# ---- row_scanout ----
==> row_scanout/route_heat.png <==
Bar = 20 um. 19 x 19 tiles, from black (low) to pale yellow (high), scaled to the fullest tile. Values are wire area over tile area, all layers added.
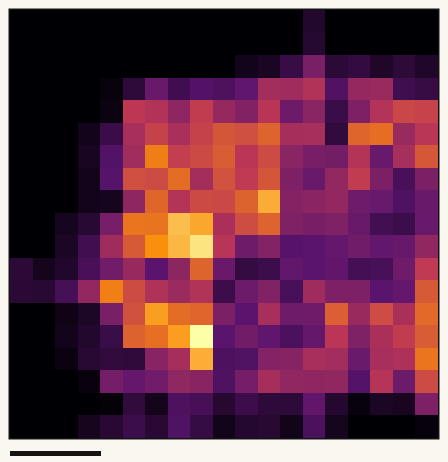
==> row_scanout/closeup.png <==
Bar = 20 um. Window x 0 to 50, y 0 to 50 um. Cells in grey, sequential cells in the stronger grey; small squares are vias.
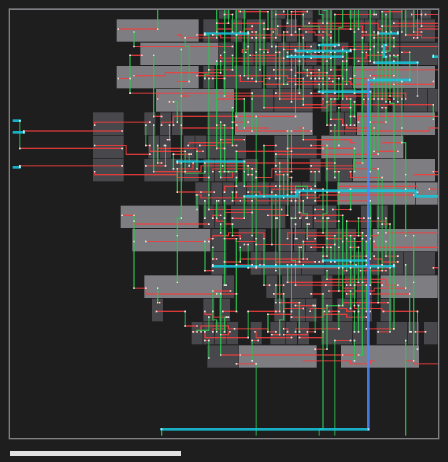
$ cat config.mk
export PLATFORM = sky130hd
export DESIGN_NAME = row_scanout
export DESIGN_NICKNAME = d
export VERILOG_FILES = /design/src/rtl/vga_timing_pkg.sv /design/src/rtl/vga_timing_counter.sv /design/src/rtl/row_scanout.sv
export SDC_FILE = /design/constraint.sdc
export NUM_CORES = 1
export LEC_CHECK = 0
export ABC_AREA = 1
export CAP_MARGIN = 10
export CORE_MARGIN = 8
export CORE_UTILIZATION = 49
export DETAILED_ROUTE_END_ITERATION = 8
export MAX_ROUTING_LAYER = met4
export PLACE_DENSITY = 0.84
export SETUP_SLACK_MARGIN = 0.15
export SYNTH_ARGS = -nofsm -noshare
export SYNTH_HDL_FRONTEND = slang
export SYNTH_SLANG_ARGS = --single-unit
$ cat constraint.sdc
create_clock -name clock -period 2.65 [get_ports clock]
set_input_delay 0.3975 -clock clock [delete_from_list [all_inputs] [get_ports clock]]
set_output_delay 0.3975 -clock clock [all_outputs]
set_load 0.01 [all_outputs]
$ cat src/rtl/vga_timing_pkg.sv
// Shared pixel type, default 640x480@60 timing, total-period helper and the
// colour-bar palette used by the scanout test pattern.
package vga_timing_pkg;

  localparam int PIXEL_W = 24;
  typedef logic [PIXEL_W-1:0] pixel_t;

  localparam int DEF_H_ACTIVE = 640;
  localparam int DEF_H_FP     = 16;
  localparam int DEF_H_SYNC   = 96;
  localparam int DEF_H_BP     = 48;
  localparam int DEF_V_ACTIVE = 480;
  localparam int DEF_V_FP     = 10;
  localparam int DEF_V_SYNC   = 2;
  localparam int DEF_V_BP     = 33;

  function automatic int timing_total(input int active, input int fp,
                                      input int sync, input int bp);
    return active + fp + sync + bp;
  endfunction

  // Left-to-right bar order across the active width.
  localparam pixel_t BAR_COLOURS [8] = '{
    24'hFFFFFF, 24'hFFFF00, 24'h00FFFF, 24'h00FF00,
    24'hFF00FF, 24'hFF0000, 24'h0000FF, 24'h000000
  };

endpackage

$ cat src/rtl/vga_timing_counter.sv
// Free-running h/v raster counters with raw (unpipelined) sync, data enable and
// horizontal active flag. Reset parks the raster two lines before the frame top.
module vga_timing_counter
  import vga_timing_pkg::*;
#(
  parameter int H_ACTIVE = DEF_H_ACTIVE,
  parameter int H_FP     = DEF_H_FP,
  parameter int H_SYNC   = DEF_H_SYNC,
  parameter int H_BP     = DEF_H_BP,
  parameter int V_ACTIVE = DEF_V_ACTIVE,
  parameter int V_FP     = DEF_V_FP,
  parameter int V_SYNC   = DEF_V_SYNC,
  parameter int V_BP     = DEF_V_BP,
  parameter int H_W      = $clog2(timing_total(H_ACTIVE, H_FP, H_SYNC, H_BP)),
  parameter int V_W      = $clog2(timing_total(V_ACTIVE, V_FP, V_SYNC, V_BP))
) (
  input  logic           clock,
  input  logic           reset_n,
  output logic [H_W-1:0] h_o,
  output logic [V_W-1:0] v_o,
  output logic           hsync_raw_o,
  output logic           vsync_raw_o,
  output logic           de_raw_o,
  output logic           h_active_o
);

  localparam int H_TOTAL = timing_total(H_ACTIVE, H_FP, H_SYNC, H_BP);
  localparam int V_TOTAL = timing_total(V_ACTIVE, V_FP, V_SYNC, V_BP);

  localparam logic [H_W-1:0] H_LAST   = H_W'(H_TOTAL - 1);
  localparam logic [H_W-1:0] H_ACT    = H_W'(H_ACTIVE);
  localparam logic [H_W-1:0] HS_START = H_W'(H_ACTIVE + H_FP);
  localparam logic [H_W-1:0] HS_END   = H_W'(H_ACTIVE + H_FP + H_SYNC);
  localparam logic [V_W-1:0] V_LAST   = V_W'(V_TOTAL - 1);
  localparam logic [V_W-1:0] V_START  = V_W'(V_TOTAL - 2);
  localparam logic [V_W-1:0] V_ACT    = V_W'(V_ACTIVE);
  localparam logic [V_W-1:0] VS_START = V_W'(V_ACTIVE + V_FP);
  localparam logic [V_W-1:0] VS_END   = V_W'(V_ACTIVE + V_FP + V_SYNC);

  logic [H_W-1:0] h_q, h_d;
  logic [V_W-1:0] v_q, v_d;

  always_comb begin
    h_d = h_q + 1'b1;
    v_d = v_q;
    if (h_q == H_LAST) begin
      h_d = '0;
      v_d = (v_q == V_LAST) ? '0 : v_q + 1'b1;
    end
  end

  always_ff @(posedge clock or negedge reset_n) begin
    if (!reset_n) begin
      h_q <= '0;
      v_q <= V_START;
    end else begin
      h_q <= h_d;
      v_q <= v_d;
    end
  end

  assign h_o         = h_q;
  assign v_o         = v_q;
  assign h_active_o  = (h_q < H_ACT);
  assign de_raw_o    = (h_q < H_ACT) && (v_q < V_ACT);
  assign hsync_raw_o = !((h_q >= HS_START) && (h_q < HS_END));
  assign vsync_raw_o = !((v_q >= VS_START) && (v_q < VS_END));

endmodule

$ cat src/rtl/row_scanout.sv
// VGA scanout of a ping-pong row buffer with pixel/line doubling, row swaps and
// renderer requests. Define SCANOUT_TEST_PATTERN_EN to replace pixels with colour bars.
module row_scanout
  import vga_timing_pkg::*;
#(
  parameter int A           = 9,
  parameter int S           = PIXEL_W,
  parameter int R           = 9,
  parameter int H_ACTIVE    = DEF_H_ACTIVE,
  parameter int H_FP        = DEF_H_FP,
  parameter int H_SYNC      = DEF_H_SYNC,
  parameter int H_BP        = DEF_H_BP,
  parameter int V_ACTIVE    = DEF_V_ACTIVE,
  parameter int V_FP        = DEF_V_FP,
  parameter int V_SYNC      = DEF_V_SYNC,
  parameter int V_BP        = DEF_V_BP,
  parameter int SCALE_SHIFT = 1
) (
  input  logic         clock,
  input  logic         reset_n,
  output logic [A-1:0] address_read,
  input  logic [S-1:0] data_read,
  output logic         swap,
  output logic         line_req,
  output logic [R-1:0] line_row,
  input  logic         line_done,
  output logic [S-1:0] rgb,
  output logic         hsync,
  output logic         vsync,
  output logic         de,
  output logic         underrun
);

  localparam int H_TOTAL = timing_total(H_ACTIVE, H_FP, H_SYNC, H_BP);
  localparam int V_TOTAL = timing_total(V_ACTIVE, V_FP, V_SYNC, V_BP);
  localparam int H_W     = $clog2(H_TOTAL);
  localparam int V_W     = $clog2(V_TOTAL);

  localparam logic [H_W-1:0] H_ACT    = H_W'(H_ACTIVE);
  localparam logic [V_W-1:0] V_ACT    = V_W'(V_ACTIVE);
  localparam logic [V_W-1:0] V_LAST   = V_W'(V_TOTAL - 1);
  localparam logic [V_W-1:0] V_PRIME  = V_W'(V_TOTAL - 2);
  localparam logic [V_W-1:0] SRC_ROWS = V_W'(V_ACTIVE >> SCALE_SHIFT);
  localparam logic [V_W-1:0] ROW_MASK = V_W'((1 << SCALE_SHIFT) - 1);

  logic [H_W-1:0] h_cnt;
  logic [V_W-1:0] v_cnt;
  logic           hs_raw, vs_raw, de_raw, h_active;

  vga_timing_counter #(
    .H_ACTIVE (H_ACTIVE), .H_FP (H_FP), .H_SYNC (H_SYNC), .H_BP (H_BP),
    .V_ACTIVE (V_ACTIVE), .V_FP (V_FP), .V_SYNC (V_SYNC), .V_BP (V_BP),
    .H_W      (H_W),      .V_W  (V_W)
  ) u_timing (
    .clock       (clock),
    .reset_n     (reset_n),
    .h_o         (h_cnt),
    .v_o         (v_cnt),
    .hsync_raw_o (hs_raw),
    .vsync_raw_o (vs_raw),
    .de_raw_o    (de_raw),
    .h_active_o  (h_active)
  );

  assign address_read = h_active ? A'(h_cnt >> SCALE_SHIFT) : '0;

  // Renderer handshake: line_req is a one-cycle pulse that marks line_row as
  // pending; a one-cycle line_done retires it. A request in the same cycle as a
  // done keeps the new request pending. Swaps never wait on the renderer.
  logic [V_W-1:0] l_next, src_row;
  logic           at_row_end, is_prime, is_boundary, want_req;
  logic           swap_q, swap_d, line_req_q, line_req_d;
  logic [R-1:0]   line_row_q, line_row_d;
  logic           pending_q, pending_d, underrun_q, underrun_d;

  always_comb begin
    l_next      = (v_cnt == V_LAST) ? '0 : v_cnt + 1'b1;
    src_row     = l_next >> SCALE_SHIFT;
    at_row_end  = (h_cnt == H_ACT);
    is_prime    = at_row_end && (v_cnt == V_PRIME);
    is_boundary = at_row_end && (l_next < V_ACT) && ((l_next & ROW_MASK) == '0);
    want_req    = is_prime || (is_boundary && ((src_row + 1'b1) < SRC_ROWS));
    swap_d      = is_boundary;
    line_req_d  = want_req;
    line_row_d  = line_row_q;
    if (is_prime) begin
      line_row_d = '0;
    end else if (want_req) begin
      line_row_d = R'(src_row + 1'b1);
    end
    pending_d  = line_req_q | (pending_q & ~line_done);
    underrun_d = underrun_q | (swap_q & pending_q);
  end

  // Stage 1 aligns raster flags with data_read; stage 2 is the pin register.
  logic         de1_q, hs1_q, vs1_q;
  logic         de_q, hsync_q, vsync_q;
  logic [S-1:0] rgb_q, rgb_d;

`ifdef SCANOUT_TEST_PATTERN_EN
  localparam int BAR_W = H_ACTIVE / 8;
  logic [2:0] bar_d, bar1_q;

  always_comb begin
    bar_d = '0;
    for (int k = 1; k < 8; k++) begin
      if (int'(h_cnt) >= k * BAR_W) bar_d = 3'(k);
    end
  end

  always_ff @(posedge clock or negedge reset_n) begin
    if (!reset_n) bar1_q <= '0;
    else          bar1_q <= bar_d;
  end

  assign rgb_d = de1_q ? S'(BAR_COLOURS[bar1_q]) : '0;
`else
  assign rgb_d = de1_q ? data_read : '0;
`endif

  always_ff @(posedge clock or negedge reset_n) begin
    if (!reset_n) begin
      de1_q      <= 1'b0;
      hs1_q      <= 1'b1;
      vs1_q      <= 1'b1;
      de_q       <= 1'b0;
      hsync_q    <= 1'b1;
      vsync_q    <= 1'b1;
      rgb_q      <= '0;
      swap_q     <= 1'b0;
      line_req_q <= 1'b0;
      line_row_q <= '0;
      pending_q  <= 1'b0;
      underrun_q <= 1'b0;
    end else begin
      de1_q      <= de_raw;
      hs1_q      <= hs_raw;
      vs1_q      <= vs_raw;
      de_q       <= de1_q;
      hsync_q    <= hs1_q;
      vsync_q    <= vs1_q;
      rgb_q      <= rgb_d;
      swap_q     <= swap_d;
      line_req_q <= line_req_d;
      line_row_q <= line_row_d;
      pending_q  <= pending_d;
      underrun_q <= underrun_d;
    end
  end

  assign rgb      = rgb_q;
  assign de       = de_q;
  assign hsync    = hsync_q;
  assign vsync    = vsync_q;
  assign swap     = swap_q;
  assign line_req = line_req_q;
  assign line_row = line_row_q;
  assign underrun = underrun_q;

endmodule

==> notes.md <==
Figures from the implementation reports.

- The post-layout period usage of the worst path is 0.900.
- The uppermost metal layer occupied by signal nets reads met4.
- The worst min-delay path class reads flop to flop.
- The setup TNS reads 0 ns.
- Measured against its own limit, the worst slew margin works out to 0.498.
- The instance area at placement reads 3810 sq um.
- The residual overflow from global routing reads 0.
- The count of pins on the block boundary is 75.
- The flow ran to the end, and the final reports show no timing, DRC or antenna violations.
- The count of mapped cells out of synthesis is 355.
- The minimum hold slack reads 0.356 ns.
- The met3 wire length reads 524 um.
- Per the placement report, the placed cell count is 502.
- For this design, the sink count on the clock tree is 63.
- The total number of tap cells reads 75.
- The per-instance average area after synthesis is 8.39 sq um.
- For reference, the critical path is launched at u_timing.v_o[0].
- The number of setup violations in the final report reads 0.
- For the worst reg-to-reg path, the endpoint reported by OpenROAD is line_row[3].
- The number of warnings printed during yosys synthesis is 0.
- The endpoint type of the worst setup path is a flop.
- The post-synthesis cell type with the largest instance count reads nand2_1.
- By instance count, the cell type seen most on the critical path is inv_1.
- After synthesis, the most frequently instantiated cells are nand2_1 (87), inv_1 (70), dfrtp_1 (55).
- The number of nets at the end of the flow reads 474.
- The share of final layout cell area taken by non-clock buffers is 0.192.
- Setup repair after global routing left no endpoint under its margin.
- The largest single stage delay on the critical path is 0.56 ns.
- The number of levels in the clock H-tree reads 3.
- The CTS tree reads built.
- The total number of sequential cells reads 63.
- According to the floorplan report, the placeable core area is 5890 sq um.
- The initial antenna violation count is 0.
- In this run, distinct cell masters in the synthesized netlist total 30.
Notes on row_scanout/route_heat.png above:
- tiles over half the peak: 16%
- nearly empty tiles: 26%
- densest ninth of the die: centre
- mean over tiles: 0.14
- fullest tile: 0.53
total routing usage reported by global routing: 0.188
total via count in the routed design: 2603
Total Wirelength: 7.59 mm
detailed-route wire length per cell: 14.5 um

Notes on row_scanout/closeup.png above:
- cyan: M3
- blue: M4
- green: M2
- red: M1
- cells with their middle in the window: 147
- most frequent: inv_1 (28), nand2_1 (23), nor2_1 (21)
- netlist names of flops here include: u_timing.h_o (10), u_timing.v_o (5)
- sequential cells in the window: 17

==> logic make-up (layout without fill, tap and decap cells) <==
family | after synthesis | in the layout | synth area share
adder cells (fa/ha/maj) | 5 | 5 | 0.0210
XOR/XNOR | 3 | 3 | 0.00883
buffers and inverters | 76 | 167 | 0.0971
AND/OR/NAND/NOR | 186 | 187 | 0.299
AND-OR/OR-AND | 22 | 22 | 0.0416
flip-flops | 63 | 63 | 0.533
==> report_power, final <==
part           internal, mW  switching [mW]
clock network         0.555           0.370
registers             0.980         0.00489
logic                0.0727          0.0527

# ---- scan_select_sequencer ----
===== config.mk =====
export PLATFORM = sky130hd
export DESIGN_NAME = scan_select_sequencer
export DESIGN_NICKNAME = d
export VERILOG_FILES = /design/src/rtl/scan_seq_pkg.sv /design/src/rtl/step_debouncer.sv /design/src/rtl/scan_select_sequencer.sv
export SDC_FILE = /design/constraint.sdc
export NUM_CORES = 1
export LEC_CHECK = 0
export ABC_AREA = 1
export CORE_ASPECT_RATIO = 2
export CORE_MARGIN = 3
export CORE_UTILIZATION = 55
export CTS_BUF_LIST = sky130_fd_sc_hd__clkbuf_4
export CTS_CLUSTER_SIZE = 14
export DETAILED_ROUTE_END_ITERATION = 12
export PLACE_DENSITY_LB_ADDON = 0.25
export REMOVE_ABC_BUFFERS = 1
export SLEW_MARGIN = 10
export SYNTH_ARGS = -nofsm -noshare
export SYNTH_HDL_FRONTEND = slang
export SYNTH_HIERARCHICAL = 1
export SYNTH_SLANG_ARGS = --single-unit

===== constraint.sdc =====
create_clock -name clk -period 1.7 [get_ports clk]
set_clock_uncertainty 0.05 [all_clocks]
set_input_delay 0.34 -clock clk [delete_from_list [all_inputs] [get_ports clk]]
set_output_delay 0.34 -clock clk [all_outputs]
set_load 0.01 [all_outputs]

===== src/rtl/scan_seq_pkg.sv =====
// Shared types and defaults for the scan select sequencer and its step debouncer.
package scan_seq_pkg;

  localparam int SEL_W               = 2;
  localparam int DEF_DWELL_BASE      = 16;
  localparam int DEF_BLANK_CYCLES    = 2;
  localparam int DEF_DEBOUNCE_CYCLES = 4;
  localparam int DEF_CNT_W           = 20;

  typedef enum logic [1:0] {
    ST_IDLE  = 2'd0,
    ST_DRIVE = 2'd1,
    ST_BLANK = 2'd2
  } state_e;

  // Next decoder select; 3 wraps back to 0.
  function automatic logic [SEL_W-1:0] next_sel(input logic [SEL_W-1:0] sel);
    return sel + 1'b1;
  endfunction

endpackage


===== src/rtl/step_debouncer.sv =====
// Pushbutton conditioner: 2-flop synchronizer, stable-sample debounce and a
// one-cycle pulse on each accepted 0->1 change of the debounced level.
module step_debouncer #(
  parameter int DEBOUNCE_CYCLES = 4
) (
  input  logic clk,
  input  logic rst_n,
  input  logic btn_i,
  output logic rise_o
);

  localparam int CW = (DEBOUNCE_CYCLES > 1) ? $clog2(DEBOUNCE_CYCLES) : 1;
  localparam logic [CW-1:0] CNT_LAST = CW'(DEBOUNCE_CYCLES - 1);

  logic          sync1_q, sync2_q;
  logic          level_q, level_d;
  logic [CW-1:0] cnt_q, cnt_d;
  logic          accept;

  // The level flips on the edge that sees the last of DEBOUNCE_CYCLES
  // consecutive synchronized samples disagreeing with it.
  always_comb begin
    // NOTE: every variable gets a default first so no path leaves it unassigned (no latch).
    level_d = level_q;
    cnt_d   = cnt_q;
    accept  = (sync2_q != level_q) && (cnt_q == CNT_LAST);
    if (sync2_q == level_q) begin
      cnt_d = '0;
    end else if (accept) begin
      level_d = sync2_q;
      cnt_d   = '0;
    end else begin
      cnt_d = cnt_q + 1'b1;
    end
  end

  always_ff @(posedge clk or negedge rst_n) begin
    if (!rst_n) begin
      sync1_q <= 1'b0;
      sync2_q <= 1'b0;
      level_q <= 1'b0;
      cnt_q   <= '0;
    end else begin
      // NOTE: non-blocking assignments so every flop samples pre-edge values.
      sync1_q <= btn_i;
      sync2_q <= sync1_q;
      level_q <= level_d;
      cnt_q   <= cnt_d;
    end
  end

  // Pulse is decoded from flop outputs only, so it lines up with the edge
  // that updates the debounced level.
  assign rise_o = accept && sync2_q;

endmodule


===== src/rtl/scan_select_sequencer.sv =====
// Drives select and active-low enable of a 2-to-4 decoder: timed auto scan with
// blanking between selections, or manual single-step from a debounced button.
module scan_select_sequencer
  import scan_seq_pkg::*;
#(
  parameter int DWELL_BASE      = DEF_DWELL_BASE,
  parameter int BLANK_CYCLES    = DEF_BLANK_CYCLES,
  parameter int DEBOUNCE_CYCLES = DEF_DEBOUNCE_CYCLES,
  parameter int CNT_W           = DEF_CNT_W
) (
  input  logic       clk,
  input  logic       rst_n,
  input  logic       run_i,
  input  logic       auto_i,
  input  logic       step_in,
  input  logic [1:0] dwell_sel_i,
  output logic [1:0] sel_o,
  output logic       en_n_o,
  output logic       frame_o,
  output logic [1:0] state_o
);

  localparam logic [CNT_W-1:0] DWELL_BASE_W = CNT_W'(DWELL_BASE);
  localparam logic [CNT_W-1:0] BLANK_LAST   = CNT_W'((BLANK_CYCLES > 0) ? BLANK_CYCLES - 1 : 0);

  state_e               state_q, state_d;
  logic [SEL_W-1:0]     sel_q, sel_d;
  logic                 en_n_q, en_n_d;
  logic                 frame_q, frame_d;
  logic [CNT_W-1:0]     cnt_q, cnt_d;
  logic [CNT_W-1:0]     dwell_len_q, dwell_len_d;
  logic                 auto_q, auto_d;

  logic                 step_evt;
  logic                 step_ok;
  logic                 phase_end;
  logic                 drive_entry;

  step_debouncer #(
    .DEBOUNCE_CYCLES (DEBOUNCE_CYCLES)
  ) u_step_debouncer (
    .clk    (clk),
    .rst_n  (rst_n),
    .btn_i  (step_in),
    .rise_o (step_evt)
  );

  always_comb begin
    state_d     = state_q;
    sel_d       = sel_q;
    cnt_d       = cnt_q;
    dwell_len_d = dwell_len_q;
    auto_d      = auto_i;
    phase_end   = 1'b0;
    drive_entry = 1'b0;
    // Step events outside a manual DRIVE are simply dropped.
    step_ok     = step_evt && (state_q == ST_DRIVE) && !auto_i;

    if (!run_i) begin
      state_d = ST_IDLE;
      cnt_d   = '0;
    end else begin
      case (state_q)
        ST_IDLE: drive_entry = 1'b1;
        ST_DRIVE: begin
          if (auto_i && !auto_q) begin
            cnt_d = '0;
          end else if (auto_i) begin
            if (cnt_q == dwell_len_q - 1'b1) phase_end = 1'b1;
            else                             cnt_d     = cnt_q + 1'b1;
          end else if (step_ok) begin
            phase_end = 1'b1;
          end
        end
        ST_BLANK: begin
          if (cnt_q == BLANK_LAST) begin
            sel_d       = next_sel(sel_q);
            drive_entry = 1'b1;
          end else begin
            cnt_d = cnt_q + 1'b1;
          end
        end
        default: begin
          state_d = ST_IDLE;
          cnt_d   = '0;
        end
      endcase

      // With no blanking the next selection starts on the same edge.
      if (phase_end) begin
        if (BLANK_CYCLES == 0) begin
          sel_d       = next_sel(sel_q);
          drive_entry = 1'b1;
        end else begin
          state_d = ST_BLANK;
          cnt_d   = '0;
        end
      end

      if (drive_entry) begin
        state_d     = ST_DRIVE;
        cnt_d       = '0;
        dwell_len_d = DWELL_BASE_W << dwell_sel_i;
      end
    end

    en_n_d  = (state_d != ST_DRIVE);
    frame_d = drive_entry && (sel_d == '0) && auto_i;
  end

  always_ff @(posedge clk or negedge rst_n) begin
    if (!rst_n) begin
      state_q     <= ST_IDLE;
      sel_q       <= '0;
      en_n_q      <= 1'b1;
      frame_q     <= 1'b0;
      cnt_q       <= '0;
      dwell_len_q <= '0;
      auto_q      <= 1'b0;
    end else begin
      state_q     <= state_d;
      sel_q       <= sel_d;
      en_n_q      <= en_n_d;
      frame_q     <= frame_d;
      cnt_q       <= cnt_d;
      dwell_len_q <= dwell_len_d;
      auto_q      <= auto_d;
    end
  end

  assign sel_o   = sel_q;
  assign en_n_o  = en_n_q;
  assign frame_o = frame_q;
  assign state_o = state_q;

endmodule


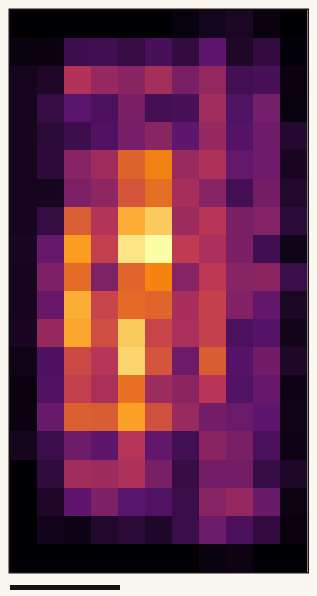
(scan_select_sequencer/route_heat.png)
Bar = 20 um. 11 x 20 tiles, from black (low) to pale yellow (high), scaled to the fullest tile. Values are wire area over tile area, all layers added.
- tiles over half the peak: 16%
- emptiest ninth of the die: upper left
- mean over tiles: 0.27
- fullest tile: 0.95
- densest ninth of the die: centre
total via count in the routed design: 2889
Total Wirelength: 8.60 mm

==> notes.md <==
Figures from the implementation reports.

- The run finished, with violations left.
- The final reports fail on setup timing.
- The CTS tree reads built.
- The final timing report gives a worst setup slack of -0.559 ns.
- The number of warnings printed during yosys synthesis is 6.
- By area, the combinational part of the netlist is dominated by simple AND/OR/NAND/NOR gates.
- The detailed-route vias per instance reads 5.91.
- Per the layout area report, the combinational fraction of cell area is 0.471.
- The net switching component of the power is 0.951 mW.
- The instance count on the critical path reads 13.
- In this run the VDD rail shows a maximum IR drop of 0.000662 V.
- The final-layout fill cell count reads 303.
- The total power divided by cell area reads 757 nW/um^2.
- Per the final report, max-transition violations number 0.
- Setup violations remaining at the end of the flow were counted as 28.
- The residual overflow from global routing reads 0.
- The share of final layout cell area taken by non-clock buffers is 0.160.
- On the final layout, the worst hold slack is 0.324 ns.
- The number of nets at the end of the flow reads 449.
- The worst reg-to-reg path cell count reads 13.
- The share of the synthesized area in the top cell type reads 0.342.
- For the clock group, total power comes out at 0.649 mW.
- The hold violation count in the final report reads 0.
- The pre-CTS setup check shows a worst slack of -0.420 ns.
- The global-route usage over all layers reads 0.291.
- After detailed routing, the wire length on met1 is 2.91 mm.
- cnt_q holds more flip-flops than any other register.
- The multiplexer fraction of the synthesized cell area reads 0.
- The power drawn by the sequential cells is 0.966 mW.
- The multi-input gate count reads 280.
- Combinational power for this build is 0.951 mW.
- The instance count after placement with tap cells included is 469.
- For this configuration, the core starts out at a cell density of 0.578.
- Listed in order, past its start point the critical path passes nor3_2 > ha_2 > nand3_2 > nand2_2 > inv_2 > nor2_2 > nand2_1 > nor2_2 > nand2_2 > nand2_8 > nand2_4 > nand4_1 > nand2_1.
- The fraction of final layout cells with drive strength greater than 1 reads 0.221.
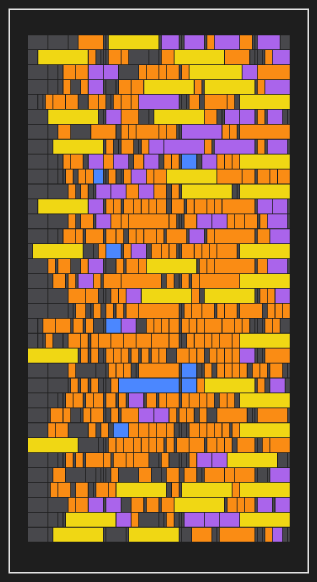
(scan_select_sequencer/class_map.png)
Fill, decap, tap and diode cells in grey.
- blue: clock drivers and dummy loads (cells 8; share of their area 2.4%)
- yellow: registers (cells 36; share of their area 27%)
- orange: remaining logic cells (cells 330; share of their area 54%)
- purple: remaining buffers and delay cells (cells 61; share of their area 16%)
proportion of cell area occupied by registers: 0.266
finished layout cell area: 3390 sq um
Finished Core Util: 0.766

## repair_timing
action	in CTS	in global routing
resized	9	44
endpoints found under the hold margin	19	0
cloned	1	4
buffers inserted	1	5
hold buffers	1	0
pin swaps	3	12
endpoints found under the setup margin	30	33
## cells in the final DEF, fill, tap and decap left out, types with 6 or more instances in the layout
cell type,instances
buf_4,43
clkbuf_4,6
clkdlybuf4s50_1,7
dfrtp_1,35
inv_1,46
nand2_1,97
nand2_8,7
nand3_1,14
nand4_1,48
nor2_1,49
nor2_2,7
nor3_1,7
xor2_1,7

# ---- cfg_regfile_flat ----
### src/rtl/cfg_regfile_pkg.sv
// -----------------------------------------------------------------------------
// cfg_pkg : shared definitions for the configuration register file.
//   state_t          - command parser states
//   OP_WRITE/OP_READ - value of the op bit in a header byte
//   OP_BIT/ADDR_MSB  - header byte field positions
//   nbytes()         - number of bytes needed to carry a DATA_W-bit register
// -----------------------------------------------------------------------------
package cfg_pkg;

   typedef enum logic [1:0] {
      IDLE   = 2'd0,
      WDATA  = 2'd1,
      COMMIT = 2'd2,
      RDATA  = 2'd3
   } state_t;

   localparam logic OP_WRITE = 1'b0;
   localparam logic OP_READ  = 1'b1;

   localparam int OP_BIT   = 7;
   localparam int ADDR_MSB = 6;

   function automatic int nbytes(input int w);
      return (w + 7) / 8;
   endfunction

endpackage

### src/rtl/cfg_regfile_if.sv
// -----------------------------------------------------------------------------
// cfg_regfile_if : byte streams between the UART and the register file.
//   rx_data/rx_valid/rx_ready : command bytes from the UART receiver
//   tx_data/tx_valid/tx_ready : read-back bytes to the UART transmitter
// slave modport is the register file, master modport is the UART side.
// -----------------------------------------------------------------------------
interface cfg_regfile_if;

   logic [7:0] rx_data;
   logic       rx_valid;
   logic       rx_ready;
   logic [7:0] tx_data;
   logic       tx_valid;
   logic       tx_ready;

   modport slave (
      input  rx_data, rx_valid, tx_ready,
      output rx_ready, tx_data, tx_valid
   );

   modport master (
      output rx_data, rx_valid, tx_ready,
      input  rx_ready, tx_data, tx_valid
   );

endinterface

### src/rtl/cfg_regfile.sv
// -----------------------------------------------------------------------------
// cfg_regfile : command-driven configuration register file.
// Parses a byte stream of write/read commands (header byte: bit7 op,
// bits6:0 address; writes followed by the register value MSB first) into
// NUM_REGS registers of DATA_W bits and returns read data as bytes.
// Ports:
//   clk, rst_n  - clock, synchronous active-low reset
//   bus         - rx (command) and tx (read-back) byte handshakes
//   stall       - bit i holds off a pending commit to register i
//   regs        - packed register contents, register i at [i*DATA_W +: DATA_W]
//   reg_update  - one-cycle pulse on bit i when register i is written
//   cmd_err     - one-cycle pulse when a command names a nonexistent register
// -----------------------------------------------------------------------------
module cfg_regfile
   import cfg_pkg::*;
#(
   parameter int                          NUM_REGS   = 4,
   parameter int                          DATA_W     = 8,
   parameter logic [NUM_REGS*DATA_W-1:0]  RESET_VALS = '0
) (
   input  logic                         clk,
   input  logic                         rst_n,
   cfg_regfile_if.slave                 bus,
   input  logic [NUM_REGS-1:0]          stall,
   output logic [NUM_REGS*DATA_W-1:0]   regs,
   output logic [NUM_REGS-1:0]          reg_update,
   output logic                         cmd_err
);

   localparam int         NB     = nbytes(DATA_W);
   localparam int         SNAP_W = NB * 8;
   localparam int         STG_W  = DATA_W + 8;
   localparam logic [2:0] LAST   = 3'(NB - 1);
   localparam logic [7:0] NREG8  = 8'(NUM_REGS);

   if (NUM_REGS < 1 || NUM_REGS > 128) begin : g_bad_num_regs
      $error("cfg_regfile: NUM_REGS must be in 1..128");
   end
   if (DATA_W < 1 || DATA_W > 32) begin : g_bad_data_w
      $error("cfg_regfile: DATA_W must be in 1..32");
   end

   state_t                 state_q, state_d;
   logic [2:0]             cnt_q, cnt_d;
   logic [ADDR_MSB:0]      addr_q, addr_d;
   logic [STG_W-1:0]       stage_q, stage_d;
   logic [SNAP_W-1:0]      snap_q, snap_d;
   logic [DATA_W-1:0]      regs_q [NUM_REGS];
   logic [NUM_REGS-1:0]    upd_q, upd_d;
   logic                   err_q, err_d;
   logic                   wr_en;
   logic                   stall_sel;
   logic                   rx_acc, tx_acc;
   logic [ADDR_MSB:0]      hdr_addr;
   logic                   hdr_bad, addr_bad;
   logic                   stage_unused;

   assign rx_acc   = bus.rx_valid && bus.rx_ready;
   assign tx_acc   = bus.tx_valid && bus.tx_ready;
   assign hdr_addr = bus.rx_data[ADDR_MSB:0];
   assign hdr_bad  = {1'b0, hdr_addr} >= NREG8;
   assign addr_bad = {1'b0, addr_q} >= NREG8;

   // The top byte of the staging register only ever holds bits that have
   // already shifted past the register width (first byte's spare bits).
   assign stage_unused = ^stage_q[STG_W-1:DATA_W];

   assign bus.rx_ready = (state_q == IDLE) || (state_q == WDATA);
   assign bus.tx_valid = (state_q == RDATA);
   assign bus.tx_data  = bus.tx_valid ? snap_q[SNAP_W-1 -: 8] : 8'h00;

   assign reg_update = upd_q;
   assign cmd_err    = err_q;

   for (genvar g = 0; g < NUM_REGS; g++) begin : g_regs_out
      assign regs[g*DATA_W +: DATA_W] = regs_q[g];
   end

   // Stall bit of the register being committed.
   always_comb begin
      stall_sel = 1'b0;
      for (int i = 0; i < NUM_REGS; i++) begin
         if (addr_q == (ADDR_MSB+1)'(i)) stall_sel = stall[i];
      end
   end

   always_comb begin
      state_d = state_q;
      cnt_d   = cnt_q;
      addr_d  = addr_q;
      stage_d = stage_q;
      snap_d  = snap_q;
      upd_d   = '0;
      err_d   = 1'b0;
      wr_en   = 1'b0;

      unique case (state_q)
         IDLE: begin
            if (rx_acc) begin
               cnt_d = '0;
               if (bus.rx_data[OP_BIT] == OP_WRITE) begin
                  addr_d  = hdr_addr;
                  state_d = WDATA;
               end else begin
                  // Snapshot zero-extended to whole bytes; a bad address
                  // matches no register and leaves it all zero.
                  snap_d = '0;
                  for (int i = 0; i < NUM_REGS; i++) begin
                     if (hdr_addr == (ADDR_MSB+1)'(i)) snap_d[DATA_W-1:0] = regs_q[i];
                  end
                  err_d   = hdr_bad;
                  state_d = RDATA;
               end
            end
         end

         WDATA: begin
            if (rx_acc) begin
               stage_d = {stage_q[DATA_W-1:0], bus.rx_data};
               if (cnt_q == LAST) begin
                  cnt_d   = '0;
                  state_d = COMMIT;
               end else begin
                  cnt_d = cnt_q + 3'd1;
               end
            end
         end

         COMMIT: begin
            if (addr_bad) begin
               err_d   = 1'b1;
               state_d = IDLE;
            end else if (!stall_sel) begin
               wr_en   = 1'b1;
               for (int i = 0; i < NUM_REGS; i++) begin
                  upd_d[i] = (addr_q == (ADDR_MSB+1)'(i));
               end
               state_d = IDLE;
            end
         end

         RDATA: begin
            if (tx_acc) begin
               snap_d = snap_q << 8;
               if (cnt_q == LAST) begin
                  cnt_d   = '0;
                  state_d = IDLE;
               end else begin
                  cnt_d = cnt_q + 3'd1;
               end
            end
         end

         default: state_d = IDLE;
      endcase
   end

   always_ff @(posedge clk) begin
      if (!rst_n) begin
         state_q <= IDLE;
         cnt_q   <= '0;
         addr_q  <= '0;
         stage_q <= '0;
         snap_q  <= '0;
         upd_q   <= '0;
         err_q   <= 1'b0;
         for (int i = 0; i < NUM_REGS; i++) begin
            regs_q[i] <= RESET_VALS[i*DATA_W +: DATA_W];
         end
      end else begin
         state_q <= state_d;
         cnt_q   <= cnt_d;
         addr_q  <= addr_d;
         stage_q <= stage_d;
         snap_q  <= snap_d;
         upd_q   <= upd_d;
         err_q   <= err_d;
         if (wr_en) begin
            for (int i = 0; i < NUM_REGS; i++) begin
               if (addr_q == (ADDR_MSB+1)'(i)) regs_q[i] <= stage_q[DATA_W-1:0];
            end
         end
      end
   end

endmodule

### src/flat_wrapper.sv
// flat-port wrapper written by rule: the top's interface ports become plain ports
module cfg_regfile_flat import cfg_pkg::*;
#(
   parameter int                          NUM_REGS   = 4,
   parameter int                          DATA_W     = 8,
   parameter logic [NUM_REGS*DATA_W-1:0]  RESET_VALS = '0
)
  (clk, rst_n, stall, regs, reg_update, cmd_err, bus_rx_data, bus_rx_valid, bus_tx_ready, bus_rx_ready, bus_tx_data, bus_tx_valid);
  cfg_regfile_if bus_i ();
  input  logic clk;
  input  logic rst_n;
  input  logic [NUM_REGS-1:0] stall;
  output logic [NUM_REGS*DATA_W-1:0] regs;
  output logic [NUM_REGS-1:0] reg_update;
  output logic cmd_err;
  input wire logic [$bits(bus_i.rx_data)-1:0] bus_rx_data;
  input wire logic [$bits(bus_i.rx_valid)-1:0] bus_rx_valid;
  input wire logic [$bits(bus_i.tx_ready)-1:0] bus_tx_ready;
  output wire logic [$bits(bus_i.rx_ready)-1:0] bus_rx_ready;
  output wire logic [$bits(bus_i.tx_data)-1:0] bus_tx_data;
  output wire logic [$bits(bus_i.tx_valid)-1:0] bus_tx_valid;
  assign bus_i.rx_data = bus_rx_data;
  assign bus_i.rx_valid = bus_rx_valid;
  assign bus_i.tx_ready = bus_tx_ready;
  assign bus_rx_ready = bus_i.rx_ready;
  assign bus_tx_data = bus_i.tx_data;
  assign bus_tx_valid = bus_i.tx_valid;
  cfg_regfile #(.NUM_REGS(NUM_REGS), .DATA_W(DATA_W), .RESET_VALS(RESET_VALS)) u_core (.clk(clk), .rst_n(rst_n), .bus(bus_i), .stall(stall), .regs(regs), .reg_update(reg_update), .cmd_err(cmd_err));
endmodule
### config.mk
export PLATFORM = sky130hd
export DESIGN_NAME = cfg_regfile_flat
export DESIGN_NICKNAME = d
export VERILOG_FILES = /design/src/rtl/cfg_regfile_pkg.sv /design/src/rtl/cfg_regfile_if.sv /design/src/rtl/cfg_regfile.sv /design/src/flat_wrapper.sv
export SDC_FILE = /design/constraint.sdc
export NUM_CORES = 1
export LEC_CHECK = 0
export ABC_CLOCK_PERIOD_IN_PS = 2550
export CORE_MARGIN = 2
export CORE_UTILIZATION = 46
export DETAILED_ROUTE_END_ITERATION = 8
export GPL_TIMING_DRIVEN = 0
export PLACE_DENSITY = 0.76
export REMOVE_ABC_BUFFERS = 1
export SLEW_MARGIN = 20
export SYNTH_ARGS = -nofsm -noshare
export SYNTH_HDL_FRONTEND = slang
export SYNTH_SLANG_ARGS = --single-unit
### constraint.sdc
create_clock -name clk -period 2.55 [get_ports clk]
set_clock_uncertainty 0.05 [all_clocks]
set_input_delay 0.255 -clock clk [delete_from_list [all_inputs] [get_ports clk]]
set_output_delay 0.255 -clock clk [all_outputs]
set_load 0.005 [all_outputs]
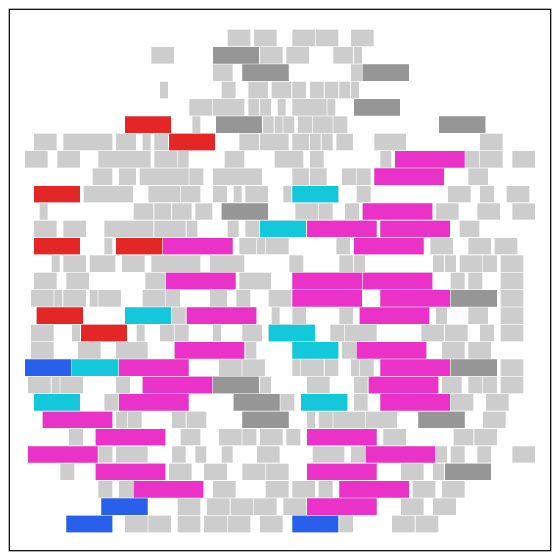
(cfg_regfile_flat/ff_map.png)
Other sequential cells in the stronger grey, the rest of the logic in the fainter grey.
- cyan: u_core.stage_q (sequential cells 8)
- blue: u_core.reg_update (sequential cells 4; where lower left)
- magenta: u_core.regs_q (sequential cells 32)
- red: u_core.addr_q (sequential cells 7; where middle left)
- not coloured: 14
proportion of cell area occupied by registers: 0.422
sequential cell power: 1.18 mW
register cell area after layout: 1620 sq um

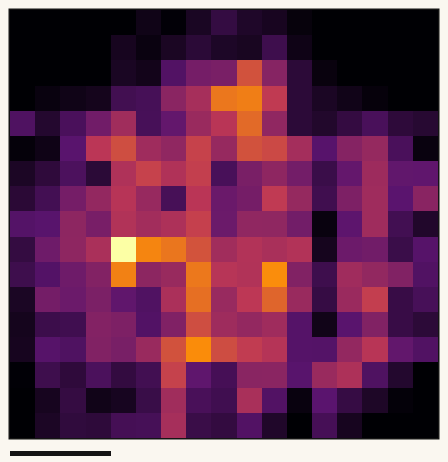
(cfg_regfile_flat/route_heat.png)
Bar = 20 um. 17 x 17 tiles, from black (low) to pale yellow (high), scaled to the fullest tile. Values are wire area over tile area, all layers added.
- emptiest ninth of the die: upper right
- densest ninth of the die: centre
- tiles over half the peak: 10%
- fullest tile: 0.61
Total Wirelength: 6.80 mm
total routing usage reported by global routing: 0.199

==> notes.md <==
Figures from the implementation reports.

- STA classifies the critical path startpoint as a flop.
- The biggest area consumer among synthesized cells reads edfxtp_1.
- The detailed-routing iteration count for the pre-antenna-repair pass reads 4.
- The synthesized-area fraction occupied by xor and xnor cells reads 0.00293.
- The count of clock-net buffers in the final layout reads 11.
- Along the worst hold path, the cell count comes to 1.
- The synthesized netlist has a Yosys-reported chip area of 2990 sq um.
- The highest clock rate reads 409 MHz.
- The total of max-cap violations is 0.
- The routability-driven placement congestion ratio is 0.853.
- The biggest cell delay along the critical path reads 0.64 ns.
- The number of setup violations in the final report is 0.
- Among the non-sequential cells, simple AND/OR/NAND/NOR gates take the most area.
- The kind of critical path is flop to flop.
- The multi-input logic area is 1320 sq um.
- Of all the cell area in the finished design, non-clock buffers hold 0.162.
- The met2 wirelength from detailed routing reads 3.36 mm.
- For this run, the script counts the antenna cells in the layout as 0.
- The initial antenna violation count was 0.
- The launch point of the critical path reads u_core.addr_q[2].
- In the power breakdown, the internal column shows 1.63 mW.
- For flop-to-flop paths, the worst setup slack is 0.10 ns.
- The number of buffers on the longest clock path is 2.
- The run finished with clean final reports.
- Yosys printed 0 warnings.
- The power report puts the net switching power at 0.560 mW.
- Leaving out the clock tree, the finished layout contains a buffer count of 63.
- The tree is rooted in a clkbuf_8.
- The synthesis report names the predominant flop master as dfxtp_1.
- The met3 wire length reads 546 um.
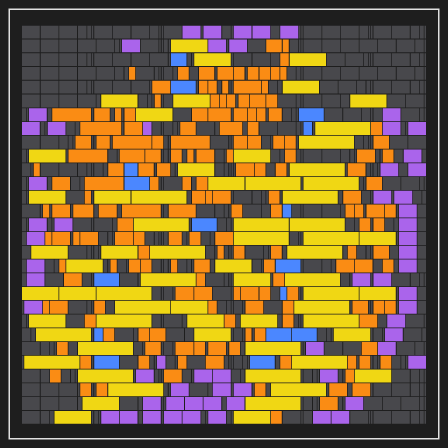
(cfg_regfile_flat/class_map.png)
Fill, decap, tap and diode cells in grey.
- orange: remaining logic cells (cells 173; share of their area 36%)
- purple: remaining buffers and delay cells (cells 63; share of their area 17%)
- blue: clock drivers and dummy loads (cells 16; share of their area 4.6%)
- yellow: registers (cells 65; share of their area 43%)
Std-Cell Rows: 29
Std-Cell Core Area: 6310 sq um
finished layout cell area: 3840 sq um
Finished Core Util: 0.609

critical path: cells and delay by family, from the launching register on:
kind | cells | cell delay (ns)
AOI/OAI and AO/OA | 1 | 0.52
DFF | 1 | 0.31
and+or+nand+nor | 2 | 1.21
sequential cells by signal (all words and copies together), names as in the netlist:
register	count
u_core.cnt_q	3
u_core.regs_q	32
u_core.state_q	2
u_core.cmd_err	1
u_core.stage_q	8
u_core.reg_update	4
u_core.addr_q	7
u_core.snap_q	8
stage by stage:
stage	setup TNS, ns	util
after floorplan	0	-
after global placement	-12.81	0.577
after detailed placement	-1.43	0.579
after CTS	0	0.609
after global routing	0	0.609
final	0	0.609

# ---- ysyx_22040125_lsu_flat ----
==> ysyx_22040125_lsu_flat/route_heat.png <==
Bar = 50 um. 32 x 33 tiles, from black (low) to pale yellow (high), scaled to the fullest tile. Values are wire area over tile area, all layers added.
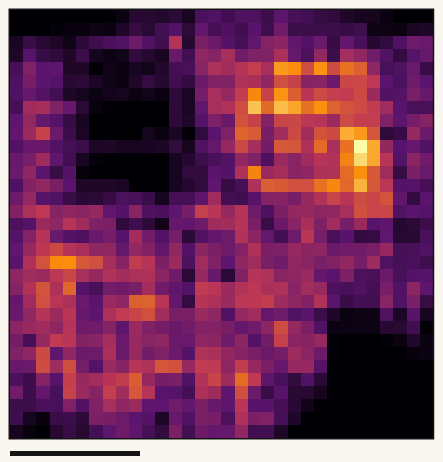
[src/rtl/ysyx_22040125_lsu_if.sv]
// Execute/writeback and data-memory bundles for the LSU.
// master drives the request side of each bundle.
interface ysyx_22040125_lsu_ex_if #(
  parameter int ADDR_W = 32
);
  logic              ex_valid;
  logic              ex_ready;
  logic              ex_load;
  logic              ex_store;
  logic [ADDR_W-1:0] ex_addr;
  logic [63:0]       ex_wdata;
  logic [5:0]        ex_l_bhw;
  logic [2:0]        ex_s_bhwd;
  logic              wb_valid;
  logic [63:0]       wb_rdata;
  logic              wb_err;

  modport master (
    output ex_valid, ex_load, ex_store,
    output ex_addr, ex_wdata,
    output ex_l_bhw, ex_s_bhwd,
    input  ex_ready,
    input  wb_valid, wb_rdata, wb_err
  );

  modport slave (
    input  ex_valid, ex_load, ex_store,
    input  ex_addr, ex_wdata,
    input  ex_l_bhw, ex_s_bhwd,
    output ex_ready,
    output wb_valid, wb_rdata, wb_err
  );
endinterface

interface ysyx_22040125_lsu_mem_if #(
  parameter int ADDR_W = 32
);
  logic              mem_req_valid;
  logic              mem_req_ready;
  logic [ADDR_W-1:0] mem_addr;
  logic              mem_wen;
  logic [7:0]        mem_wstrb;
  logic [63:0]       mem_wdata;
  logic              mem_rsp_valid;
  logic [63:0]       mem_rsp_rdata;

  modport master (
    output mem_req_valid, mem_addr,
    output mem_wen, mem_wstrb, mem_wdata,
    input  mem_req_ready,
    input  mem_rsp_valid, mem_rsp_rdata
  );

  modport slave (
    input  mem_req_valid, mem_addr,
    input  mem_wen, mem_wstrb, mem_wdata,
    output mem_req_ready,
    output mem_rsp_valid, mem_rsp_rdata
  );
endinterface

[src/rtl/ysyx_22040125_lsu.sv]
// Load/store unit: one transaction at a time from execute
// to the 64-bit data memory, formatted result to writeback.
module ysyx_22040125_lsu #(
  parameter int                ADDR_W = 32,
  parameter logic [ADDR_W-1:0] BASE   = 32'h8000_0000
) (
  input  logic                       clk,
  input  logic                       rst,
  ysyx_22040125_lsu_ex_if.slave      ex,
  ysyx_22040125_lsu_mem_if.master    mem
);

  typedef enum logic [1:0] {
    IDLE,
    REQ,
    WAIT,
    DONE
  } state_e;

  state_e            state_q, state_d;
  logic              ex_ready_q, ex_ready_d;
  logic              req_valid_q, req_valid_d;
  logic [ADDR_W-1:0] addr_q, addr_d;
  logic              wen_q, wen_d;
  logic [7:0]        strb_q, strb_d;
  logic [63:0]       wdata_q, wdata_d;
  logic              wb_valid_q, wb_valid_d;
  logic [63:0]       wb_rdata_q, wb_rdata_d;
  logic              wb_err_q, wb_err_d;
  logic [5:0]        lty_q, lty_d;
  logic [2:0]        off_q, off_d;
  logic              is_ld_q, is_ld_d;

  logic [2:0]  off;
  logic [5:0]  lt;
  logic [2:0]  st;
  logic        ld;
  logic        sz_b, sz_h, sz_w, sz_d;
  logic        ty_ok, misal, bad, acc;
  logic [7:0]  strb;
  logic [63:0] wsft, wmsk;
  logic [63:0] rsft, fmt;

  assign off = ex.ex_addr[2:0];
  assign lt  = ex.ex_l_bhw;
  assign st  = ex.ex_s_bhwd;
  assign ld  = ex.ex_load;

  assign sz_b = ld ? (lt[5] | lt[4]) : st[2];
  assign sz_h = ld ? (lt[3] | lt[2]) : st[1];
  assign sz_w = ld ? (lt[1] | lt[0]) : st[0];
  assign sz_d = ld ? (lt == '0) : (st == '0);

  assign ty_ok = ld ? $onehot0(lt) : $onehot0(st);
  assign misal = (sz_h & off[0])
               | (sz_w & (|off[1:0]))
               | (sz_d & (|off));
  assign bad = (ex.ex_load & ex.ex_store)
             | ~ty_ok
             | (ex.ex_addr < BASE)
             | misal;
  assign acc = ex.ex_valid & ex_ready_q
             & (ex.ex_load | ex.ex_store);

  assign strb = sz_b ? (8'h01 << off) :
                sz_h ? (8'h03 << off) :
                sz_w ? (8'h0F << off) :
                       8'hFF;
  assign wsft = ex.ex_wdata << {off, 3'b000};

  // Lanes outside the strobe are forced to zero.
  always_comb begin
    wmsk = '0;
    for (int i = 0; i < 8; i++) begin
      wmsk[8*i +: 8] = strb[i] ? wsft[8*i +: 8] : 8'h00;
    end
  end

  assign rsft = mem.mem_rsp_rdata >> {off_q, 3'b000};

  always_comb begin
    fmt = rsft;
    unique case (1'b1)
      lty_q[5]: fmt = {{56{rsft[7]}}, rsft[7:0]};
      lty_q[4]: fmt = {56'b0, rsft[7:0]};
      lty_q[3]: fmt = {{48{rsft[15]}}, rsft[15:0]};
      lty_q[2]: fmt = {48'b0, rsft[15:0]};
      lty_q[1]: fmt = {{32{rsft[31]}}, rsft[31:0]};
      lty_q[0]: fmt = {32'b0, rsft[31:0]};
      default:  fmt = rsft;
    endcase
  end

  always_comb begin
    state_d     = state_q;
    ex_ready_d  = ex_ready_q;
    req_valid_d = req_valid_q;
    addr_d      = addr_q;
    wen_d       = wen_q;
    strb_d      = strb_q;
    wdata_d     = wdata_q;
    wb_valid_d  = 1'b0;
    wb_rdata_d  = wb_rdata_q;
    wb_err_d    = wb_err_q;
    lty_d       = lty_q;
    off_d       = off_q;
    is_ld_d     = is_ld_q;
    unique case (state_q)
      IDLE: begin
        if (acc) begin
          ex_ready_d = 1'b0;
          if (bad) begin
            state_d    = DONE;
            wb_valid_d = 1'b1;
            wb_err_d   = 1'b1;
            wb_rdata_d = '0;
          end else begin
            state_d     = REQ;
            req_valid_d = 1'b1;
            addr_d      = {ex.ex_addr[ADDR_W-1:3], 3'b000};
            wen_d       = ex.ex_store;
            strb_d      = ex.ex_store ? strb : 8'h00;
            wdata_d     = ex.ex_store ? wmsk : '0;
            lty_d       = ex.ex_load ? lt : '0;
            off_d       = off;
            is_ld_d     = ex.ex_load;
          end
        end
      end
      REQ: begin
        if (mem.mem_req_ready) begin
          state_d     = WAIT;
          req_valid_d = 1'b0;
        end
      end
      WAIT: begin
        if (mem.mem_rsp_valid) begin
          state_d    = DONE;
          wb_valid_d = 1'b1;
          wb_err_d   = 1'b0;
          wb_rdata_d = is_ld_q ? fmt : '0;
        end
      end
      DONE: begin
        state_d    = IDLE;
        ex_ready_d = 1'b1;
      end
      default: state_d = IDLE;
    endcase
  end

  always_ff @(posedge clk) begin
    if (rst) begin
      state_q     <= IDLE;
      ex_ready_q  <= 1'b1;
      req_valid_q <= 1'b0;
      addr_q      <= '0;
      wen_q       <= 1'b0;
      strb_q      <= '0;
      wdata_q     <= '0;
      wb_valid_q  <= 1'b0;
      wb_rdata_q  <= '0;
      wb_err_q    <= 1'b0;
      lty_q       <= '0;
      off_q       <= '0;
      is_ld_q     <= 1'b0;
    end else begin
      state_q     <= state_d;
      ex_ready_q  <= ex_ready_d;
      req_valid_q <= req_valid_d;
      addr_q      <= addr_d;
      wen_q       <= wen_d;
      strb_q      <= strb_d;
      wdata_q     <= wdata_d;
      wb_valid_q  <= wb_valid_d;
      wb_rdata_q  <= wb_rdata_d;
      wb_err_q    <= wb_err_d;
      lty_q       <= lty_d;
      off_q       <= off_d;
      is_ld_q     <= is_ld_d;
    end
  end

  assign ex.ex_ready      = ex_ready_q;
  assign ex.wb_valid      = wb_valid_q;
  assign ex.wb_rdata      = wb_rdata_q;
  assign ex.wb_err        = wb_err_q;
  assign mem.mem_req_valid = req_valid_q;
  assign mem.mem_addr      = addr_q;
  assign mem.mem_wen       = wen_q;
  assign mem.mem_wstrb     = strb_q;
  assign mem.mem_wdata     = wdata_q;

endmodule

[src/flat_wrapper.sv]
// flat-port wrapper written by rule: the top's interface ports become plain ports
module ysyx_22040125_lsu_flat 
#(
  parameter int                ADDR_W = 32,
  parameter logic [ADDR_W-1:0] BASE   = 32'h8000_0000
)
  (clk, rst, ex_ex_valid, ex_ex_load, ex_ex_store, ex_ex_addr, ex_ex_wdata, ex_ex_l_bhw, ex_ex_s_bhwd, ex_ex_ready, ex_wb_valid, ex_wb_rdata, ex_wb_err, mem_mem_req_valid, mem_mem_addr, mem_mem_wen, mem_mem_wstrb, mem_mem_wdata, mem_mem_req_ready, mem_mem_rsp_valid, mem_mem_rsp_rdata);
  ysyx_22040125_lsu_ex_if #(.ADDR_W(ADDR_W)) ex_i ();
  ysyx_22040125_lsu_mem_if #(.ADDR_W(ADDR_W)) mem_i ();
  input  logic clk;
  input  logic rst;
  input wire logic [$bits(ex_i.ex_valid)-1:0] ex_ex_valid;
  input wire logic [$bits(ex_i.ex_load)-1:0] ex_ex_load;
  input wire logic [$bits(ex_i.ex_store)-1:0] ex_ex_store;
  input wire logic [$bits(ex_i.ex_addr)-1:0] ex_ex_addr;
  input wire logic [$bits(ex_i.ex_wdata)-1:0] ex_ex_wdata;
  input wire logic [$bits(ex_i.ex_l_bhw)-1:0] ex_ex_l_bhw;
  input wire logic [$bits(ex_i.ex_s_bhwd)-1:0] ex_ex_s_bhwd;
  output wire logic [$bits(ex_i.ex_ready)-1:0] ex_ex_ready;
  output wire logic [$bits(ex_i.wb_valid)-1:0] ex_wb_valid;
  output wire logic [$bits(ex_i.wb_rdata)-1:0] ex_wb_rdata;
  output wire logic [$bits(ex_i.wb_err)-1:0] ex_wb_err;
  output wire logic [$bits(mem_i.mem_req_valid)-1:0] mem_mem_req_valid;
  output wire logic [$bits(mem_i.mem_addr)-1:0] mem_mem_addr;
  output wire logic [$bits(mem_i.mem_wen)-1:0] mem_mem_wen;
  output wire logic [$bits(mem_i.mem_wstrb)-1:0] mem_mem_wstrb;
  output wire logic [$bits(mem_i.mem_wdata)-1:0] mem_mem_wdata;
  input wire logic [$bits(mem_i.mem_req_ready)-1:0] mem_mem_req_ready;
  input wire logic [$bits(mem_i.mem_rsp_valid)-1:0] mem_mem_rsp_valid;
  input wire logic [$bits(mem_i.mem_rsp_rdata)-1:0] mem_mem_rsp_rdata;
  assign ex_i.ex_valid = ex_ex_valid;
  assign ex_i.ex_load = ex_ex_load;
  assign ex_i.ex_store = ex_ex_store;
  assign ex_i.ex_addr = ex_ex_addr;
  assign ex_i.ex_wdata = ex_ex_wdata;
  assign ex_i.ex_l_bhw = ex_ex_l_bhw;
  assign ex_i.ex_s_bhwd = ex_ex_s_bhwd;
  assign ex_ex_ready = ex_i.ex_ready;
  assign ex_wb_valid = ex_i.wb_valid;
  assign ex_wb_rdata = ex_i.wb_rdata;
  assign ex_wb_err = ex_i.wb_err;
  assign mem_mem_req_valid = mem_i.mem_req_valid;
  assign mem_mem_addr = mem_i.mem_addr;
  assign mem_mem_wen = mem_i.mem_wen;
  assign mem_mem_wstrb = mem_i.mem_wstrb;
  assign mem_mem_wdata = mem_i.mem_wdata;
  assign mem_i.mem_req_ready = mem_mem_req_ready;
  assign mem_i.mem_rsp_valid = mem_mem_rsp_valid;
  assign mem_i.mem_rsp_rdata = mem_mem_rsp_rdata;
  ysyx_22040125_lsu #(.ADDR_W(ADDR_W), .BASE(BASE)) u_core (.clk(clk), .rst(rst), .ex(ex_i), .mem(mem_i));
endmodule
[config.mk]
export PLATFORM = sky130hd
export DESIGN_NAME = ysyx_22040125_lsu_flat
export DESIGN_NICKNAME = d
export VERILOG_FILES = /design/src/rtl/ysyx_22040125_lsu_if.sv /design/src/rtl/ysyx_22040125_lsu.sv /design/src/flat_wrapper.sv
export SDC_FILE = /design/constraint.sdc
export NUM_CORES = 1
export LEC_CHECK = 0
export CAP_MARGIN = 15
export CORE_AREA = 2 2 160 162
export CTS_CLUSTER_DIAMETER = 30
export DETAILED_ROUTE_END_ITERATION = 8
export DIE_AREA = 0 0 162 164
export PLACE_DENSITY = 0.74
export SLEW_MARGIN = 20
export SYNTH_ARGS = -nofsm -noshare
export SYNTH_HDL_FRONTEND = slang
export SYNTH_SLANG_ARGS = --single-unit
[constraint.sdc]
create_clock -name clk -period 3.2 [get_ports clk]
set_clock_uncertainty 0.2 [all_clocks]
set_input_delay 0.64 -clock clk [delete_from_list [all_inputs] [get_ports clk]]
set_output_delay 0.64 -clock clk [all_outputs]
set_load 0.01 [all_outputs]
==> notes.md <==
Figures from the implementation reports.

- The most used logic cell in the final layout reads clkdlybuf4s50_1.
- The part of the power in combinational logic is 0.265.
- The reported clock group power is 2.06 mW.
- The static leakage power reads 5.67 nW.
- The die span in y is 164 um.
- The run finished with clean final reports.
- On the reported timing paths, the clock transition at the registers reads 0.06 ns.
- In this run the top signal layer used is met4.
- The area of the die is 26600 sq um.
- The number of cell rows is 58.
- The multiplexer fraction of the synthesized cell area is 0.146.
- In this run the layout overhead on the synthesized area is reported as 48.1%.
- The synthesized-area fraction occupied by xor and xnor cells reads 0.00169.
- In this run the tightest slew margin relative to its limit is 0.421.
- The sink of the worst hold path is u_core.mem.mem_wstrb[5].
- The async set-or-reset flop fraction in the synthesized netlist is 0.
- The biggest combinational cell group after synthesis is AND-OR/OR-AND gates.
- For this run the detailed placement stage logged an HPWL of 28.2 mm.
Notes on ysyx_22040125_lsu_flat/route_heat.png above:
- tiles over half the peak: 11%
- fullest tile: 0.90
- nearly empty tiles: 11%
- emptiest ninth of the die: lower right
detailed-route wire length per cell: 20.3 um
total via count in the routed design: 11.2k
Total Wirelength: 39.2 mm
total routing usage reported by global routing: 0.288

-- flip-flops by register name, indices dropped and copies added (netlist names) --
signal / cells
u_core.mem.mem_addr: 29
u_core.is_ld_q: 1
u_core.ex.ex_ready: 1
u_core.mem.mem_wstrb: 8
u_core.ex.wb_valid: 1
u_core.mem.mem_wdata: 64
u_core.ex.wb_rdata: 64
u_core.lty_q: 6
u_core.mem.mem_req_valid: 1
u_core.state_q: 2
u_core.off_q: 3
u_core.mem.mem_wen: 1
u_core.ex.wb_err: 1

# ---- spi_adc_responder ----
`src/rtl/spi_adc_responder.sv`:
```
// SPI mode-0 ADC emulator: shifts pattern words (constant/ramp/square/LFSR) out on MISO; pin edge to action is SYNC_STAGES+1 clk.
// No backpressure: the master paces frames. Optional LFSR pattern built only with SENSEEDGE_ADC_EMU_LFSR_EN defined.
module spi_adc_responder #(
   parameter int DATA_W      = 16,
   parameter int SYNC_STAGES = 2
) (
   input  logic              clk,
   input  logic              rst,
   input  logic              enable,
   input  logic [1:0]        mode,
   input  logic [DATA_W-1:0] amplitude,
   input  logic [4:0]        half_period,
   input  logic              spi_clk,
   input  logic              spi_cs_n,
   output logic              spi_miso,
   output logic              miso_oe,
   output logic              frame_done,
   output logic              short_frame,
   output logic [15:0]       frame_count
);

   localparam int BW = $clog2(DATA_W + 1);
   localparam logic [BW-1:0] FULL = BW'(DATA_W);

   typedef enum logic [1:0] {S_IDLE, S_LOAD, S_SHIFT, S_END} state_t;
   state_t r_state, w_state_nxt;

   logic [SYNC_STAGES-1:0] r_sclk_sync, r_cs_sync;
   logic                   r_sclk_d, r_cs_d;
   logic                   w_sclk_rise, w_sclk_fall, w_cs_rise, w_cs_fall;
   logic                   w_load, w_shift, w_bit_inc, w_done, w_short;

   logic [DATA_W-1:0] r_shreg, r_acc, r_amp, w_word, w_amp_neg;
   logic [BW-1:0]     r_bit_cnt;
   logic [4:0]        r_phase, r_hp;
   logic [1:0]        r_mode;
   logic              r_sq_neg, r_miso, r_oe, r_done, r_short;
   logic [15:0]       r_count;
`ifdef SENSEEDGE_ADC_EMU_LFSR_EN
   logic [DATA_W-1:0] r_lfsr;
   logic              w_fb;
   assign w_fb = r_lfsr[15] ^ r_lfsr[13] ^ r_lfsr[12] ^ r_lfsr[10];
`endif

   // CS chain resets low so a CS_N already held low at reset release never looks like a fresh fall.
   always_ff @(posedge clk or posedge rst) begin
      if (rst) begin
         r_sclk_sync <= '0;
         r_cs_sync   <= '0;
         r_sclk_d    <= 1'b0;
         r_cs_d      <= 1'b0;
      end else begin
         r_sclk_sync[0] <= spi_clk;
         r_cs_sync[0]   <= spi_cs_n;
         for (int i = 1; i < SYNC_STAGES; i++) begin
            r_sclk_sync[i] <= r_sclk_sync[i-1];
            r_cs_sync[i]   <= r_cs_sync[i-1];
         end
         r_sclk_d <= r_sclk_sync[SYNC_STAGES-1];
         r_cs_d   <= r_cs_sync[SYNC_STAGES-1];
      end
   end

   assign w_sclk_rise =  r_sclk_sync[SYNC_STAGES-1] & ~r_sclk_d;
   assign w_sclk_fall = ~r_sclk_sync[SYNC_STAGES-1] &  r_sclk_d;
   assign w_cs_rise   =  r_cs_sync[SYNC_STAGES-1]   & ~r_cs_d;
   assign w_cs_fall   = ~r_cs_sync[SYNC_STAGES-1]   &  r_cs_d;

   always_ff @(posedge clk or posedge rst) begin
      if (rst) r_state <= S_IDLE;
      else     r_state <= w_state_nxt;
   end

   always_comb begin
      w_state_nxt = r_state;
      w_load      = 1'b0;
      w_shift     = 1'b0;
      w_bit_inc   = 1'b0;
      w_done      = 1'b0;
      w_short     = 1'b0;
      case (r_state)
         S_IDLE:  if (enable && w_cs_fall) w_state_nxt = S_LOAD;
         S_LOAD: begin
            if (!enable) w_state_nxt = S_IDLE;
            else begin
               w_load      = 1'b1;
               w_state_nxt = S_SHIFT;
            end
         end
         S_SHIFT: begin
            if (!enable)        w_state_nxt = S_IDLE;
            else if (w_cs_rise) w_state_nxt = S_END;
            else begin
               w_bit_inc = w_sclk_rise;
               w_shift   = w_sclk_fall;
            end
         end
         S_END: begin
            w_state_nxt = S_IDLE;
            if (enable) begin
               w_done  = (r_bit_cnt == FULL);
               w_short = (r_bit_cnt != FULL);
            end
         end
         default: w_state_nxt = S_IDLE;
      endcase
   end

   assign w_amp_neg = ~amplitude + 1'b1;

   always_comb begin
      w_word = amplitude;
      case (mode)
         2'd1: w_word = r_acc;
         2'd2: w_word = r_sq_neg ? w_amp_neg : amplitude;
`ifdef SENSEEDGE_ADC_EMU_LFSR_EN
         2'd3: w_word = r_lfsr;
`endif
         default: w_word = amplitude;
      endcase
   end

   always_ff @(posedge clk or posedge rst) begin
      if (rst) begin
         r_shreg   <= '0;
         r_bit_cnt <= '0;
         r_miso    <= 1'b0;
         r_oe      <= 1'b0;
         r_done    <= 1'b0;
         r_short   <= 1'b0;
         r_count   <= '0;
         r_mode    <= 2'd0;
         r_amp     <= '0;
         r_hp      <= 5'd1;
         r_acc     <= '0;
         r_phase   <= '0;
         r_sq_neg  <= 1'b0;
`ifdef SENSEEDGE_ADC_EMU_LFSR_EN
         r_lfsr    <= 16'hACE1;
`endif
      end else begin
         r_done  <= w_done;
         r_short <= w_short;
         r_oe    <= (w_state_nxt == S_SHIFT);
         // Shift register holds the bits after the one currently on MISO.
         if (w_load) begin
            r_miso    <= w_word[DATA_W-1];
            r_shreg   <= {w_word[DATA_W-2:0], 1'b0};
            r_bit_cnt <= '0;
            r_mode    <= mode;
            r_amp     <= amplitude;
            r_hp      <= (half_period == 5'd0) ? 5'd1 : half_period;
         end else if (w_shift) begin
            r_miso  <= (r_bit_cnt >= FULL) ? 1'b0 : r_shreg[DATA_W-1];
            r_shreg <= {r_shreg[DATA_W-2:0], 1'b0};
         end else if (w_state_nxt != S_SHIFT) begin
            r_miso <= 1'b0;
         end
         if (w_bit_inc && (r_bit_cnt != FULL)) r_bit_cnt <= r_bit_cnt + 1'b1;
         if (w_done) begin
            r_count <= r_count + 16'd1;
            case (r_mode)
               2'd1: r_acc <= r_acc + r_amp;
               2'd2: begin
                  if (r_phase + 5'd1 == r_hp) begin
                     r_phase  <= '0;
                     r_sq_neg <= ~r_sq_neg;
                  end else begin
                     r_phase <= r_phase + 5'd1;
                  end
               end
`ifdef SENSEEDGE_ADC_EMU_LFSR_EN
               2'd3: r_lfsr <= {r_lfsr[DATA_W-2:0], w_fb};
`endif
               default: ;
            endcase
         end
      end
   end

   assign spi_miso    = r_miso;
   assign miso_oe     = r_oe;
   assign frame_done  = r_done;
   assign short_frame = r_short;
   assign frame_count = r_count;

endmodule
```
`config.mk`:
```
export PLATFORM = sky130hd
export DESIGN_NAME = spi_adc_responder
export DESIGN_NICKNAME = d
export VERILOG_FILES = /design/src/rtl/spi_adc_responder.sv
export SDC_FILE = /design/constraint.sdc
export NUM_CORES = 1
export LEC_CHECK = 0
export CELL_PAD_IN_SITES_DETAIL_PLACEMENT = 0
export CELL_PAD_IN_SITES_GLOBAL_PLACEMENT = 1
export CORE_MARGIN = 2
export CORE_UTILIZATION = 49
export CTS_CLUSTER_SIZE = 20
export DETAILED_ROUTE_END_ITERATION = 10
export DONT_BUFFER_PORTS = 1
export PLACE_DENSITY = 0.77
export SETUP_SLACK_MARGIN = 0.4
export SYNTH_ARGS = -nofsm -noshare
export SYNTH_HDL_FRONTEND = slang
export SYNTH_SLANG_ARGS = --single-unit
```
`constraint.sdc`:
```
create_clock -name clk -period 3.57 [get_ports clk]
set_clock_uncertainty 0.05 [all_clocks]
set_input_delay 0.714 -clock clk [delete_from_list [all_inputs] [get_ports clk]]
set_output_delay 0.714 -clock clk [all_outputs]
set_load 0.1 [all_outputs]
```
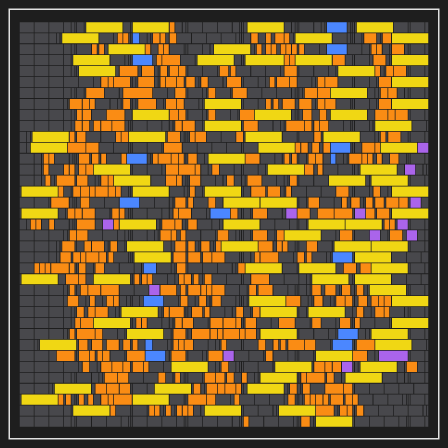
(spi_adc_responder/class_map.png)
Fill, decap, tap and diode cells in grey.
- blue: clock drivers and dummy loads (cells 16; share of their area 3.5%)
- yellow: registers (cells 93; share of their area 44%)
- orange: remaining logic cells (cells 433; share of their area 51%)
- purple: remaining buffers and delay cells (cells 13; share of their area 2.1%)
finished layout cell area: 5500 sq um
Std-Cell Rows: 37
Finished Core Util: 0.537
Std-Cell Core Area: 10200 sq um

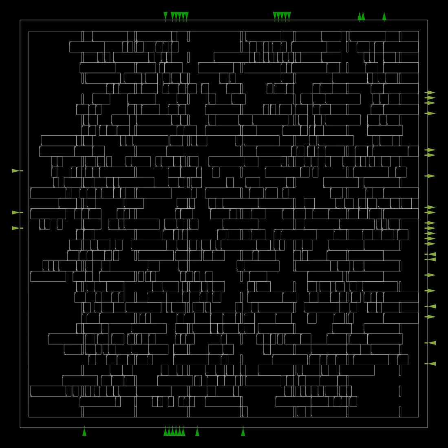
(spi_adc_responder/placed.png)
Post-Layout Cell Count: 691
count of flip-flops and latches: 93

==> notes.md <==
Figures from the implementation reports.

- The fraction of final layout cells with drive strength greater than 1 reads 0.0739.
- The met2 routing resource usage after global routing is 0.326.
- The leading power group reads sequential cells.
- Summed over all sequential cells, the power is 1.27 mW.
- The flip-flop and latch count after synthesis reads 93.
- The largest vdd supply drop reads 0.000179 V.
- Yosys stat counts 545 cells in the synthesized netlist.
- The met3 demand-to-capacity share in global routing reads 0.0331.
- Leaving out fill and tap cells, the most frequent cell in the layout is nand2_1.
- The number of different library cells used by synthesis comes to 61.
- The proportion of cell area occupied by registers reads 0.424.
- The routability-driven placement congestion ratio is 0.868.
- The worst setup path is of the flop to flop kind.
- The number of levels in the clock H-tree reads 3.
- Yosys shows that the main logic family after synthesis is simple AND/OR/NAND/NOR gates.
- The layout has 13 clock buffers.
- The maximum fanout encountered on the critical timing path reads 3.
- The max-slew violation count is 0.
- The destination of the critical timing path is r_acc[12].
- The total length of routed wires is 10.6 mm.
- Setup repair after global routing left no endpoint under its margin.
- For this design the ratio of total power to cell area is 422 nW/um^2.
- On met1, the global router reports a usage of 0.279.
- The run finished with clean final reports.
- The sequential fraction of design power reads 0.549.
- The source-to-sink clock delay at the later pin of the worst-skew pair is 0.37 ns.
- The starting density of the core reads 0.501.
- The arrival time reported for the critical path endpoint is 2.86 ns.
- The CTS tree reads built.
- The uppermost metal layer occupied by signal nets reads met4.
- The wire length of the first global-routing pass is 18.4 mm.
- Sorting the synthesis cell report by count puts at the top nand2_1.
- The total area of sequential cells is 2330 sq um.
- The layout has 948 filler cells.
- The post-synthesis share of cell area spent on and-or and or-and gates is 0.156.
- The number of buffers created by CTS is 9.
- The total vias in the final route is 3874.
- The count of cells resized by post-cts repair is 0.
- The critical path startpoint category is a flop.
- The count of pins on the block boundary reads 48.
- The fraction of power spent switching nets reads 0.283.
- For reference, the top cells by count after synthesis are nand2_1 (103), dfrtp_1 (92), a21oi_1 (36).
- Per STA, the highest per-stage delay on the worst path measures 0.41 ns.
- The placed wire-length estimate is 7.73 mm.
metrics by stage:
stage               power (mW)  utilization  instances  setup slack, ns
finish                    2.32        0.537        691            0.929
global route              2.47        0.537        691            0.636
CTS                       2.35        0.537        691            0.924
detailed placement        1.67        0.519        675            0.935
global placement          1.66        0.519        675            0.977
floorplan                 1.59            -        545             1.14
flip-flops by register name, summed over array words and instances, names as in the netlist, 5 cells and up:
register,flops
r_shreg,15
r_amp,16
r_acc,16
r_phase,5
frame_count,16
r_hp,5
r_bit_cnt,5

# ---- noc_inject_rr_arbiter ----
[src/rtl/noc_inject_rr_arbiter.sv]
// Wormhole round-robin arbiter that merges NUM_REQ local flit sources onto one
// NoC injection port through a single registered output stage.
`ifndef Noc_Data_Width
`define Noc_Data_Width 32
`endif

module noc_inject_rr_arbiter #(
  parameter int NUM_REQ = 4,
  parameter int FLIT_W  = `Noc_Data_Width,
  parameter int IDX_W   = 2
) (
  input  logic                      noc_clk,
  input  logic                      noc_rst_n,
  input  logic [NUM_REQ-1:0]        req_valid,
  output logic [NUM_REQ-1:0]        req_ready,
  input  logic [NUM_REQ*FLIT_W-1:0] req_flit,
  input  logic [NUM_REQ-1:0]        req_is_header,
  input  logic [NUM_REQ-1:0]        req_is_tail,
  output logic                      out_valid,
  input  logic                      out_ready,
  output logic [FLIT_W-1:0]         out_flit,
  output logic                      out_is_header,
  output logic                      out_is_tail,
  output logic [IDX_W-1:0]          owner,
  output logic                      locked,
  output logic [15:0]               pkt_cnt,
  output logic                      err_mid_header
);

  typedef enum logic {IDLE, LOCK} state_e;

  state_e              state_q;
  logic [IDX_W-1:0]    owner_q;
  logic [IDX_W-1:0]    last_grant_q;
  logic                locked_q;
  logic                seen_flit_q;
  logic                out_valid_q;
  logic [FLIT_W-1:0]   out_flit_q;
  logic                out_is_header_q;
  logic                out_is_tail_q;
  logic [15:0]         pkt_cnt_q;
  logic                err_q;

  logic [FLIT_W-1:0]   flit_arr [NUM_REQ];
  logic [NUM_REQ-1:0]  elig;
  logic [2*NUM_REQ-1:0] elig_rot;
  logic [IDX_W:0]      shamt;
  logic [IDX_W:0]      grant_sum;
  logic [IDX_W-1:0]    grant_d;
  logic                found_d;
  logic                can_load;
  logic                accept;
  logic                sel_header;
  logic                sel_tail;

  for (genvar gi = 0; gi < NUM_REQ; gi++) begin : g_unpack
    assign flit_arr[gi] = req_flit[gi*FLIT_W +: FLIT_W];
  end

  // Rotate the eligible vector so bit 0 is the requester right after last_grant.
  assign elig  = req_valid & req_is_header;
  assign shamt = {1'b0, last_grant_q} + {{IDX_W{1'b0}}, 1'b1};

  always_comb begin
    elig_rot  = {elig, elig} >> shamt;
    found_d   = 1'b0;
    grant_sum = '0;
    for (int i = NUM_REQ - 1; i >= 0; i--) begin
      if (elig_rot[i]) begin
        found_d   = 1'b1;
        grant_sum = shamt + (IDX_W+1)'(i);
      end
    end
    if (grant_sum >= (IDX_W+1)'(NUM_REQ)) begin
      grant_sum = grant_sum - (IDX_W+1)'(NUM_REQ);
    end
    grant_d = grant_sum[IDX_W-1:0];
  end

  assign can_load   = !out_valid_q || out_ready;
  assign accept     = (state_q == LOCK) && req_valid[owner_q] && can_load;
  assign sel_header = req_is_header[owner_q];
  assign sel_tail   = req_is_tail[owner_q];

  always_comb begin
    req_ready = '0;
    if (state_q == LOCK) begin
      req_ready[owner_q] = can_load;
    end
  end

  always_ff @(posedge noc_clk or negedge noc_rst_n) begin
    if (!noc_rst_n) begin
      state_q         <= IDLE;
      owner_q         <= IDX_W'(NUM_REQ - 1);
      last_grant_q    <= IDX_W'(NUM_REQ - 1);
      locked_q        <= 1'b0;
      seen_flit_q     <= 1'b0;
      out_valid_q     <= 1'b0;
      out_flit_q      <= '0;
      out_is_header_q <= 1'b0;
      out_is_tail_q   <= 1'b0;
      pkt_cnt_q       <= '0;
      err_q           <= 1'b0;
    end else begin
      err_q <= 1'b0;
      case (state_q)
        IDLE: begin
          if (found_d) begin
            state_q     <= LOCK;
            owner_q     <= grant_d;
            locked_q    <= 1'b1;
            seen_flit_q <= 1'b0;
          end
        end
        LOCK: begin
          if (accept) begin
            seen_flit_q <= 1'b1;
            // A header after the packet's first flit is still forwarded.
            if (sel_header && seen_flit_q) begin
              err_q <= 1'b1;
            end
            if (sel_tail) begin
              state_q      <= IDLE;
              locked_q     <= 1'b0;
              last_grant_q <= owner_q;
              pkt_cnt_q    <= pkt_cnt_q + 16'd1;
            end
          end
        end
        default: state_q <= IDLE;
      endcase

      if (accept) begin
        out_valid_q     <= 1'b1;
        out_flit_q      <= flit_arr[owner_q];
        out_is_header_q <= sel_header;
        out_is_tail_q   <= sel_tail;
      end else if (out_ready) begin
        out_valid_q     <= 1'b0;
        out_flit_q      <= '0;
        out_is_header_q <= 1'b0;
        out_is_tail_q   <= 1'b0;
      end
    end
  end

  assign out_valid      = out_valid_q;
  assign out_flit       = out_flit_q;
  assign out_is_header  = out_is_header_q;
  assign out_is_tail    = out_is_tail_q;
  assign owner          = owner_q;
  assign locked         = locked_q;
  assign pkt_cnt        = pkt_cnt_q;
  assign err_mid_header = err_q;

endmodule

[config.mk]
export PLATFORM = sky130hd
export DESIGN_NAME = noc_inject_rr_arbiter
export DESIGN_NICKNAME = d
export VERILOG_FILES = /design/src/rtl/noc_inject_rr_arbiter.sv
export SDC_FILE = /design/constraint.sdc
export NUM_CORES = 1
export LEC_CHECK = 0
export CAP_MARGIN = 15
export CORE_MARGIN = 1
export CORE_UTILIZATION = 39
export DETAILED_ROUTE_END_ITERATION = 6
export PLACE_DENSITY = 0.82
export SKIP_LAST_GASP = 1
export SLEW_MARGIN = 30
export SYNTH_ARGS = -nofsm -noshare
export SYNTH_HDL_FRONTEND = slang
export SYNTH_SLANG_ARGS = --single-unit
[constraint.sdc]
create_clock -name noc_clk -period 2.9 [get_ports noc_clk]
set_clock_uncertainty 0.2 [all_clocks]
set_input_delay 0.58 -clock noc_clk [delete_from_list [all_inputs] [get_ports noc_clk]]
set_output_delay 0.58 -clock noc_clk [all_outputs]
set_load 0.02 [all_outputs]
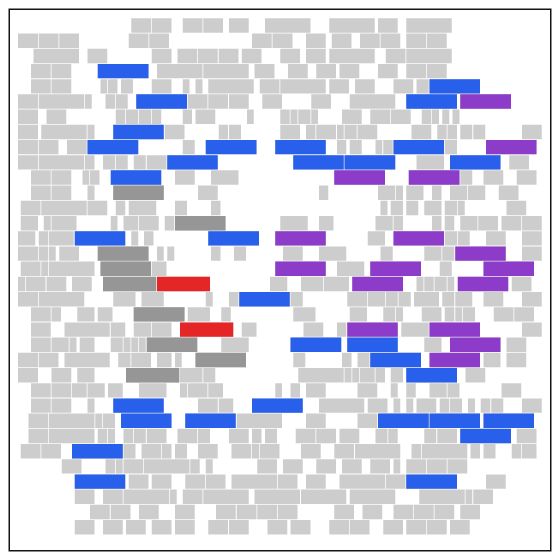
(noc_inject_rr_arbiter/ff_map.png)
Other sequential cells in the stronger grey, the rest of the logic in the fainter grey.
- blue: out_flit (sequential cells 32; where all over the die)
- red: last_grant_q (sequential cells 2)
- purple: pkt_cnt (sequential cells 16; where middle right)
- not coloured: 9
proportion of cell area occupied by registers: 0.259
Finished Core Util: 0.660
sequential cell power: 1.34 mW
register cell area after layout: 1480 sq um

==> notes.md <==
Figures from the implementation reports.

- The flip-flop cell with the highest count after synthesis is dfrtp_1.
- The worst-margin pin slew is 0.730 ns.
- The cell type group with the largest total delay on the critical path is buffers and inverters.
- The post-route standard cell area excluding fillers reads 5720 sq um.
- The logic share of the area is 0.328.
- The biggest area consumer among synthesized cells is dfrtp_1.
- 202 I/O pins were placed.
- The per-instance average area after synthesis reads 11.6 sq um.
- For reference, the critical path cell chain is clkdlybuf4s50_1 > nand2b_1 > nand3_1 > nor2_1 > dlygate4sd2_1.
- TritonCTS built the clock tree.
- Based on the critical path, the design can be clocked at up to 383 MHz.
- The total number of sequential cells reads 59.
- The multi-input logic area reads 1880 sq um.
- The worst slew margin relative to its limit reads 0.513.
- In the final design, more cell area goes to buffers than to any other class.
- Of the synthesized area, sequential elements account for 0.424.
- The routability-driven placement congestion ratio is 0.836.
- The number of nets at the end of the flow reads 645.
- The minimum clock period after layout is 2.61 ns.
- The share of the synthesized area in the top cell type reads 0.394.
- On the final layout, the worst hold slack is 0.185 ns.
- According to the CTS report, the clock sink count is 59.
- The detailed router finished its first iteration with 94 violations.
- The instance count after placement with tap cells included reads 598.
- The most used logic cell in the final layout is clkdlybuf4s50_1.
- The post-synthesis share of cell area spent on and-or and or-and gates is 0.0752.
- The run finished with clean final reports.
- The run reported a max-capacitance violation count of 0.
- The destination of the critical timing path reads req_ready[1].
- The multiplexer fraction of the synthesized cell area is 0.239.
- The die span in y is 96.6 um.
- The setup TNS reads 0 ns.
- The number of flip-flops under the largest register name reads 32.
- The max-slew violation count reads 0.
- The number of cell rows reads 34.
- The starting density of the core reads 0.402.
- The residual overflow from global routing reads 0.
- The number of warnings printed during yosys synthesis reads 0.
- The clock transition at the registers of the reported paths reads 0.06 ns.
- The power report puts the leakage power at 2.33 nW.
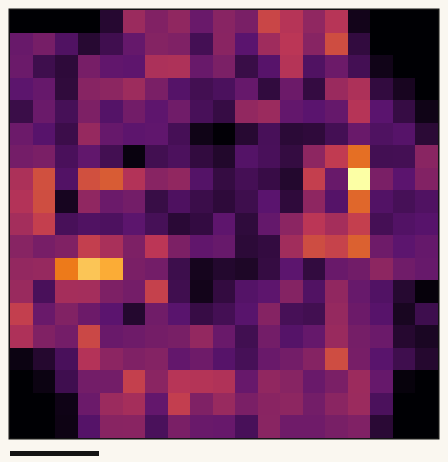
(noc_inject_rr_arbiter/route_heat.png)
Bar = 20 um. 19 x 19 tiles, from black (low) to pale yellow (high), scaled to the fullest tile. Values are wire area over tile area, all layers added.
- fullest tile: 0.62
- nearly empty tiles: 7.2%
- mean over tiles: 0.17
- tiles over half the peak: 7.2%
detailed-route wire length per cell: 16.4 um
total routing usage reported by global routing: 0.220
total via count in the routed design: 3188
Total Wirelength: 10.0 mm

[power by group]
group          total [mW]  internal (mW)  switching [mW]
registers            1.34           1.11           0.232
clock network       0.588          0.294           0.295
logic                2.47           1.26            1.21
total                4.40           2.66            1.74
[routing by layer]
metal	share of wire	wire length (um)	track usage	up-vias
li1	-	-	-	1500
met1	0.42	4210	0.282	1548
met2	0.51	5160	0.371	130
met3	0.057	571	0.0564	10
met4	0.010	104	0.0574	0
met5	0	0	0	-

# ---- hazard_ctrl ----
==> hazard_ctrl/class_map.png <==
Fill, decap, tap and diode cells in grey.
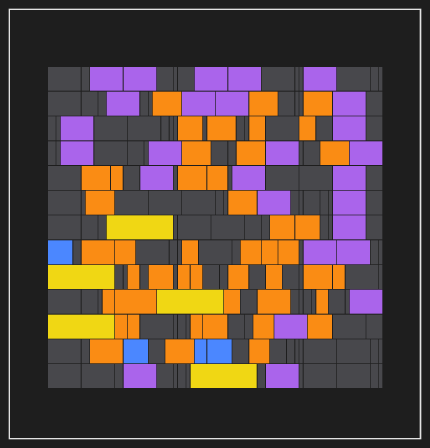
==> hazard_ctrl/placed.png <==
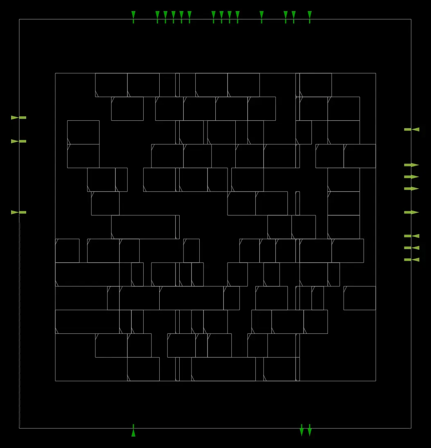
[src/rtl/hazard_ctrl.sv]
// hazard_ctrl: pipeline hazard controller for the PC and the IF/ID register.
// Handles load-use stalls, jump and taken-branch flushes, and front-end
// freezes while a multicycle op occupies EX.
// Optional feature macro: HAZARD_STATS_EN adds saturating stall/flush counters.
module hazard_ctrl #(
  parameter int REG_W     = 5,
  parameter int MC_CYCLES = 4,
  parameter int CNT_W     = 16
) (
  input  logic             clk,
  input  logic             reset,
  input  logic [REG_W-1:0] id_rs,
  input  logic [REG_W-1:0] id_rt,
  input  logic             id_uses_rt,
  input  logic             ex_memread,
  input  logic [REG_W-1:0] ex_rt,
  input  logic             jump_in,
  input  logic             branch_taken,
  input  logic             mc_start,
  output logic             pc_write,
  output logic             if_id_write,
  output logic             if_id_flush,
  output logic             id_ex_bubble,
  output logic [1:0]       ctrl_state
`ifdef HAZARD_STATS_EN
  ,
  output logic [CNT_W-1:0] stall_cnt,
  output logic [CNT_W-1:0] flush_cnt
`endif
);

  // The counter only has to reach MC_CYCLES-2, so this width always suffices.
  localparam int MC_W = (MC_CYCLES > 2) ? $clog2(MC_CYCLES) : 1;
  localparam logic [MC_W-1:0] MC_INIT = MC_W'(MC_CYCLES - 2);

  typedef enum logic [1:0] {
    RUN      = 2'd0,
    MC_STALL = 2'd1,
    REPLAY   = 2'd2,
    ILLEGAL  = 2'd3
  } state_t;

  state_t          state, state_nxt;
  logic [MC_W-1:0] mc_cnt, mc_cnt_nxt;
  logic            br_pend, br_pend_nxt;
  logic            load_use;

  // Load-use hazard: the load in EX writes a register the ID instruction reads.
  always_comb begin
    load_use = ex_memread && (ex_rt != '0) &&
               ((ex_rt == id_rs) || (id_uses_rt && (ex_rt == id_rt)));
  end

  // State register, multicycle counter and the pending-branch flag.
  always_ff @(posedge clk) begin
    if (!reset) begin
      state   <= RUN;
      mc_cnt  <= '0;
      br_pend <= 1'b0;
    end else begin
      state   <= state_nxt;
      mc_cnt  <= mc_cnt_nxt;
      br_pend <= br_pend_nxt;
    end
  end

  // Next-state and output decode; reset forces the front end into a safe hold.
  always_comb begin
    pc_write     = 1'b1;
    if_id_write  = 1'b1;
    if_id_flush  = 1'b0;
    id_ex_bubble = 1'b0;
    state_nxt    = state;
    mc_cnt_nxt   = mc_cnt;
    br_pend_nxt  = br_pend;
    ctrl_state   = state;

    case (state)
      RUN: begin
        if (branch_taken) begin
          if_id_flush  = 1'b1;
          id_ex_bubble = 1'b1;
        end else if (jump_in) begin
          if_id_flush  = 1'b1;
        end else if (mc_start) begin
          pc_write     = 1'b0;
          if_id_write  = 1'b0;
          id_ex_bubble = 1'b1;
          mc_cnt_nxt   = MC_INIT;
          state_nxt    = MC_STALL;
        end else if (load_use) begin
          pc_write     = 1'b0;
          if_id_write  = 1'b0;
          id_ex_bubble = 1'b1;
        end
      end
      MC_STALL: begin
        pc_write     = 1'b0;
        if_id_write  = 1'b0;
        id_ex_bubble = 1'b1;
        if (branch_taken) begin
          br_pend_nxt = 1'b1;
        end
        if (mc_cnt == '0) begin
          state_nxt = (br_pend || branch_taken) ? REPLAY : RUN;
        end else begin
          mc_cnt_nxt = mc_cnt - 1'b1;
        end
      end
      REPLAY: begin
        if_id_flush  = 1'b1;
        id_ex_bubble = 1'b1;
        br_pend_nxt  = 1'b0;
        state_nxt    = RUN;
      end
      default: begin
        pc_write     = 1'b0;
        if_id_write  = 1'b0;
        if_id_flush  = 1'b1;
        id_ex_bubble = 1'b1;
        br_pend_nxt  = 1'b0;
        state_nxt    = RUN;
      end
    endcase

    if (!reset) begin
      pc_write     = 1'b0;
      if_id_write  = 1'b0;
      if_id_flush  = 1'b1;
      id_ex_bubble = 1'b1;
      ctrl_state   = 2'd0;
    end
  end

`ifdef HAZARD_STATS_EN
  // Saturating counts of frozen-PC cycles and IF/ID flush cycles.
  always_ff @(posedge clk) begin
    if (!reset) begin
      stall_cnt <= '0;
      flush_cnt <= '0;
    end else begin
      if (!pc_write && (stall_cnt != '1)) begin
        stall_cnt <= stall_cnt + 1'b1;
      end
      if (if_id_flush && (flush_cnt != '1)) begin
        flush_cnt <= flush_cnt + 1'b1;
      end
    end
  end
`endif

endmodule

[config.mk]
export PLATFORM = sky130hd
export DESIGN_NAME = hazard_ctrl
export DESIGN_NICKNAME = d
export VERILOG_FILES = /design/src/rtl/hazard_ctrl.sv
export SDC_FILE = /design/constraint.sdc
export NUM_CORES = 1
export LEC_CHECK = 0
export CORE_AREA = 4 4 41 43
export CTS_CLUSTER_DIAMETER = 40
export DETAILED_ROUTE_END_ITERATION = 10
export DIE_AREA = 0 0 45 47
export GPL_ROUTABILITY_DRIVEN = 0
export PLACE_DENSITY_LB_ADDON = 0.12
export RECOVER_POWER = 100
export REMOVE_ABC_BUFFERS = 1
export SLEW_MARGIN = 20
export SYNTH_ARGS = -nofsm -noshare
export SYNTH_HDL_FRONTEND = slang
export SYNTH_SLANG_ARGS = --single-unit
[constraint.sdc]
create_clock -name clk -period 4.02 [get_ports clk]
set_clock_uncertainty 0.2 [all_clocks]
set_input_delay 0.603 -clock clk [delete_from_list [all_inputs] [get_ports clk]]
set_output_delay 0.603 -clock clk [all_outputs]
set_load 0.03 [all_outputs]
==> notes.md <==
Figures from the implementation reports.

- The buffers inserted during post-CTS setup optimization reads 0.
- Of the total synthesized cell area, the portion taken by XOR and XNOR cells is 0.206.
- The per-instance average area after synthesis is 8.16 sq um.
- The number of setup violations in the final report reads 0.
- The number of buffers inserted by port buffering is 27.
- In the finished design, the share of the clock period the worst path needs comes to 0.892.
- Data arrives at the worst endpoint at 2.78 ns.
- The setup TNS is 0 ns.
- Hold analysis shows the worst path with a depth of 2.
- Counting endpoints that fail hold in the final report gives 0.
- The initial DRC count reads 0.
- The area of the die reads 2120 sq um.
- The width of the chip reads 45 um.
- The DRC violation count after routing is 0.
- The count of mapped cells out of synthesis is 52.
- The static leakage power reads 0.300 nW.
- The worst slew margin relative to its limit is 0.747.
- The starting density of the core reads 0.326.
- OpenSTA lists the critical path endpoint as pc_write.
- The instance count after placement with tap cells included reads 93.
- The flip-flop and latch count after synthesis reads 5.
- The met2 routing resource usage after global routing is 0.164.
- The multiplexer fraction of the synthesized cell area reads 0.
- The total inserted antenna cells is 0.
- Counting pins that exceed their max-slew limit in the final report gives 0.
- The detailed-routing iteration count for the pre-antenna-repair pass reads 1.
- Looking at the worst setup and hold paths, the clock pins of their registers show a slew of 0.04 ns.
- The leading power group is the clock network.
- The final timing report derives a shortest allowable period of 3.59 ns.
- The launching point of the worst reg2reg path is state[0].
- For this run, global-route usage on met1 was measured as 0.143.
- The total of max-cap violations is 0.
- The flow ran to the end, and the final reports show no timing, DRC or antenna violations.
- The die span in y reads 47 um.
- The number of nets with antenna violations after detailed routing is 0.
- The number of warnings printed during yosys synthesis is 0.
- The worst min-delay path class reads flop to flop.
- The required time of the critical path reads 3.22 ns.
## Picture notes: hazard_ctrl/class_map.png
- purple: remaining buffers and delay cells (cells 27; share of their area 38%)
- orange: remaining logic cells (cells 46; share of their area 44%)
- blue: clock drivers and dummy loads (cells 4; share of their area 3.7%)
- yellow: registers (cells 5; share of their area 14%)
Std-Cell Rows: 13
proportion of cell area occupied by registers: 0.137
Finished Core Util: 0.560
finished layout cell area: 728 sq um
Std-Cell Core Area: 1300 sq um

## Picture notes: hazard_ctrl/placed.png
count of flip-flops and latches: 5
FILL cells: 121
total number of tap cells: 15
Post-Layout Cell Count: 97

-- layout make-up --
cell class	instances	area [sq um]
Fill cell	121	573
Multi-Input combinational cell	43	302
Timing Repair Buffer	27	270
Sequential cell	5	100
Clock buffer	4	26.3
Tap cell	15	18.8
Inverter	3	11.3
-- stage by stage --
step	setup WS, ns	power [mW]
after floorplan	1.27	0.0754
after global placement	0.484	0.109
after detailed placement	0.476	0.109
after CTS	0.467	0.169
after global routing	0.347	0.177
final	0.435	0.163
-- state kept, by name, indices dropped and copies added, names as in the netlist --
signal,flops
mc_cnt,2
state,2
br_pend,1

# ---- shift_delay_line_flat ----
==> shift_delay_line_flat/placed.png <==
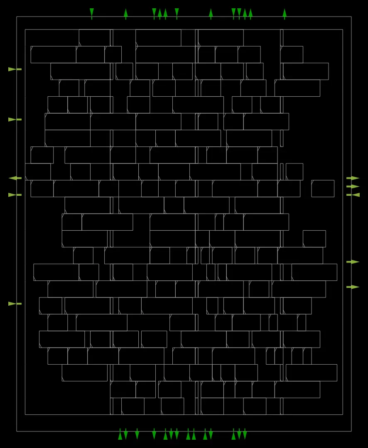
==> shift_delay_line_flat/class_map.png <==
Fill, decap, tap and diode cells in grey.
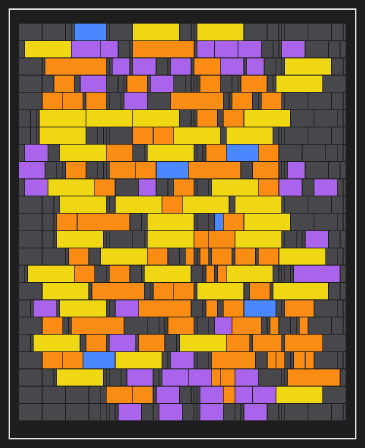
File: config.mk
export PLATFORM = sky130hd
export DESIGN_NAME = shift_delay_line_flat
export DESIGN_NICKNAME = d
export VERILOG_FILES = /design/src/rtl/shift_delay_line_if.sv /design/src/rtl/shift_delay_line.sv /design/src/flat_wrapper.sv
export SDC_FILE = /design/constraint.sdc
export NUM_CORES = 1
export LEC_CHECK = 0
export CORE_ASPECT_RATIO = 1.25
export CORE_UTILIZATION = 49
export DETAILED_ROUTE_END_ITERATION = 16
export PLACE_DENSITY = 0.79
export SETUP_SLACK_MARGIN = 0.3
export SLEW_MARGIN = 0
export SYNTH_ARGS = -nofsm -noshare
export SYNTH_HDL_FRONTEND = slang
export SYNTH_SLANG_ARGS = --single-unit
File: constraint.sdc
create_clock -name i_clk -period 2.39 [get_ports i_clk]
set_input_delay 0.239 -clock i_clk [delete_from_list [all_inputs] [get_ports i_clk]]
set_output_delay 0.239 -clock i_clk [all_outputs]
set_load 0.05 [all_outputs]
File: src/rtl/shift_delay_line_if.sv
// Bus bundle for shift_delay_line: shift control, data/valid in, tap select,
// and the tap, serial and occupancy outputs.
interface shift_delay_line_if #(
   parameter int DWIDTH = 8,
   parameter int DLYW   = 3
) ();
   logic              i_en;
   logic              i_flush;
   logic [DWIDTH-1:0] i_d;
   logic              i_vld;
   logic [DLYW-1:0]   i_dly;
   logic [DWIDTH-1:0] o_q;
   logic              o_vld;
   logic [DWIDTH-1:0] o_last;
   logic [DLYW-1:0]   o_cnt;

   modport master (
      output i_en, i_flush, i_d, i_vld, i_dly,
      input  o_q, o_vld, o_last, o_cnt
   );

   modport slave (
      input  i_en, i_flush, i_d, i_vld, i_dly,
      output o_q, o_vld, o_last, o_cnt
   );
endinterface

File: src/rtl/shift_delay_line.sv
// Enable-gated DEPTH-stage delay line for a data word plus valid tag, with a
// run-time tap select and a count of stages holding valid words.
module shift_delay_line #(
   parameter int DWIDTH = 8,
   parameter int DEPTH  = 4,
   parameter int DLYW   = 3
) (
   input  logic               i_clk,
   input  logic               i_rst,
   shift_delay_line_if.slave  bus
);

   // Index 0 is stage 1 (newest), index DEPTH-1 is the serial output stage.
   logic [DEPTH-1:0][DWIDTH-1:0] data_r;
   logic [DEPTH-1:0]             vld_r;
   logic [DLYW-1:0]              cnt_r;

   logic [DLYW-1:0]   cnt_next_s;
   logic [DLYW-1:0]   sel_s;
   logic [DWIDTH-1:0] q_s;
   logic              q_vld_s;

   // Entry and exit terms both use pre-edge values, so this stays within 0..DEPTH.
   assign cnt_next_s = cnt_r
                     + {{(DLYW-1){1'b0}}, bus.i_vld}
                     - {{(DLYW-1){1'b0}}, vld_r[DEPTH-1]};

   // Stage registers and occupancy counter: reset > flush > shift > hold.
   always_ff @(posedge i_clk) begin
      if (i_rst) begin
         data_r <= '0;
         vld_r  <= '0;
         cnt_r  <= '0;
      end else if (bus.i_flush) begin
         data_r <= '0;
         vld_r  <= '0;
         cnt_r  <= '0;
      end else if (bus.i_en) begin
         data_r[0] <= bus.i_d;
         vld_r[0]  <= bus.i_vld;
         for (int k = 1; k < DEPTH; k++) begin
            data_r[k] <= data_r[k-1];
            vld_r[k]  <= vld_r[k-1];
         end
         cnt_r <= cnt_next_s;
      end else begin
         data_r <= data_r;
         vld_r  <= vld_r;
         cnt_r  <= cnt_r;
      end
   end

   // Tap select clamp: anything past the last stage reads the last stage.
   always_comb begin
      sel_s = bus.i_dly;
      if (bus.i_dly > DLYW'(DEPTH)) begin
         sel_s = DLYW'(DEPTH);
      end else begin
         sel_s = bus.i_dly;
      end
   end

   // Tap mux; a zero tap bypasses the stages and only flags words that would be accepted.
   always_comb begin
      q_s     = bus.i_d;
      q_vld_s = bus.i_vld & bus.i_en & ~bus.i_flush & ~i_rst;
      if (sel_s == {DLYW{1'b0}}) begin
         q_s     = bus.i_d;
         q_vld_s = bus.i_vld & bus.i_en & ~bus.i_flush & ~i_rst;
      end else begin
         q_s     = data_r[DEPTH-1];
         q_vld_s = vld_r[DEPTH-1];
         for (int k = 0; k < DEPTH; k++) begin
            q_s     = (sel_s == DLYW'(k + 1)) ? data_r[k] : q_s;
            q_vld_s = (sel_s == DLYW'(k + 1)) ? vld_r[k]  : q_vld_s;
         end
      end
   end

   assign bus.o_q    = q_s;
   assign bus.o_vld  = q_vld_s;
   assign bus.o_last = data_r[DEPTH-1];
   assign bus.o_cnt  = cnt_r;

endmodule

File: src/flat_wrapper.sv
// flat-port wrapper written by rule: the top's interface ports become plain ports
module shift_delay_line_flat 
#(
   parameter int DWIDTH = 8,
   parameter int DEPTH  = 4,
   parameter int DLYW   = 3
)
  (i_clk, i_rst, bus_i_en, bus_i_flush, bus_i_d, bus_i_vld, bus_i_dly, bus_o_q, bus_o_vld, bus_o_last, bus_o_cnt);
  shift_delay_line_if #(.DWIDTH(DWIDTH), .DLYW(DLYW)) bus_i ();
  input  logic i_clk;
  input  logic i_rst;
  input wire logic [$bits(bus_i.i_en)-1:0] bus_i_en;
  input wire logic [$bits(bus_i.i_flush)-1:0] bus_i_flush;
  input wire logic [$bits(bus_i.i_d)-1:0] bus_i_d;
  input wire logic [$bits(bus_i.i_vld)-1:0] bus_i_vld;
  input wire logic [$bits(bus_i.i_dly)-1:0] bus_i_dly;
  output wire logic [$bits(bus_i.o_q)-1:0] bus_o_q;
  output wire logic [$bits(bus_i.o_vld)-1:0] bus_o_vld;
  output wire logic [$bits(bus_i.o_last)-1:0] bus_o_last;
  output wire logic [$bits(bus_i.o_cnt)-1:0] bus_o_cnt;
  assign bus_i.i_en = bus_i_en;
  assign bus_i.i_flush = bus_i_flush;
  assign bus_i.i_d = bus_i_d;
  assign bus_i.i_vld = bus_i_vld;
  assign bus_i.i_dly = bus_i_dly;
  assign bus_o_q = bus_i.o_q;
  assign bus_o_vld = bus_i.o_vld;
  assign bus_o_last = bus_i.o_last;
  assign bus_o_cnt = bus_i.o_cnt;
  shift_delay_line #(.DWIDTH(DWIDTH), .DEPTH(DEPTH), .DLYW(DLYW)) u_core (.i_clk(i_clk), .i_rst(i_rst), .bus(bus_i));
endmodule
==> notes.md <==
Figures from the implementation reports.

- Clock skew on the completed layout was measured at 0.00533 ns.
- Per the skew report, the later register of the worst-skew pair sees a clock latency of 0.30 ns.
- The number of setup violations in the final report reads 0.
- The worst reg-to-reg path cell count reads 9.
- The power report attributes to the clock group a share of 0.337.
- For this run, the total global-route usage over all layers was measured as 0.213.
- The minimum clock period after layout reads 1.99 ns.
- The commonest cells after synthesis are dfxtp_1 (39), a22o_1 (37), buf_4 (10).
- The multi-input gate count reads 70.
- The start point of the worst min-delay path is u_core.bus.o_cnt[0].
- Yosys reports a chip area of 1680 sq um.
- The critical path's most frequent cell reads inv_1.
- The synthesized design contains 0 enable-type register cells.
- The highest clock rate is 503 MHz.
- The sink of the worst hold path reads u_core.bus.o_cnt[0].
- The starting density of the core is 0.520.
- The max-slew violation count is 0.
- The share of synthesized area occupied by flip-flops and latches reads 0.466.
- The main area contributors are dfxtp_1 (47%), a22o_1 (19%), mux4_2 (8.1%).
- The met3 wire length reads 124 um.
- The highest supply drop recorded on VDD is 0.000405 V.
- The clock net in this run drives a total of 39 sinks.
- The total length of routed wires is 3.32 mm.
- The number of buffers on the longest clock path is 2.
- The global routing's busiest layer reads met2.
- The launching point of the worst reg2reg path reads u_core.bus.o_cnt[0].
- Walking the worst path, the cells encountered are inv_1 > ha_1 > inv_1 > ha_1 > inv_1 > fa_2 > xnor2_2 > or3_1 > a211oi_2.
- The synthesized net count reads 154.
- The endpoint of the lowest-slack register-to-register path reads u_core.bus.o_cnt[2].
- The worst-margin pin slew reads 0.503 ns.
- The number of inverters outside the clock class in the layout reads 7.
- Setup repair after global routing left no endpoint under its margin.
- The root buffer cell chosen for the clock tree is clkbuf_8.
- The run finished with clean final reports.
- The count of cells resized by post-cts repair reads 4.
## Picture notes: shift_delay_line_flat/placed.png
Std-Cell Core Area: 3220 sq um
Finished Core Util: 0.649
total number of tap cells: 37
FILL cells: 275
proportion of cell area occupied by registers: 0.375

## Picture notes: shift_delay_line_flat/class_map.png
- purple: remaining buffers and delay cells (cells 40; share of their area 19%)
- yellow: registers (cells 39; share of their area 38%)
- orange: remaining logic cells (cells 77; share of their area 39%)
- blue: clock drivers and dummy loads (cells 6; share of their area 3.5%)
finished layout cell area: 2090 sq um
Std-Cell Rows: 23

-- worst max-delay path, delay by kind of cell (launching register included) --
| family | cells | cell delay [ns] |
|---|---|---|
| buffers and inverters | 3 | 0.14 |
| xor gates and xnor gates | 1 | 0.15 |
| AOI/OAI and AO/OA | 1 | 0.18 |
| and+or+nand+nor | 1 | 0.33 |
| DFF | 1 | 0.36 |
| adders and majority gates | 3 | 0.75 |
-- cells by family after synthesis --
group | count (synthesis)
xor+xnor | 1
fa+ha+maj | 3
compound gates | 42
mux | 17
simple gates | 7
buf+inv | 26
flops | 39

# ---- dmem_arbiter ----
===== src/rtl/dmem_arbiter.sv =====
// dmem_arbiter: round-robin two-port arbiter and sequencer for a 256-word data memory
// Ports: clk, rst_n (async active-low);
//        p0_*/p1_* requester req/we/addr/wdata in, gnt/rvalid/rdata/err out;
//        mem_address/mem_read/mem_write/mem_write_data out, mem_read_data in; busy out.
module dmem_arbiter #(
    parameter int ADDR_W     = 32,
    parameter int DATA_W     = 32,
    parameter int DEPTH_LOG2 = 8
) (
    input  logic              clk,
    input  logic              rst_n,
    input  logic              p0_req,
    input  logic              p1_req,
    input  logic              p0_we,
    input  logic              p1_we,
    input  logic [ADDR_W-1:0] p0_addr,
    input  logic [ADDR_W-1:0] p1_addr,
    input  logic [DATA_W-1:0] p0_wdata,
    input  logic [DATA_W-1:0] p1_wdata,
    output logic              p0_gnt,
    output logic              p1_gnt,
    output logic              p0_rvalid,
    output logic              p1_rvalid,
    output logic [DATA_W-1:0] p0_rdata,
    output logic [DATA_W-1:0] p1_rdata,
    output logic              p0_err,
    output logic              p1_err,
    output logic [ADDR_W-1:0] mem_address,
    output logic              mem_read,
    output logic              mem_write,
    output logic [DATA_W-1:0] mem_write_data,
    input  logic [DATA_W-1:0] mem_read_data,
    output logic              busy
);
    typedef enum logic [1:0] {IDLE, ACCESS, RESP} state_t;
    state_t            r_state;
    logic              r_last;
    logic              r_owner;
    logic              r_we;
    logic              r_err;
    logic              r_mem_read;
    logic              r_mem_write;
    logic [ADDR_W-1:0] r_mem_address;
    logic [DATA_W-1:0] r_mem_wdata;
    logic              w_any;
    logic              w_p1_win;
    logic              w_grant;
    logic              w_we;
    logic [ADDR_W-1:0] w_addr;
    logic [DATA_W-1:0] w_wdata;
    logic              w_in_range;
    logic              w_resp;
    logic [DATA_W-1:0] w_rdata;
    assign w_any      = p0_req | p1_req;
    // p1 wins when alone, or on a tie when p0 was granted last
    assign w_p1_win   = p1_req & (~p0_req | ~r_last);
    // gnt is combinational, so it is gated by reset to keep outputs quiet while held
    assign w_grant    = rst_n & (r_state == IDLE) & w_any;
    assign w_we       = w_p1_win ? p1_we : p0_we;
    assign w_addr     = w_p1_win ? p1_addr : p0_addr;
    assign w_wdata    = w_p1_win ? p1_wdata : p0_wdata;
    assign w_in_range = w_addr[ADDR_W-1:DEPTH_LOG2] == '0;
    assign w_resp     = r_state == RESP;
    assign w_rdata    = (w_resp & ~r_we & ~r_err) ? mem_read_data : '0;
    assign p0_gnt     = w_grant & ~w_p1_win;
    assign p1_gnt     = w_grant & w_p1_win;
    assign p0_rvalid  = w_resp & ~r_owner;
    assign p1_rvalid  = w_resp & r_owner;
    assign p0_rdata   = p0_rvalid ? w_rdata : '0;
    assign p1_rdata   = p1_rvalid ? w_rdata : '0;
    assign p0_err     = p0_rvalid & r_err;
    assign p1_err     = p1_rvalid & r_err;
    assign busy       = r_state != IDLE;
    assign mem_address    = r_mem_address;
    assign mem_read       = r_mem_read;
    assign mem_write      = r_mem_write;
    assign mem_write_data = r_mem_wdata;
    // The memory registers double as the latched addr/wdata: they are loaded on
    // the grant edge and cleared on every other edge, so they live only in ACCESS.
    always_ff @(posedge clk or negedge rst_n) begin
        if (!rst_n) begin
            r_state       <= IDLE;
            r_last        <= 1'b1;
            r_owner       <= 1'b0;
            r_we          <= 1'b0;
            r_err         <= 1'b0;
            r_mem_read    <= 1'b0;
            r_mem_write   <= 1'b0;
            r_mem_address <= '0;
            r_mem_wdata   <= '0;
        end else begin
            r_mem_read    <= 1'b0;
            r_mem_write   <= 1'b0;
            r_mem_address <= '0;
            r_mem_wdata   <= '0;
            case (r_state)
                IDLE: begin
                    if (w_any) begin
                        r_owner <= w_p1_win;
                        r_last  <= w_p1_win;
                        r_we    <= w_we;
                        r_err   <= ~w_in_range;
                        r_state <= w_in_range ? ACCESS : RESP;
                        if (w_in_range) begin
                            r_mem_address <= w_addr;
                            r_mem_read    <= ~w_we;
                            r_mem_write   <= w_we;
                            r_mem_wdata   <= w_wdata;
                        end
                    end
                end
                ACCESS:  r_state <= RESP;
                default: begin
                    r_state <= IDLE;
                    r_err   <= 1'b0;
                end
            endcase
        end
    end
endmodule

===== config.mk =====
export PLATFORM = sky130hd
export DESIGN_NAME = dmem_arbiter
export DESIGN_NICKNAME = d
export VERILOG_FILES = /design/src/rtl/dmem_arbiter.sv
export SDC_FILE = /design/constraint.sdc
export NUM_CORES = 1
export LEC_CHECK = 0
export ABC_AREA = 1
export CELL_PAD_IN_SITES_DETAIL_PLACEMENT = 1
export CELL_PAD_IN_SITES_GLOBAL_PLACEMENT = 1
export CORE_MARGIN = 8
export CORE_UTILIZATION = 24
export DETAILED_ROUTE_END_ITERATION = 16
export PLACE_DENSITY = 0.87
export SKIP_CTS_REPAIR_TIMING = 1
export SLEW_MARGIN = 20
export SYNTH_ARGS = -nofsm -noshare
export SYNTH_HDL_FRONTEND = slang
export SYNTH_SLANG_ARGS = --single-unit

===== constraint.sdc =====
create_clock -name clk -period 2.9 [get_ports clk]
set_input_delay 0.435 -clock clk [delete_from_list [all_inputs] [get_ports clk]]
set_output_delay 0.435 -clock clk [all_outputs]
set_load 0.01 [all_outputs]

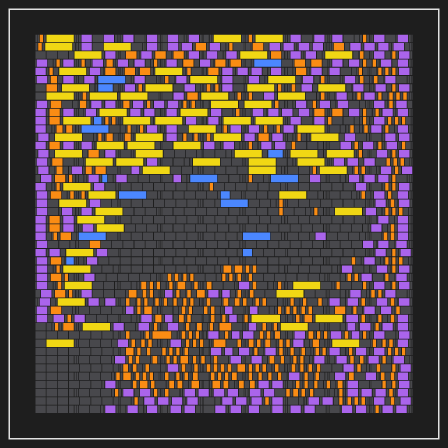
(dmem_arbiter/class_map.png)
Fill, decap, tap and diode cells in grey.
- blue: clock drivers and dummy loads (cells 16; share of their area 4.1%)
- purple: remaining buffers and delay cells (cells 316; share of their area 44%)
- yellow: registers (cells 72; share of their area 25%)
- orange: remaining logic cells (cells 395; share of their area 26%)
Std-Cell Core Area: 15600 sq um
proportion of cell area occupied by registers: 0.245

==> notes.md <==
Figures from the implementation reports.

- The flow ran to the end, and the final reports show no timing, DRC or antenna violations.
- The met2 routing resource usage after global routing is 0.311.
- The first detailed-routing pass took 4 iterations.
- The report lists the cells along the critical path as inv_1 > nor2_1 > inv_1 > nor3_2 > buf_6 > nand2_1 > nor2_1 > clkdlybuf4s50_1.
- The post-route clock skew is 0.00539 ns.
- The multiplexer fraction of the synthesized cell area reads 0.106.
- The power report lists the combinational group at 0.834 mW.
- The completed layout was analyzed and its total power is 2.96 mW.
- The number of nets at the end of the flow reads 960.
- The detail route stage leaves a number of antenna-violating nets equal to 0.
- The largest net degree at the start of global routing is 73.
- The uppermost metal layer occupied by signal nets reads met5.
- Per the final timing report, the hold violations number 0.
- The minimum clock period after layout is 2.65 ns.
- The met2 wirelength from detailed routing is 8.89 mm.
- The total area of sequential cells is 1800 sq um.
- The critical path startpoint category is a flop.
- The via count of the first global-routing pass reads 4602.
- The sequential power reported by the tool is 1.05 mW.
- The number of warnings printed during yosys synthesis reads 0.
- After legalization and detailed placement, the total HPWL measured 14.2 mm.
- In this run, the synthesized area fraction spent on and/or/nand/nor cells is recorded as 0.326.
- The sum of routed wire segments on met1 is 6.35 mm.
- For this design the static power due to leakage is 3.45 nW.
- The initial DRC count reads 142.
- The fraction of final cell area spent on clock buffers and inverters in this run is 0.0394.
- The count of cell types in the netlist is 22.
- The synthesized netlist has a Yosys-reported chip area of 3770 sq um.
- The instance count after placement with tap cells included reads 999.
- The slowest stage of the critical path is the clkdlybuf4s50_1 cell.
- The cell type group with the largest total delay on the critical path is buffers and inverters.
- The final report gives the core utilization as 0.473.
- The flip-flop and latch count after synthesis reads 72.
- The post-synthesis cell area is 3770 sq um.
- The routability-driven placement congestion ratio reads 0.845.
- The post-synthesis cell type with the largest instance count reads nand2_1.
- Looking at the clock tree report, the H-tree level count equals 3.
==> worst paths after layout <==
path / startpoint / to
min reg2reg: r_last / r_last
min in group clk: r_last / r_last
max: r_state[1] / p1_rdata[14]
max reg2reg: r_last / mem_address[4]
min: rst_n / mem_address[9]
max in group asynchronous: rst_n / mem_write_data[27]
==> cell usage in the layout (no fill, tap or decap), drive strengths merged, types with 2 or more instances in the layout <==
cell type and count:
clkinvlp 2, nor3 4, conb 24, mux2i 40, nand3b 13, buf 15
nor2 131, inv 34, nand3 16, clkinv 2, clkdlybuf4s50 301, o21ai 5
dfrtp 71, clkbuf 11, nand2 127

# ---- uart_rx_fifo ----
$ cat src/rtl/uart_pkg.sv
// Shared types and defaults for the UART receive path.
// rx_entry_t is the word stored per received character.
package uart_pkg;

  localparam int UART_DATA_W = 8;
  localparam int FIFO_DEPTH  = 16;
  localparam int RTS_MARGIN_DEFAULT = 2;

  typedef struct packed {
    logic                   perr;
    logic [UART_DATA_W-1:0] data;
  } rx_entry_t;

  typedef enum logic {
    RTS_SEND = 1'b0,
    RTS_HOLD = 1'b1
  } rts_state_t;

endpackage

$ cat src/rtl/uart_fifo_mem.sv
// DEPTH x rx_entry_t register array: one synchronous write port and a
// combinational read port addressed by the FIFO read pointer.
module uart_fifo_mem
  import uart_pkg::*;
#(
  parameter  int DEPTH = FIFO_DEPTH,
  localparam int AW    = $clog2(DEPTH)
) (
  input  logic            clk,
  input  logic            we,
  input  logic [AW-1:0]   waddr,
  input  rx_entry_t       wdata,
  input  logic [AW-1:0]   raddr,
  output rx_entry_t       rdata
);

  rx_entry_t mem [DEPTH];

  // NOTE: the array has no reset; the level counter guarantees that no entry is
  // ever presented before it has been written, so resetting it buys nothing.
  always_ff @(posedge clk) begin
    if (we) begin
      mem[waddr] <= wdata;
    end
  end

  assign rdata = mem[raddr];

endmodule

$ cat src/rtl/uart_rx_fifo.sv
// Receive FIFO between uart_rx and the register block: first-word-fall-through
// head, fill level, threshold flag, sticky overrun and RTS hysteresis.
module uart_rx_fifo
  import uart_pkg::*;
#(
  parameter  int DEPTH      = FIFO_DEPTH,
  parameter  int DATA_W     = UART_DATA_W,
  parameter  int RTS_MARGIN = RTS_MARGIN_DEFAULT,
  localparam int AW         = $clog2(DEPTH)
) (
  input  logic              clk,
  input  logic              rst_n,
  input  logic              wr_valid_i,
  input  logic [DATA_W-1:0] wr_data_i,
  input  logic              wr_perr_i,
  input  logic              rd_en_i,
  input  logic              flush_i,
  input  logic [AW:0]       thresh_i,
  input  logic              ovr_clr_i,
  output logic [DATA_W-1:0] rd_data_o,
  output logic              rd_perr_o,
  output logic              empty_o,
  output logic              full_o,
  output logic [AW:0]       level_o,
  output logic              thresh_hit_o,
  output logic              overrun_o,
  output logic              rts_n_o
);

  localparam logic [AW:0] LVL_ONE  = (AW+1)'(1);
  localparam logic [AW:0] LVL_FULL = (AW+1)'(DEPTH);
  localparam logic [AW:0] LVL_HOLD = (AW+1)'(DEPTH - RTS_MARGIN);
  localparam logic [AW:0] LVL_SEND = (AW+1)'(DEPTH / 2);

  logic [AW-1:0] wr_ptr;
  logic [AW-1:0] rd_ptr;
  logic [AW:0]   level;
  logic [AW:0]   level_next;
  logic          overrun;
  logic          push;
  logic          pop;
  logic          we;
  logic          drop;
  rx_entry_t     wentry;
  rx_entry_t     head;
  rts_state_t    rts_state;
  rts_state_t    rts_next;

  assign full_o  = (level == LVL_FULL);
  assign empty_o = (level == '0);

  // A pop on a full FIFO frees the slot the coincident push writes into.
  assign push = wr_valid_i && (!full_o || rd_en_i);
  assign pop  = rd_en_i && !empty_o;
  assign we   = push && !flush_i;
  assign drop = wr_valid_i && full_o && !rd_en_i && !flush_i;

  assign wentry.perr = wr_perr_i;
  assign wentry.data = wr_data_i;

  uart_fifo_mem #(
    .DEPTH (DEPTH)
  ) u_mem (
    .clk   (clk),
    .we    (we),
    .waddr (wr_ptr),
    .wdata (wentry),
    .raddr (rd_ptr),
    .rdata (head)
  );

  // NOTE: every signal written in an always_comb gets a default first so that
  // no path leaves it unassigned and infers a latch.
  always_comb begin
    level_next = level;
    if (flush_i) begin
      level_next = '0;
    end else if (push && !pop) begin
      level_next = level + LVL_ONE;
    end else if (pop && !push) begin
      level_next = level - LVL_ONE;
    end
  end

  // NOTE: sequential state uses non-blocking assignments so every register
  // samples pre-edge values regardless of process ordering.
  always_ff @(posedge clk or negedge rst_n) begin
    if (!rst_n) begin
      wr_ptr <= '0;
      rd_ptr <= '0;
      level  <= '0;
    end else begin
      level <= level_next;
      if (flush_i) begin
        wr_ptr <= '0;
        rd_ptr <= '0;
      end else begin
        if (push) wr_ptr <= wr_ptr + 1'b1;
        if (pop)  rd_ptr <= rd_ptr + 1'b1;
      end
    end
  end

  // A drop in the same cycle as a clear leaves the flag set.
  always_ff @(posedge clk or negedge rst_n) begin
    if (!rst_n) begin
      overrun <= 1'b0;
    end else if (drop) begin
      overrun <= 1'b1;
    end else if (ovr_clr_i) begin
      overrun <= 1'b0;
    end
  end

  always_ff @(posedge clk or negedge rst_n) begin
    if (!rst_n) begin
      rts_state <= RTS_SEND;
    end else begin
      rts_state <= rts_next;
    end
  end

  always_comb begin
    rts_next = rts_state;
    if (flush_i) begin
      rts_next = RTS_SEND;
    end else if (rts_state == RTS_SEND) begin
      if (level_next >= LVL_HOLD) rts_next = RTS_HOLD;
    end else begin
      if (level_next <= LVL_SEND) rts_next = RTS_SEND;
    end
  end

  // rts_n_o decodes a single state flop, so it cannot glitch.
  always_comb begin
    rts_n_o = (rts_state == RTS_HOLD);
  end

  always_comb begin
    rd_data_o = '0;
    rd_perr_o = 1'b0;
    if (!empty_o) begin
      rd_data_o = head.data;
      rd_perr_o = head.perr;
    end
  end

  assign level_o      = level;
  assign overrun_o    = overrun;
  assign thresh_hit_o = (thresh_i != '0) && (level >= thresh_i);

endmodule
$ cat config.mk
export PLATFORM = sky130hd
export DESIGN_NAME = uart_rx_fifo
export DESIGN_NICKNAME = d
export VERILOG_FILES = /design/src/rtl/uart_pkg.sv /design/src/rtl/uart_fifo_mem.sv /design/src/rtl/uart_rx_fifo.sv
export SDC_FILE = /design/constraint.sdc
export NUM_CORES = 1
export LEC_CHECK = 0
export ABC_AREA = 0
export ABC_CLOCK_PERIOD_IN_PS = 7400
export CORE_MARGIN = 8
export CORE_UTILIZATION = 64
export DETAILED_ROUTE_END_ITERATION = 6
export PLACE_DENSITY_LB_ADDON = 0.3
export RECOVER_POWER = 25
export SLEW_MARGIN = 25
export SYNTH_ARGS = -nofsm -noshare
export SYNTH_HDL_FRONTEND = slang
export SYNTH_SLANG_ARGS = --single-unit
$ cat constraint.sdc
create_clock -name clk -period 7.4 [get_ports clk]
set_clock_uncertainty 0.2 [all_clocks]
set_input_delay 1.48 -clock clk [delete_from_list [all_inputs] [get_ports clk]]
set_output_delay 1.48 -clock clk [all_outputs]
set_load 0.1 [all_outputs]
==> notes.md <==
Figures from the implementation reports.

- The tool flagged a number of max-cap violations equal to 0.
- The wire length of the first global-routing pass is 22.3 mm.
- After synthesis, the cell types taking the most area are edfxtp_1 (65%), mux4_2 (15%), dfrtp_1 (5.6%).
- The largest vdd supply drop is 0.000199 V.
- Across all hold checks on the routed design, the worst slack comes to 0.337 ns.
- The flip-flop cell with the highest count after synthesis reads edfxtp_1.
- The post-detailed-route wirelength per cell is 26.9 um.
- The synthesis report gives the async set-or-reset register share as 0.0943.
- The post-synthesis cell type with the largest instance count is edfxtp_1.
- The yosys stat cell total reads 354.
- The stage logs contain a warning count of 30.
- The buffer type at the clock tree root is clkbuf_8.
- The endpoint of the lowest-slack register-to-register path is u_mem.mem[4][4].
- The global routing's busiest layer reads met2.
- The flow ran to the end, and the final reports show no timing, DRC or antenna violations.
- The biggest area consumer among synthesized cells reads edfxtp_1.
-- through the flow --
step	area (sq um)	std cells
finish	7800	548
global route	7800	548
CTS	7790	548
detailed placement	7200	516
global placement	7190	516
floorplan	6700	354
-- final cells by class --
| cell class | count | area [sq um] |
|---|---|---|
| clock buffer | 19 | 422 |
| clock inverter | 13 | 166 |
| fill | 553 | 2430 |
| inverter | 12 | 57.6 |
| multi-input combinational | 165 | 1850 |
| sequential | 159 | 4700 |
| tap | 136 | 170 |
| timing repair buffer | 44 | 425 |
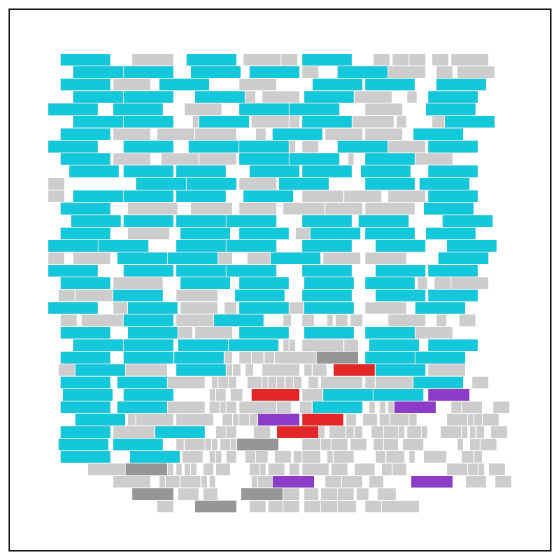
(uart_rx_fifo/ff_map.png)
Other sequential cells in the stronger grey, the rest of the logic in the fainter grey.
- red: rd_ptr (sequential cells 4; where bottom centre)
- cyan: u_mem.mem (sequential cells 144)
- purple: level_o (sequential cells 5; where lower right)
Finished Core Util: 0.762
sequential cell power: 1.08 mW
proportion of cell area occupied by registers: 0.603
register cell area after layout: 4700 sq um

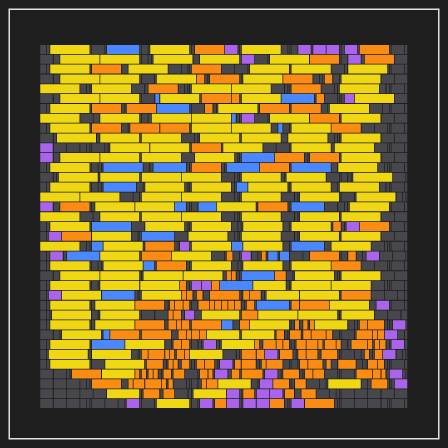
(uart_rx_fifo/class_map.png)
Fill, decap, tap and diode cells in grey.
- blue: clock drivers and dummy loads (cells 32; share of their area 7.7%)
- orange: remaining logic cells (cells 177; share of their area 25%)
- purple: remaining buffers and delay cells (cells 44; share of their area 5.6%)
- yellow: registers (cells 159; share of their area 62%)
Std-Cell Rows: 37
finished layout cell area: 7800 sq um
Std-Cell Core Area: 10200 sq um



## Gallery

Routed metal, one colour a layer.
shot_01.png
Bar = 20 um. Two of the layers only.
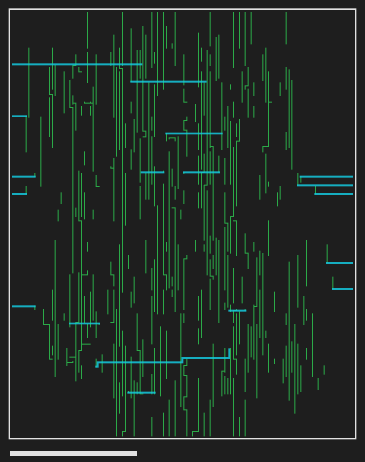
shot_02.png
Bar = 10 um. Two of the layers only.
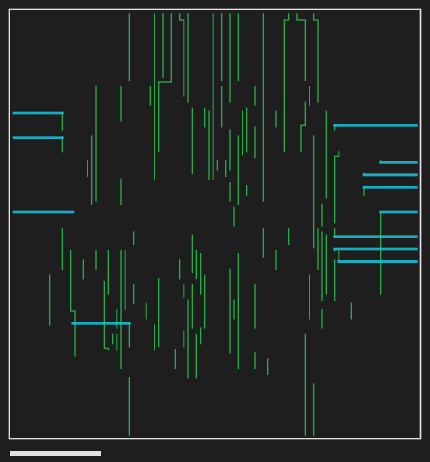
shot_03.png
Bar = 20 um. Two of the layers only.
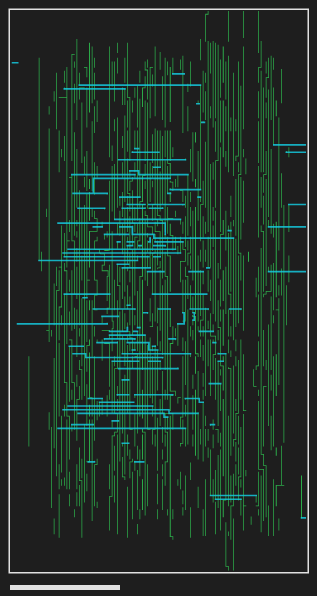
shot_02.png: hazard_ctrl
shot_03.png: scan_select_sequencer
shot_01.png: shift_delay_line_flat

Key to shot_01.png:
- green: M2 (wire length 1680 um)
- cyan: M3 (wire length 125 um)


==> notes/layouts.md <==
Pictures saved along the way, in no particular order.

Placement by cell class.
Fill, decap, tap and diode cells in grey.
image #1
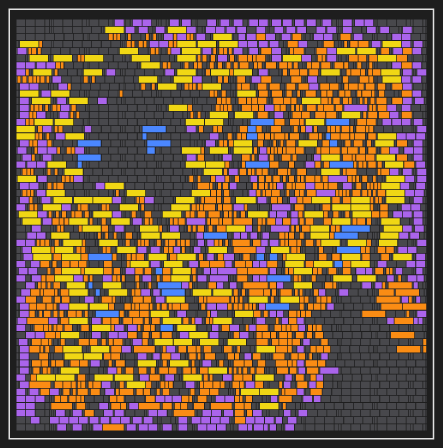
image #2
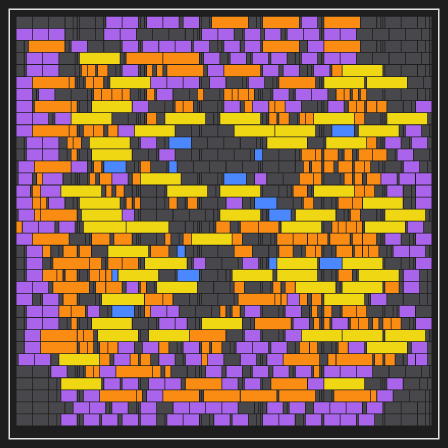
image #3
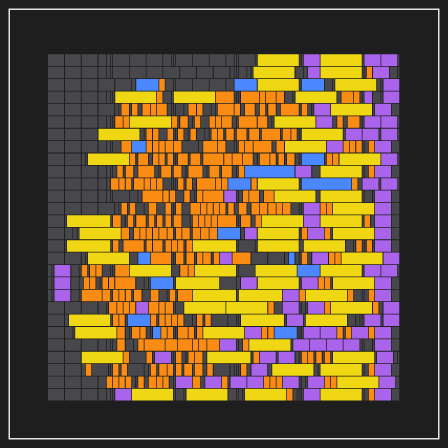
For noc_inject_rr_arbiter, see image #2.
For row_scanout, see image #3.
For ysyx_22040125_lsu_flat, see image #1.
Of these, most sequential cells: image #1
Of these, fewest cells: image #3

Power and IR drop assume default switching activity.
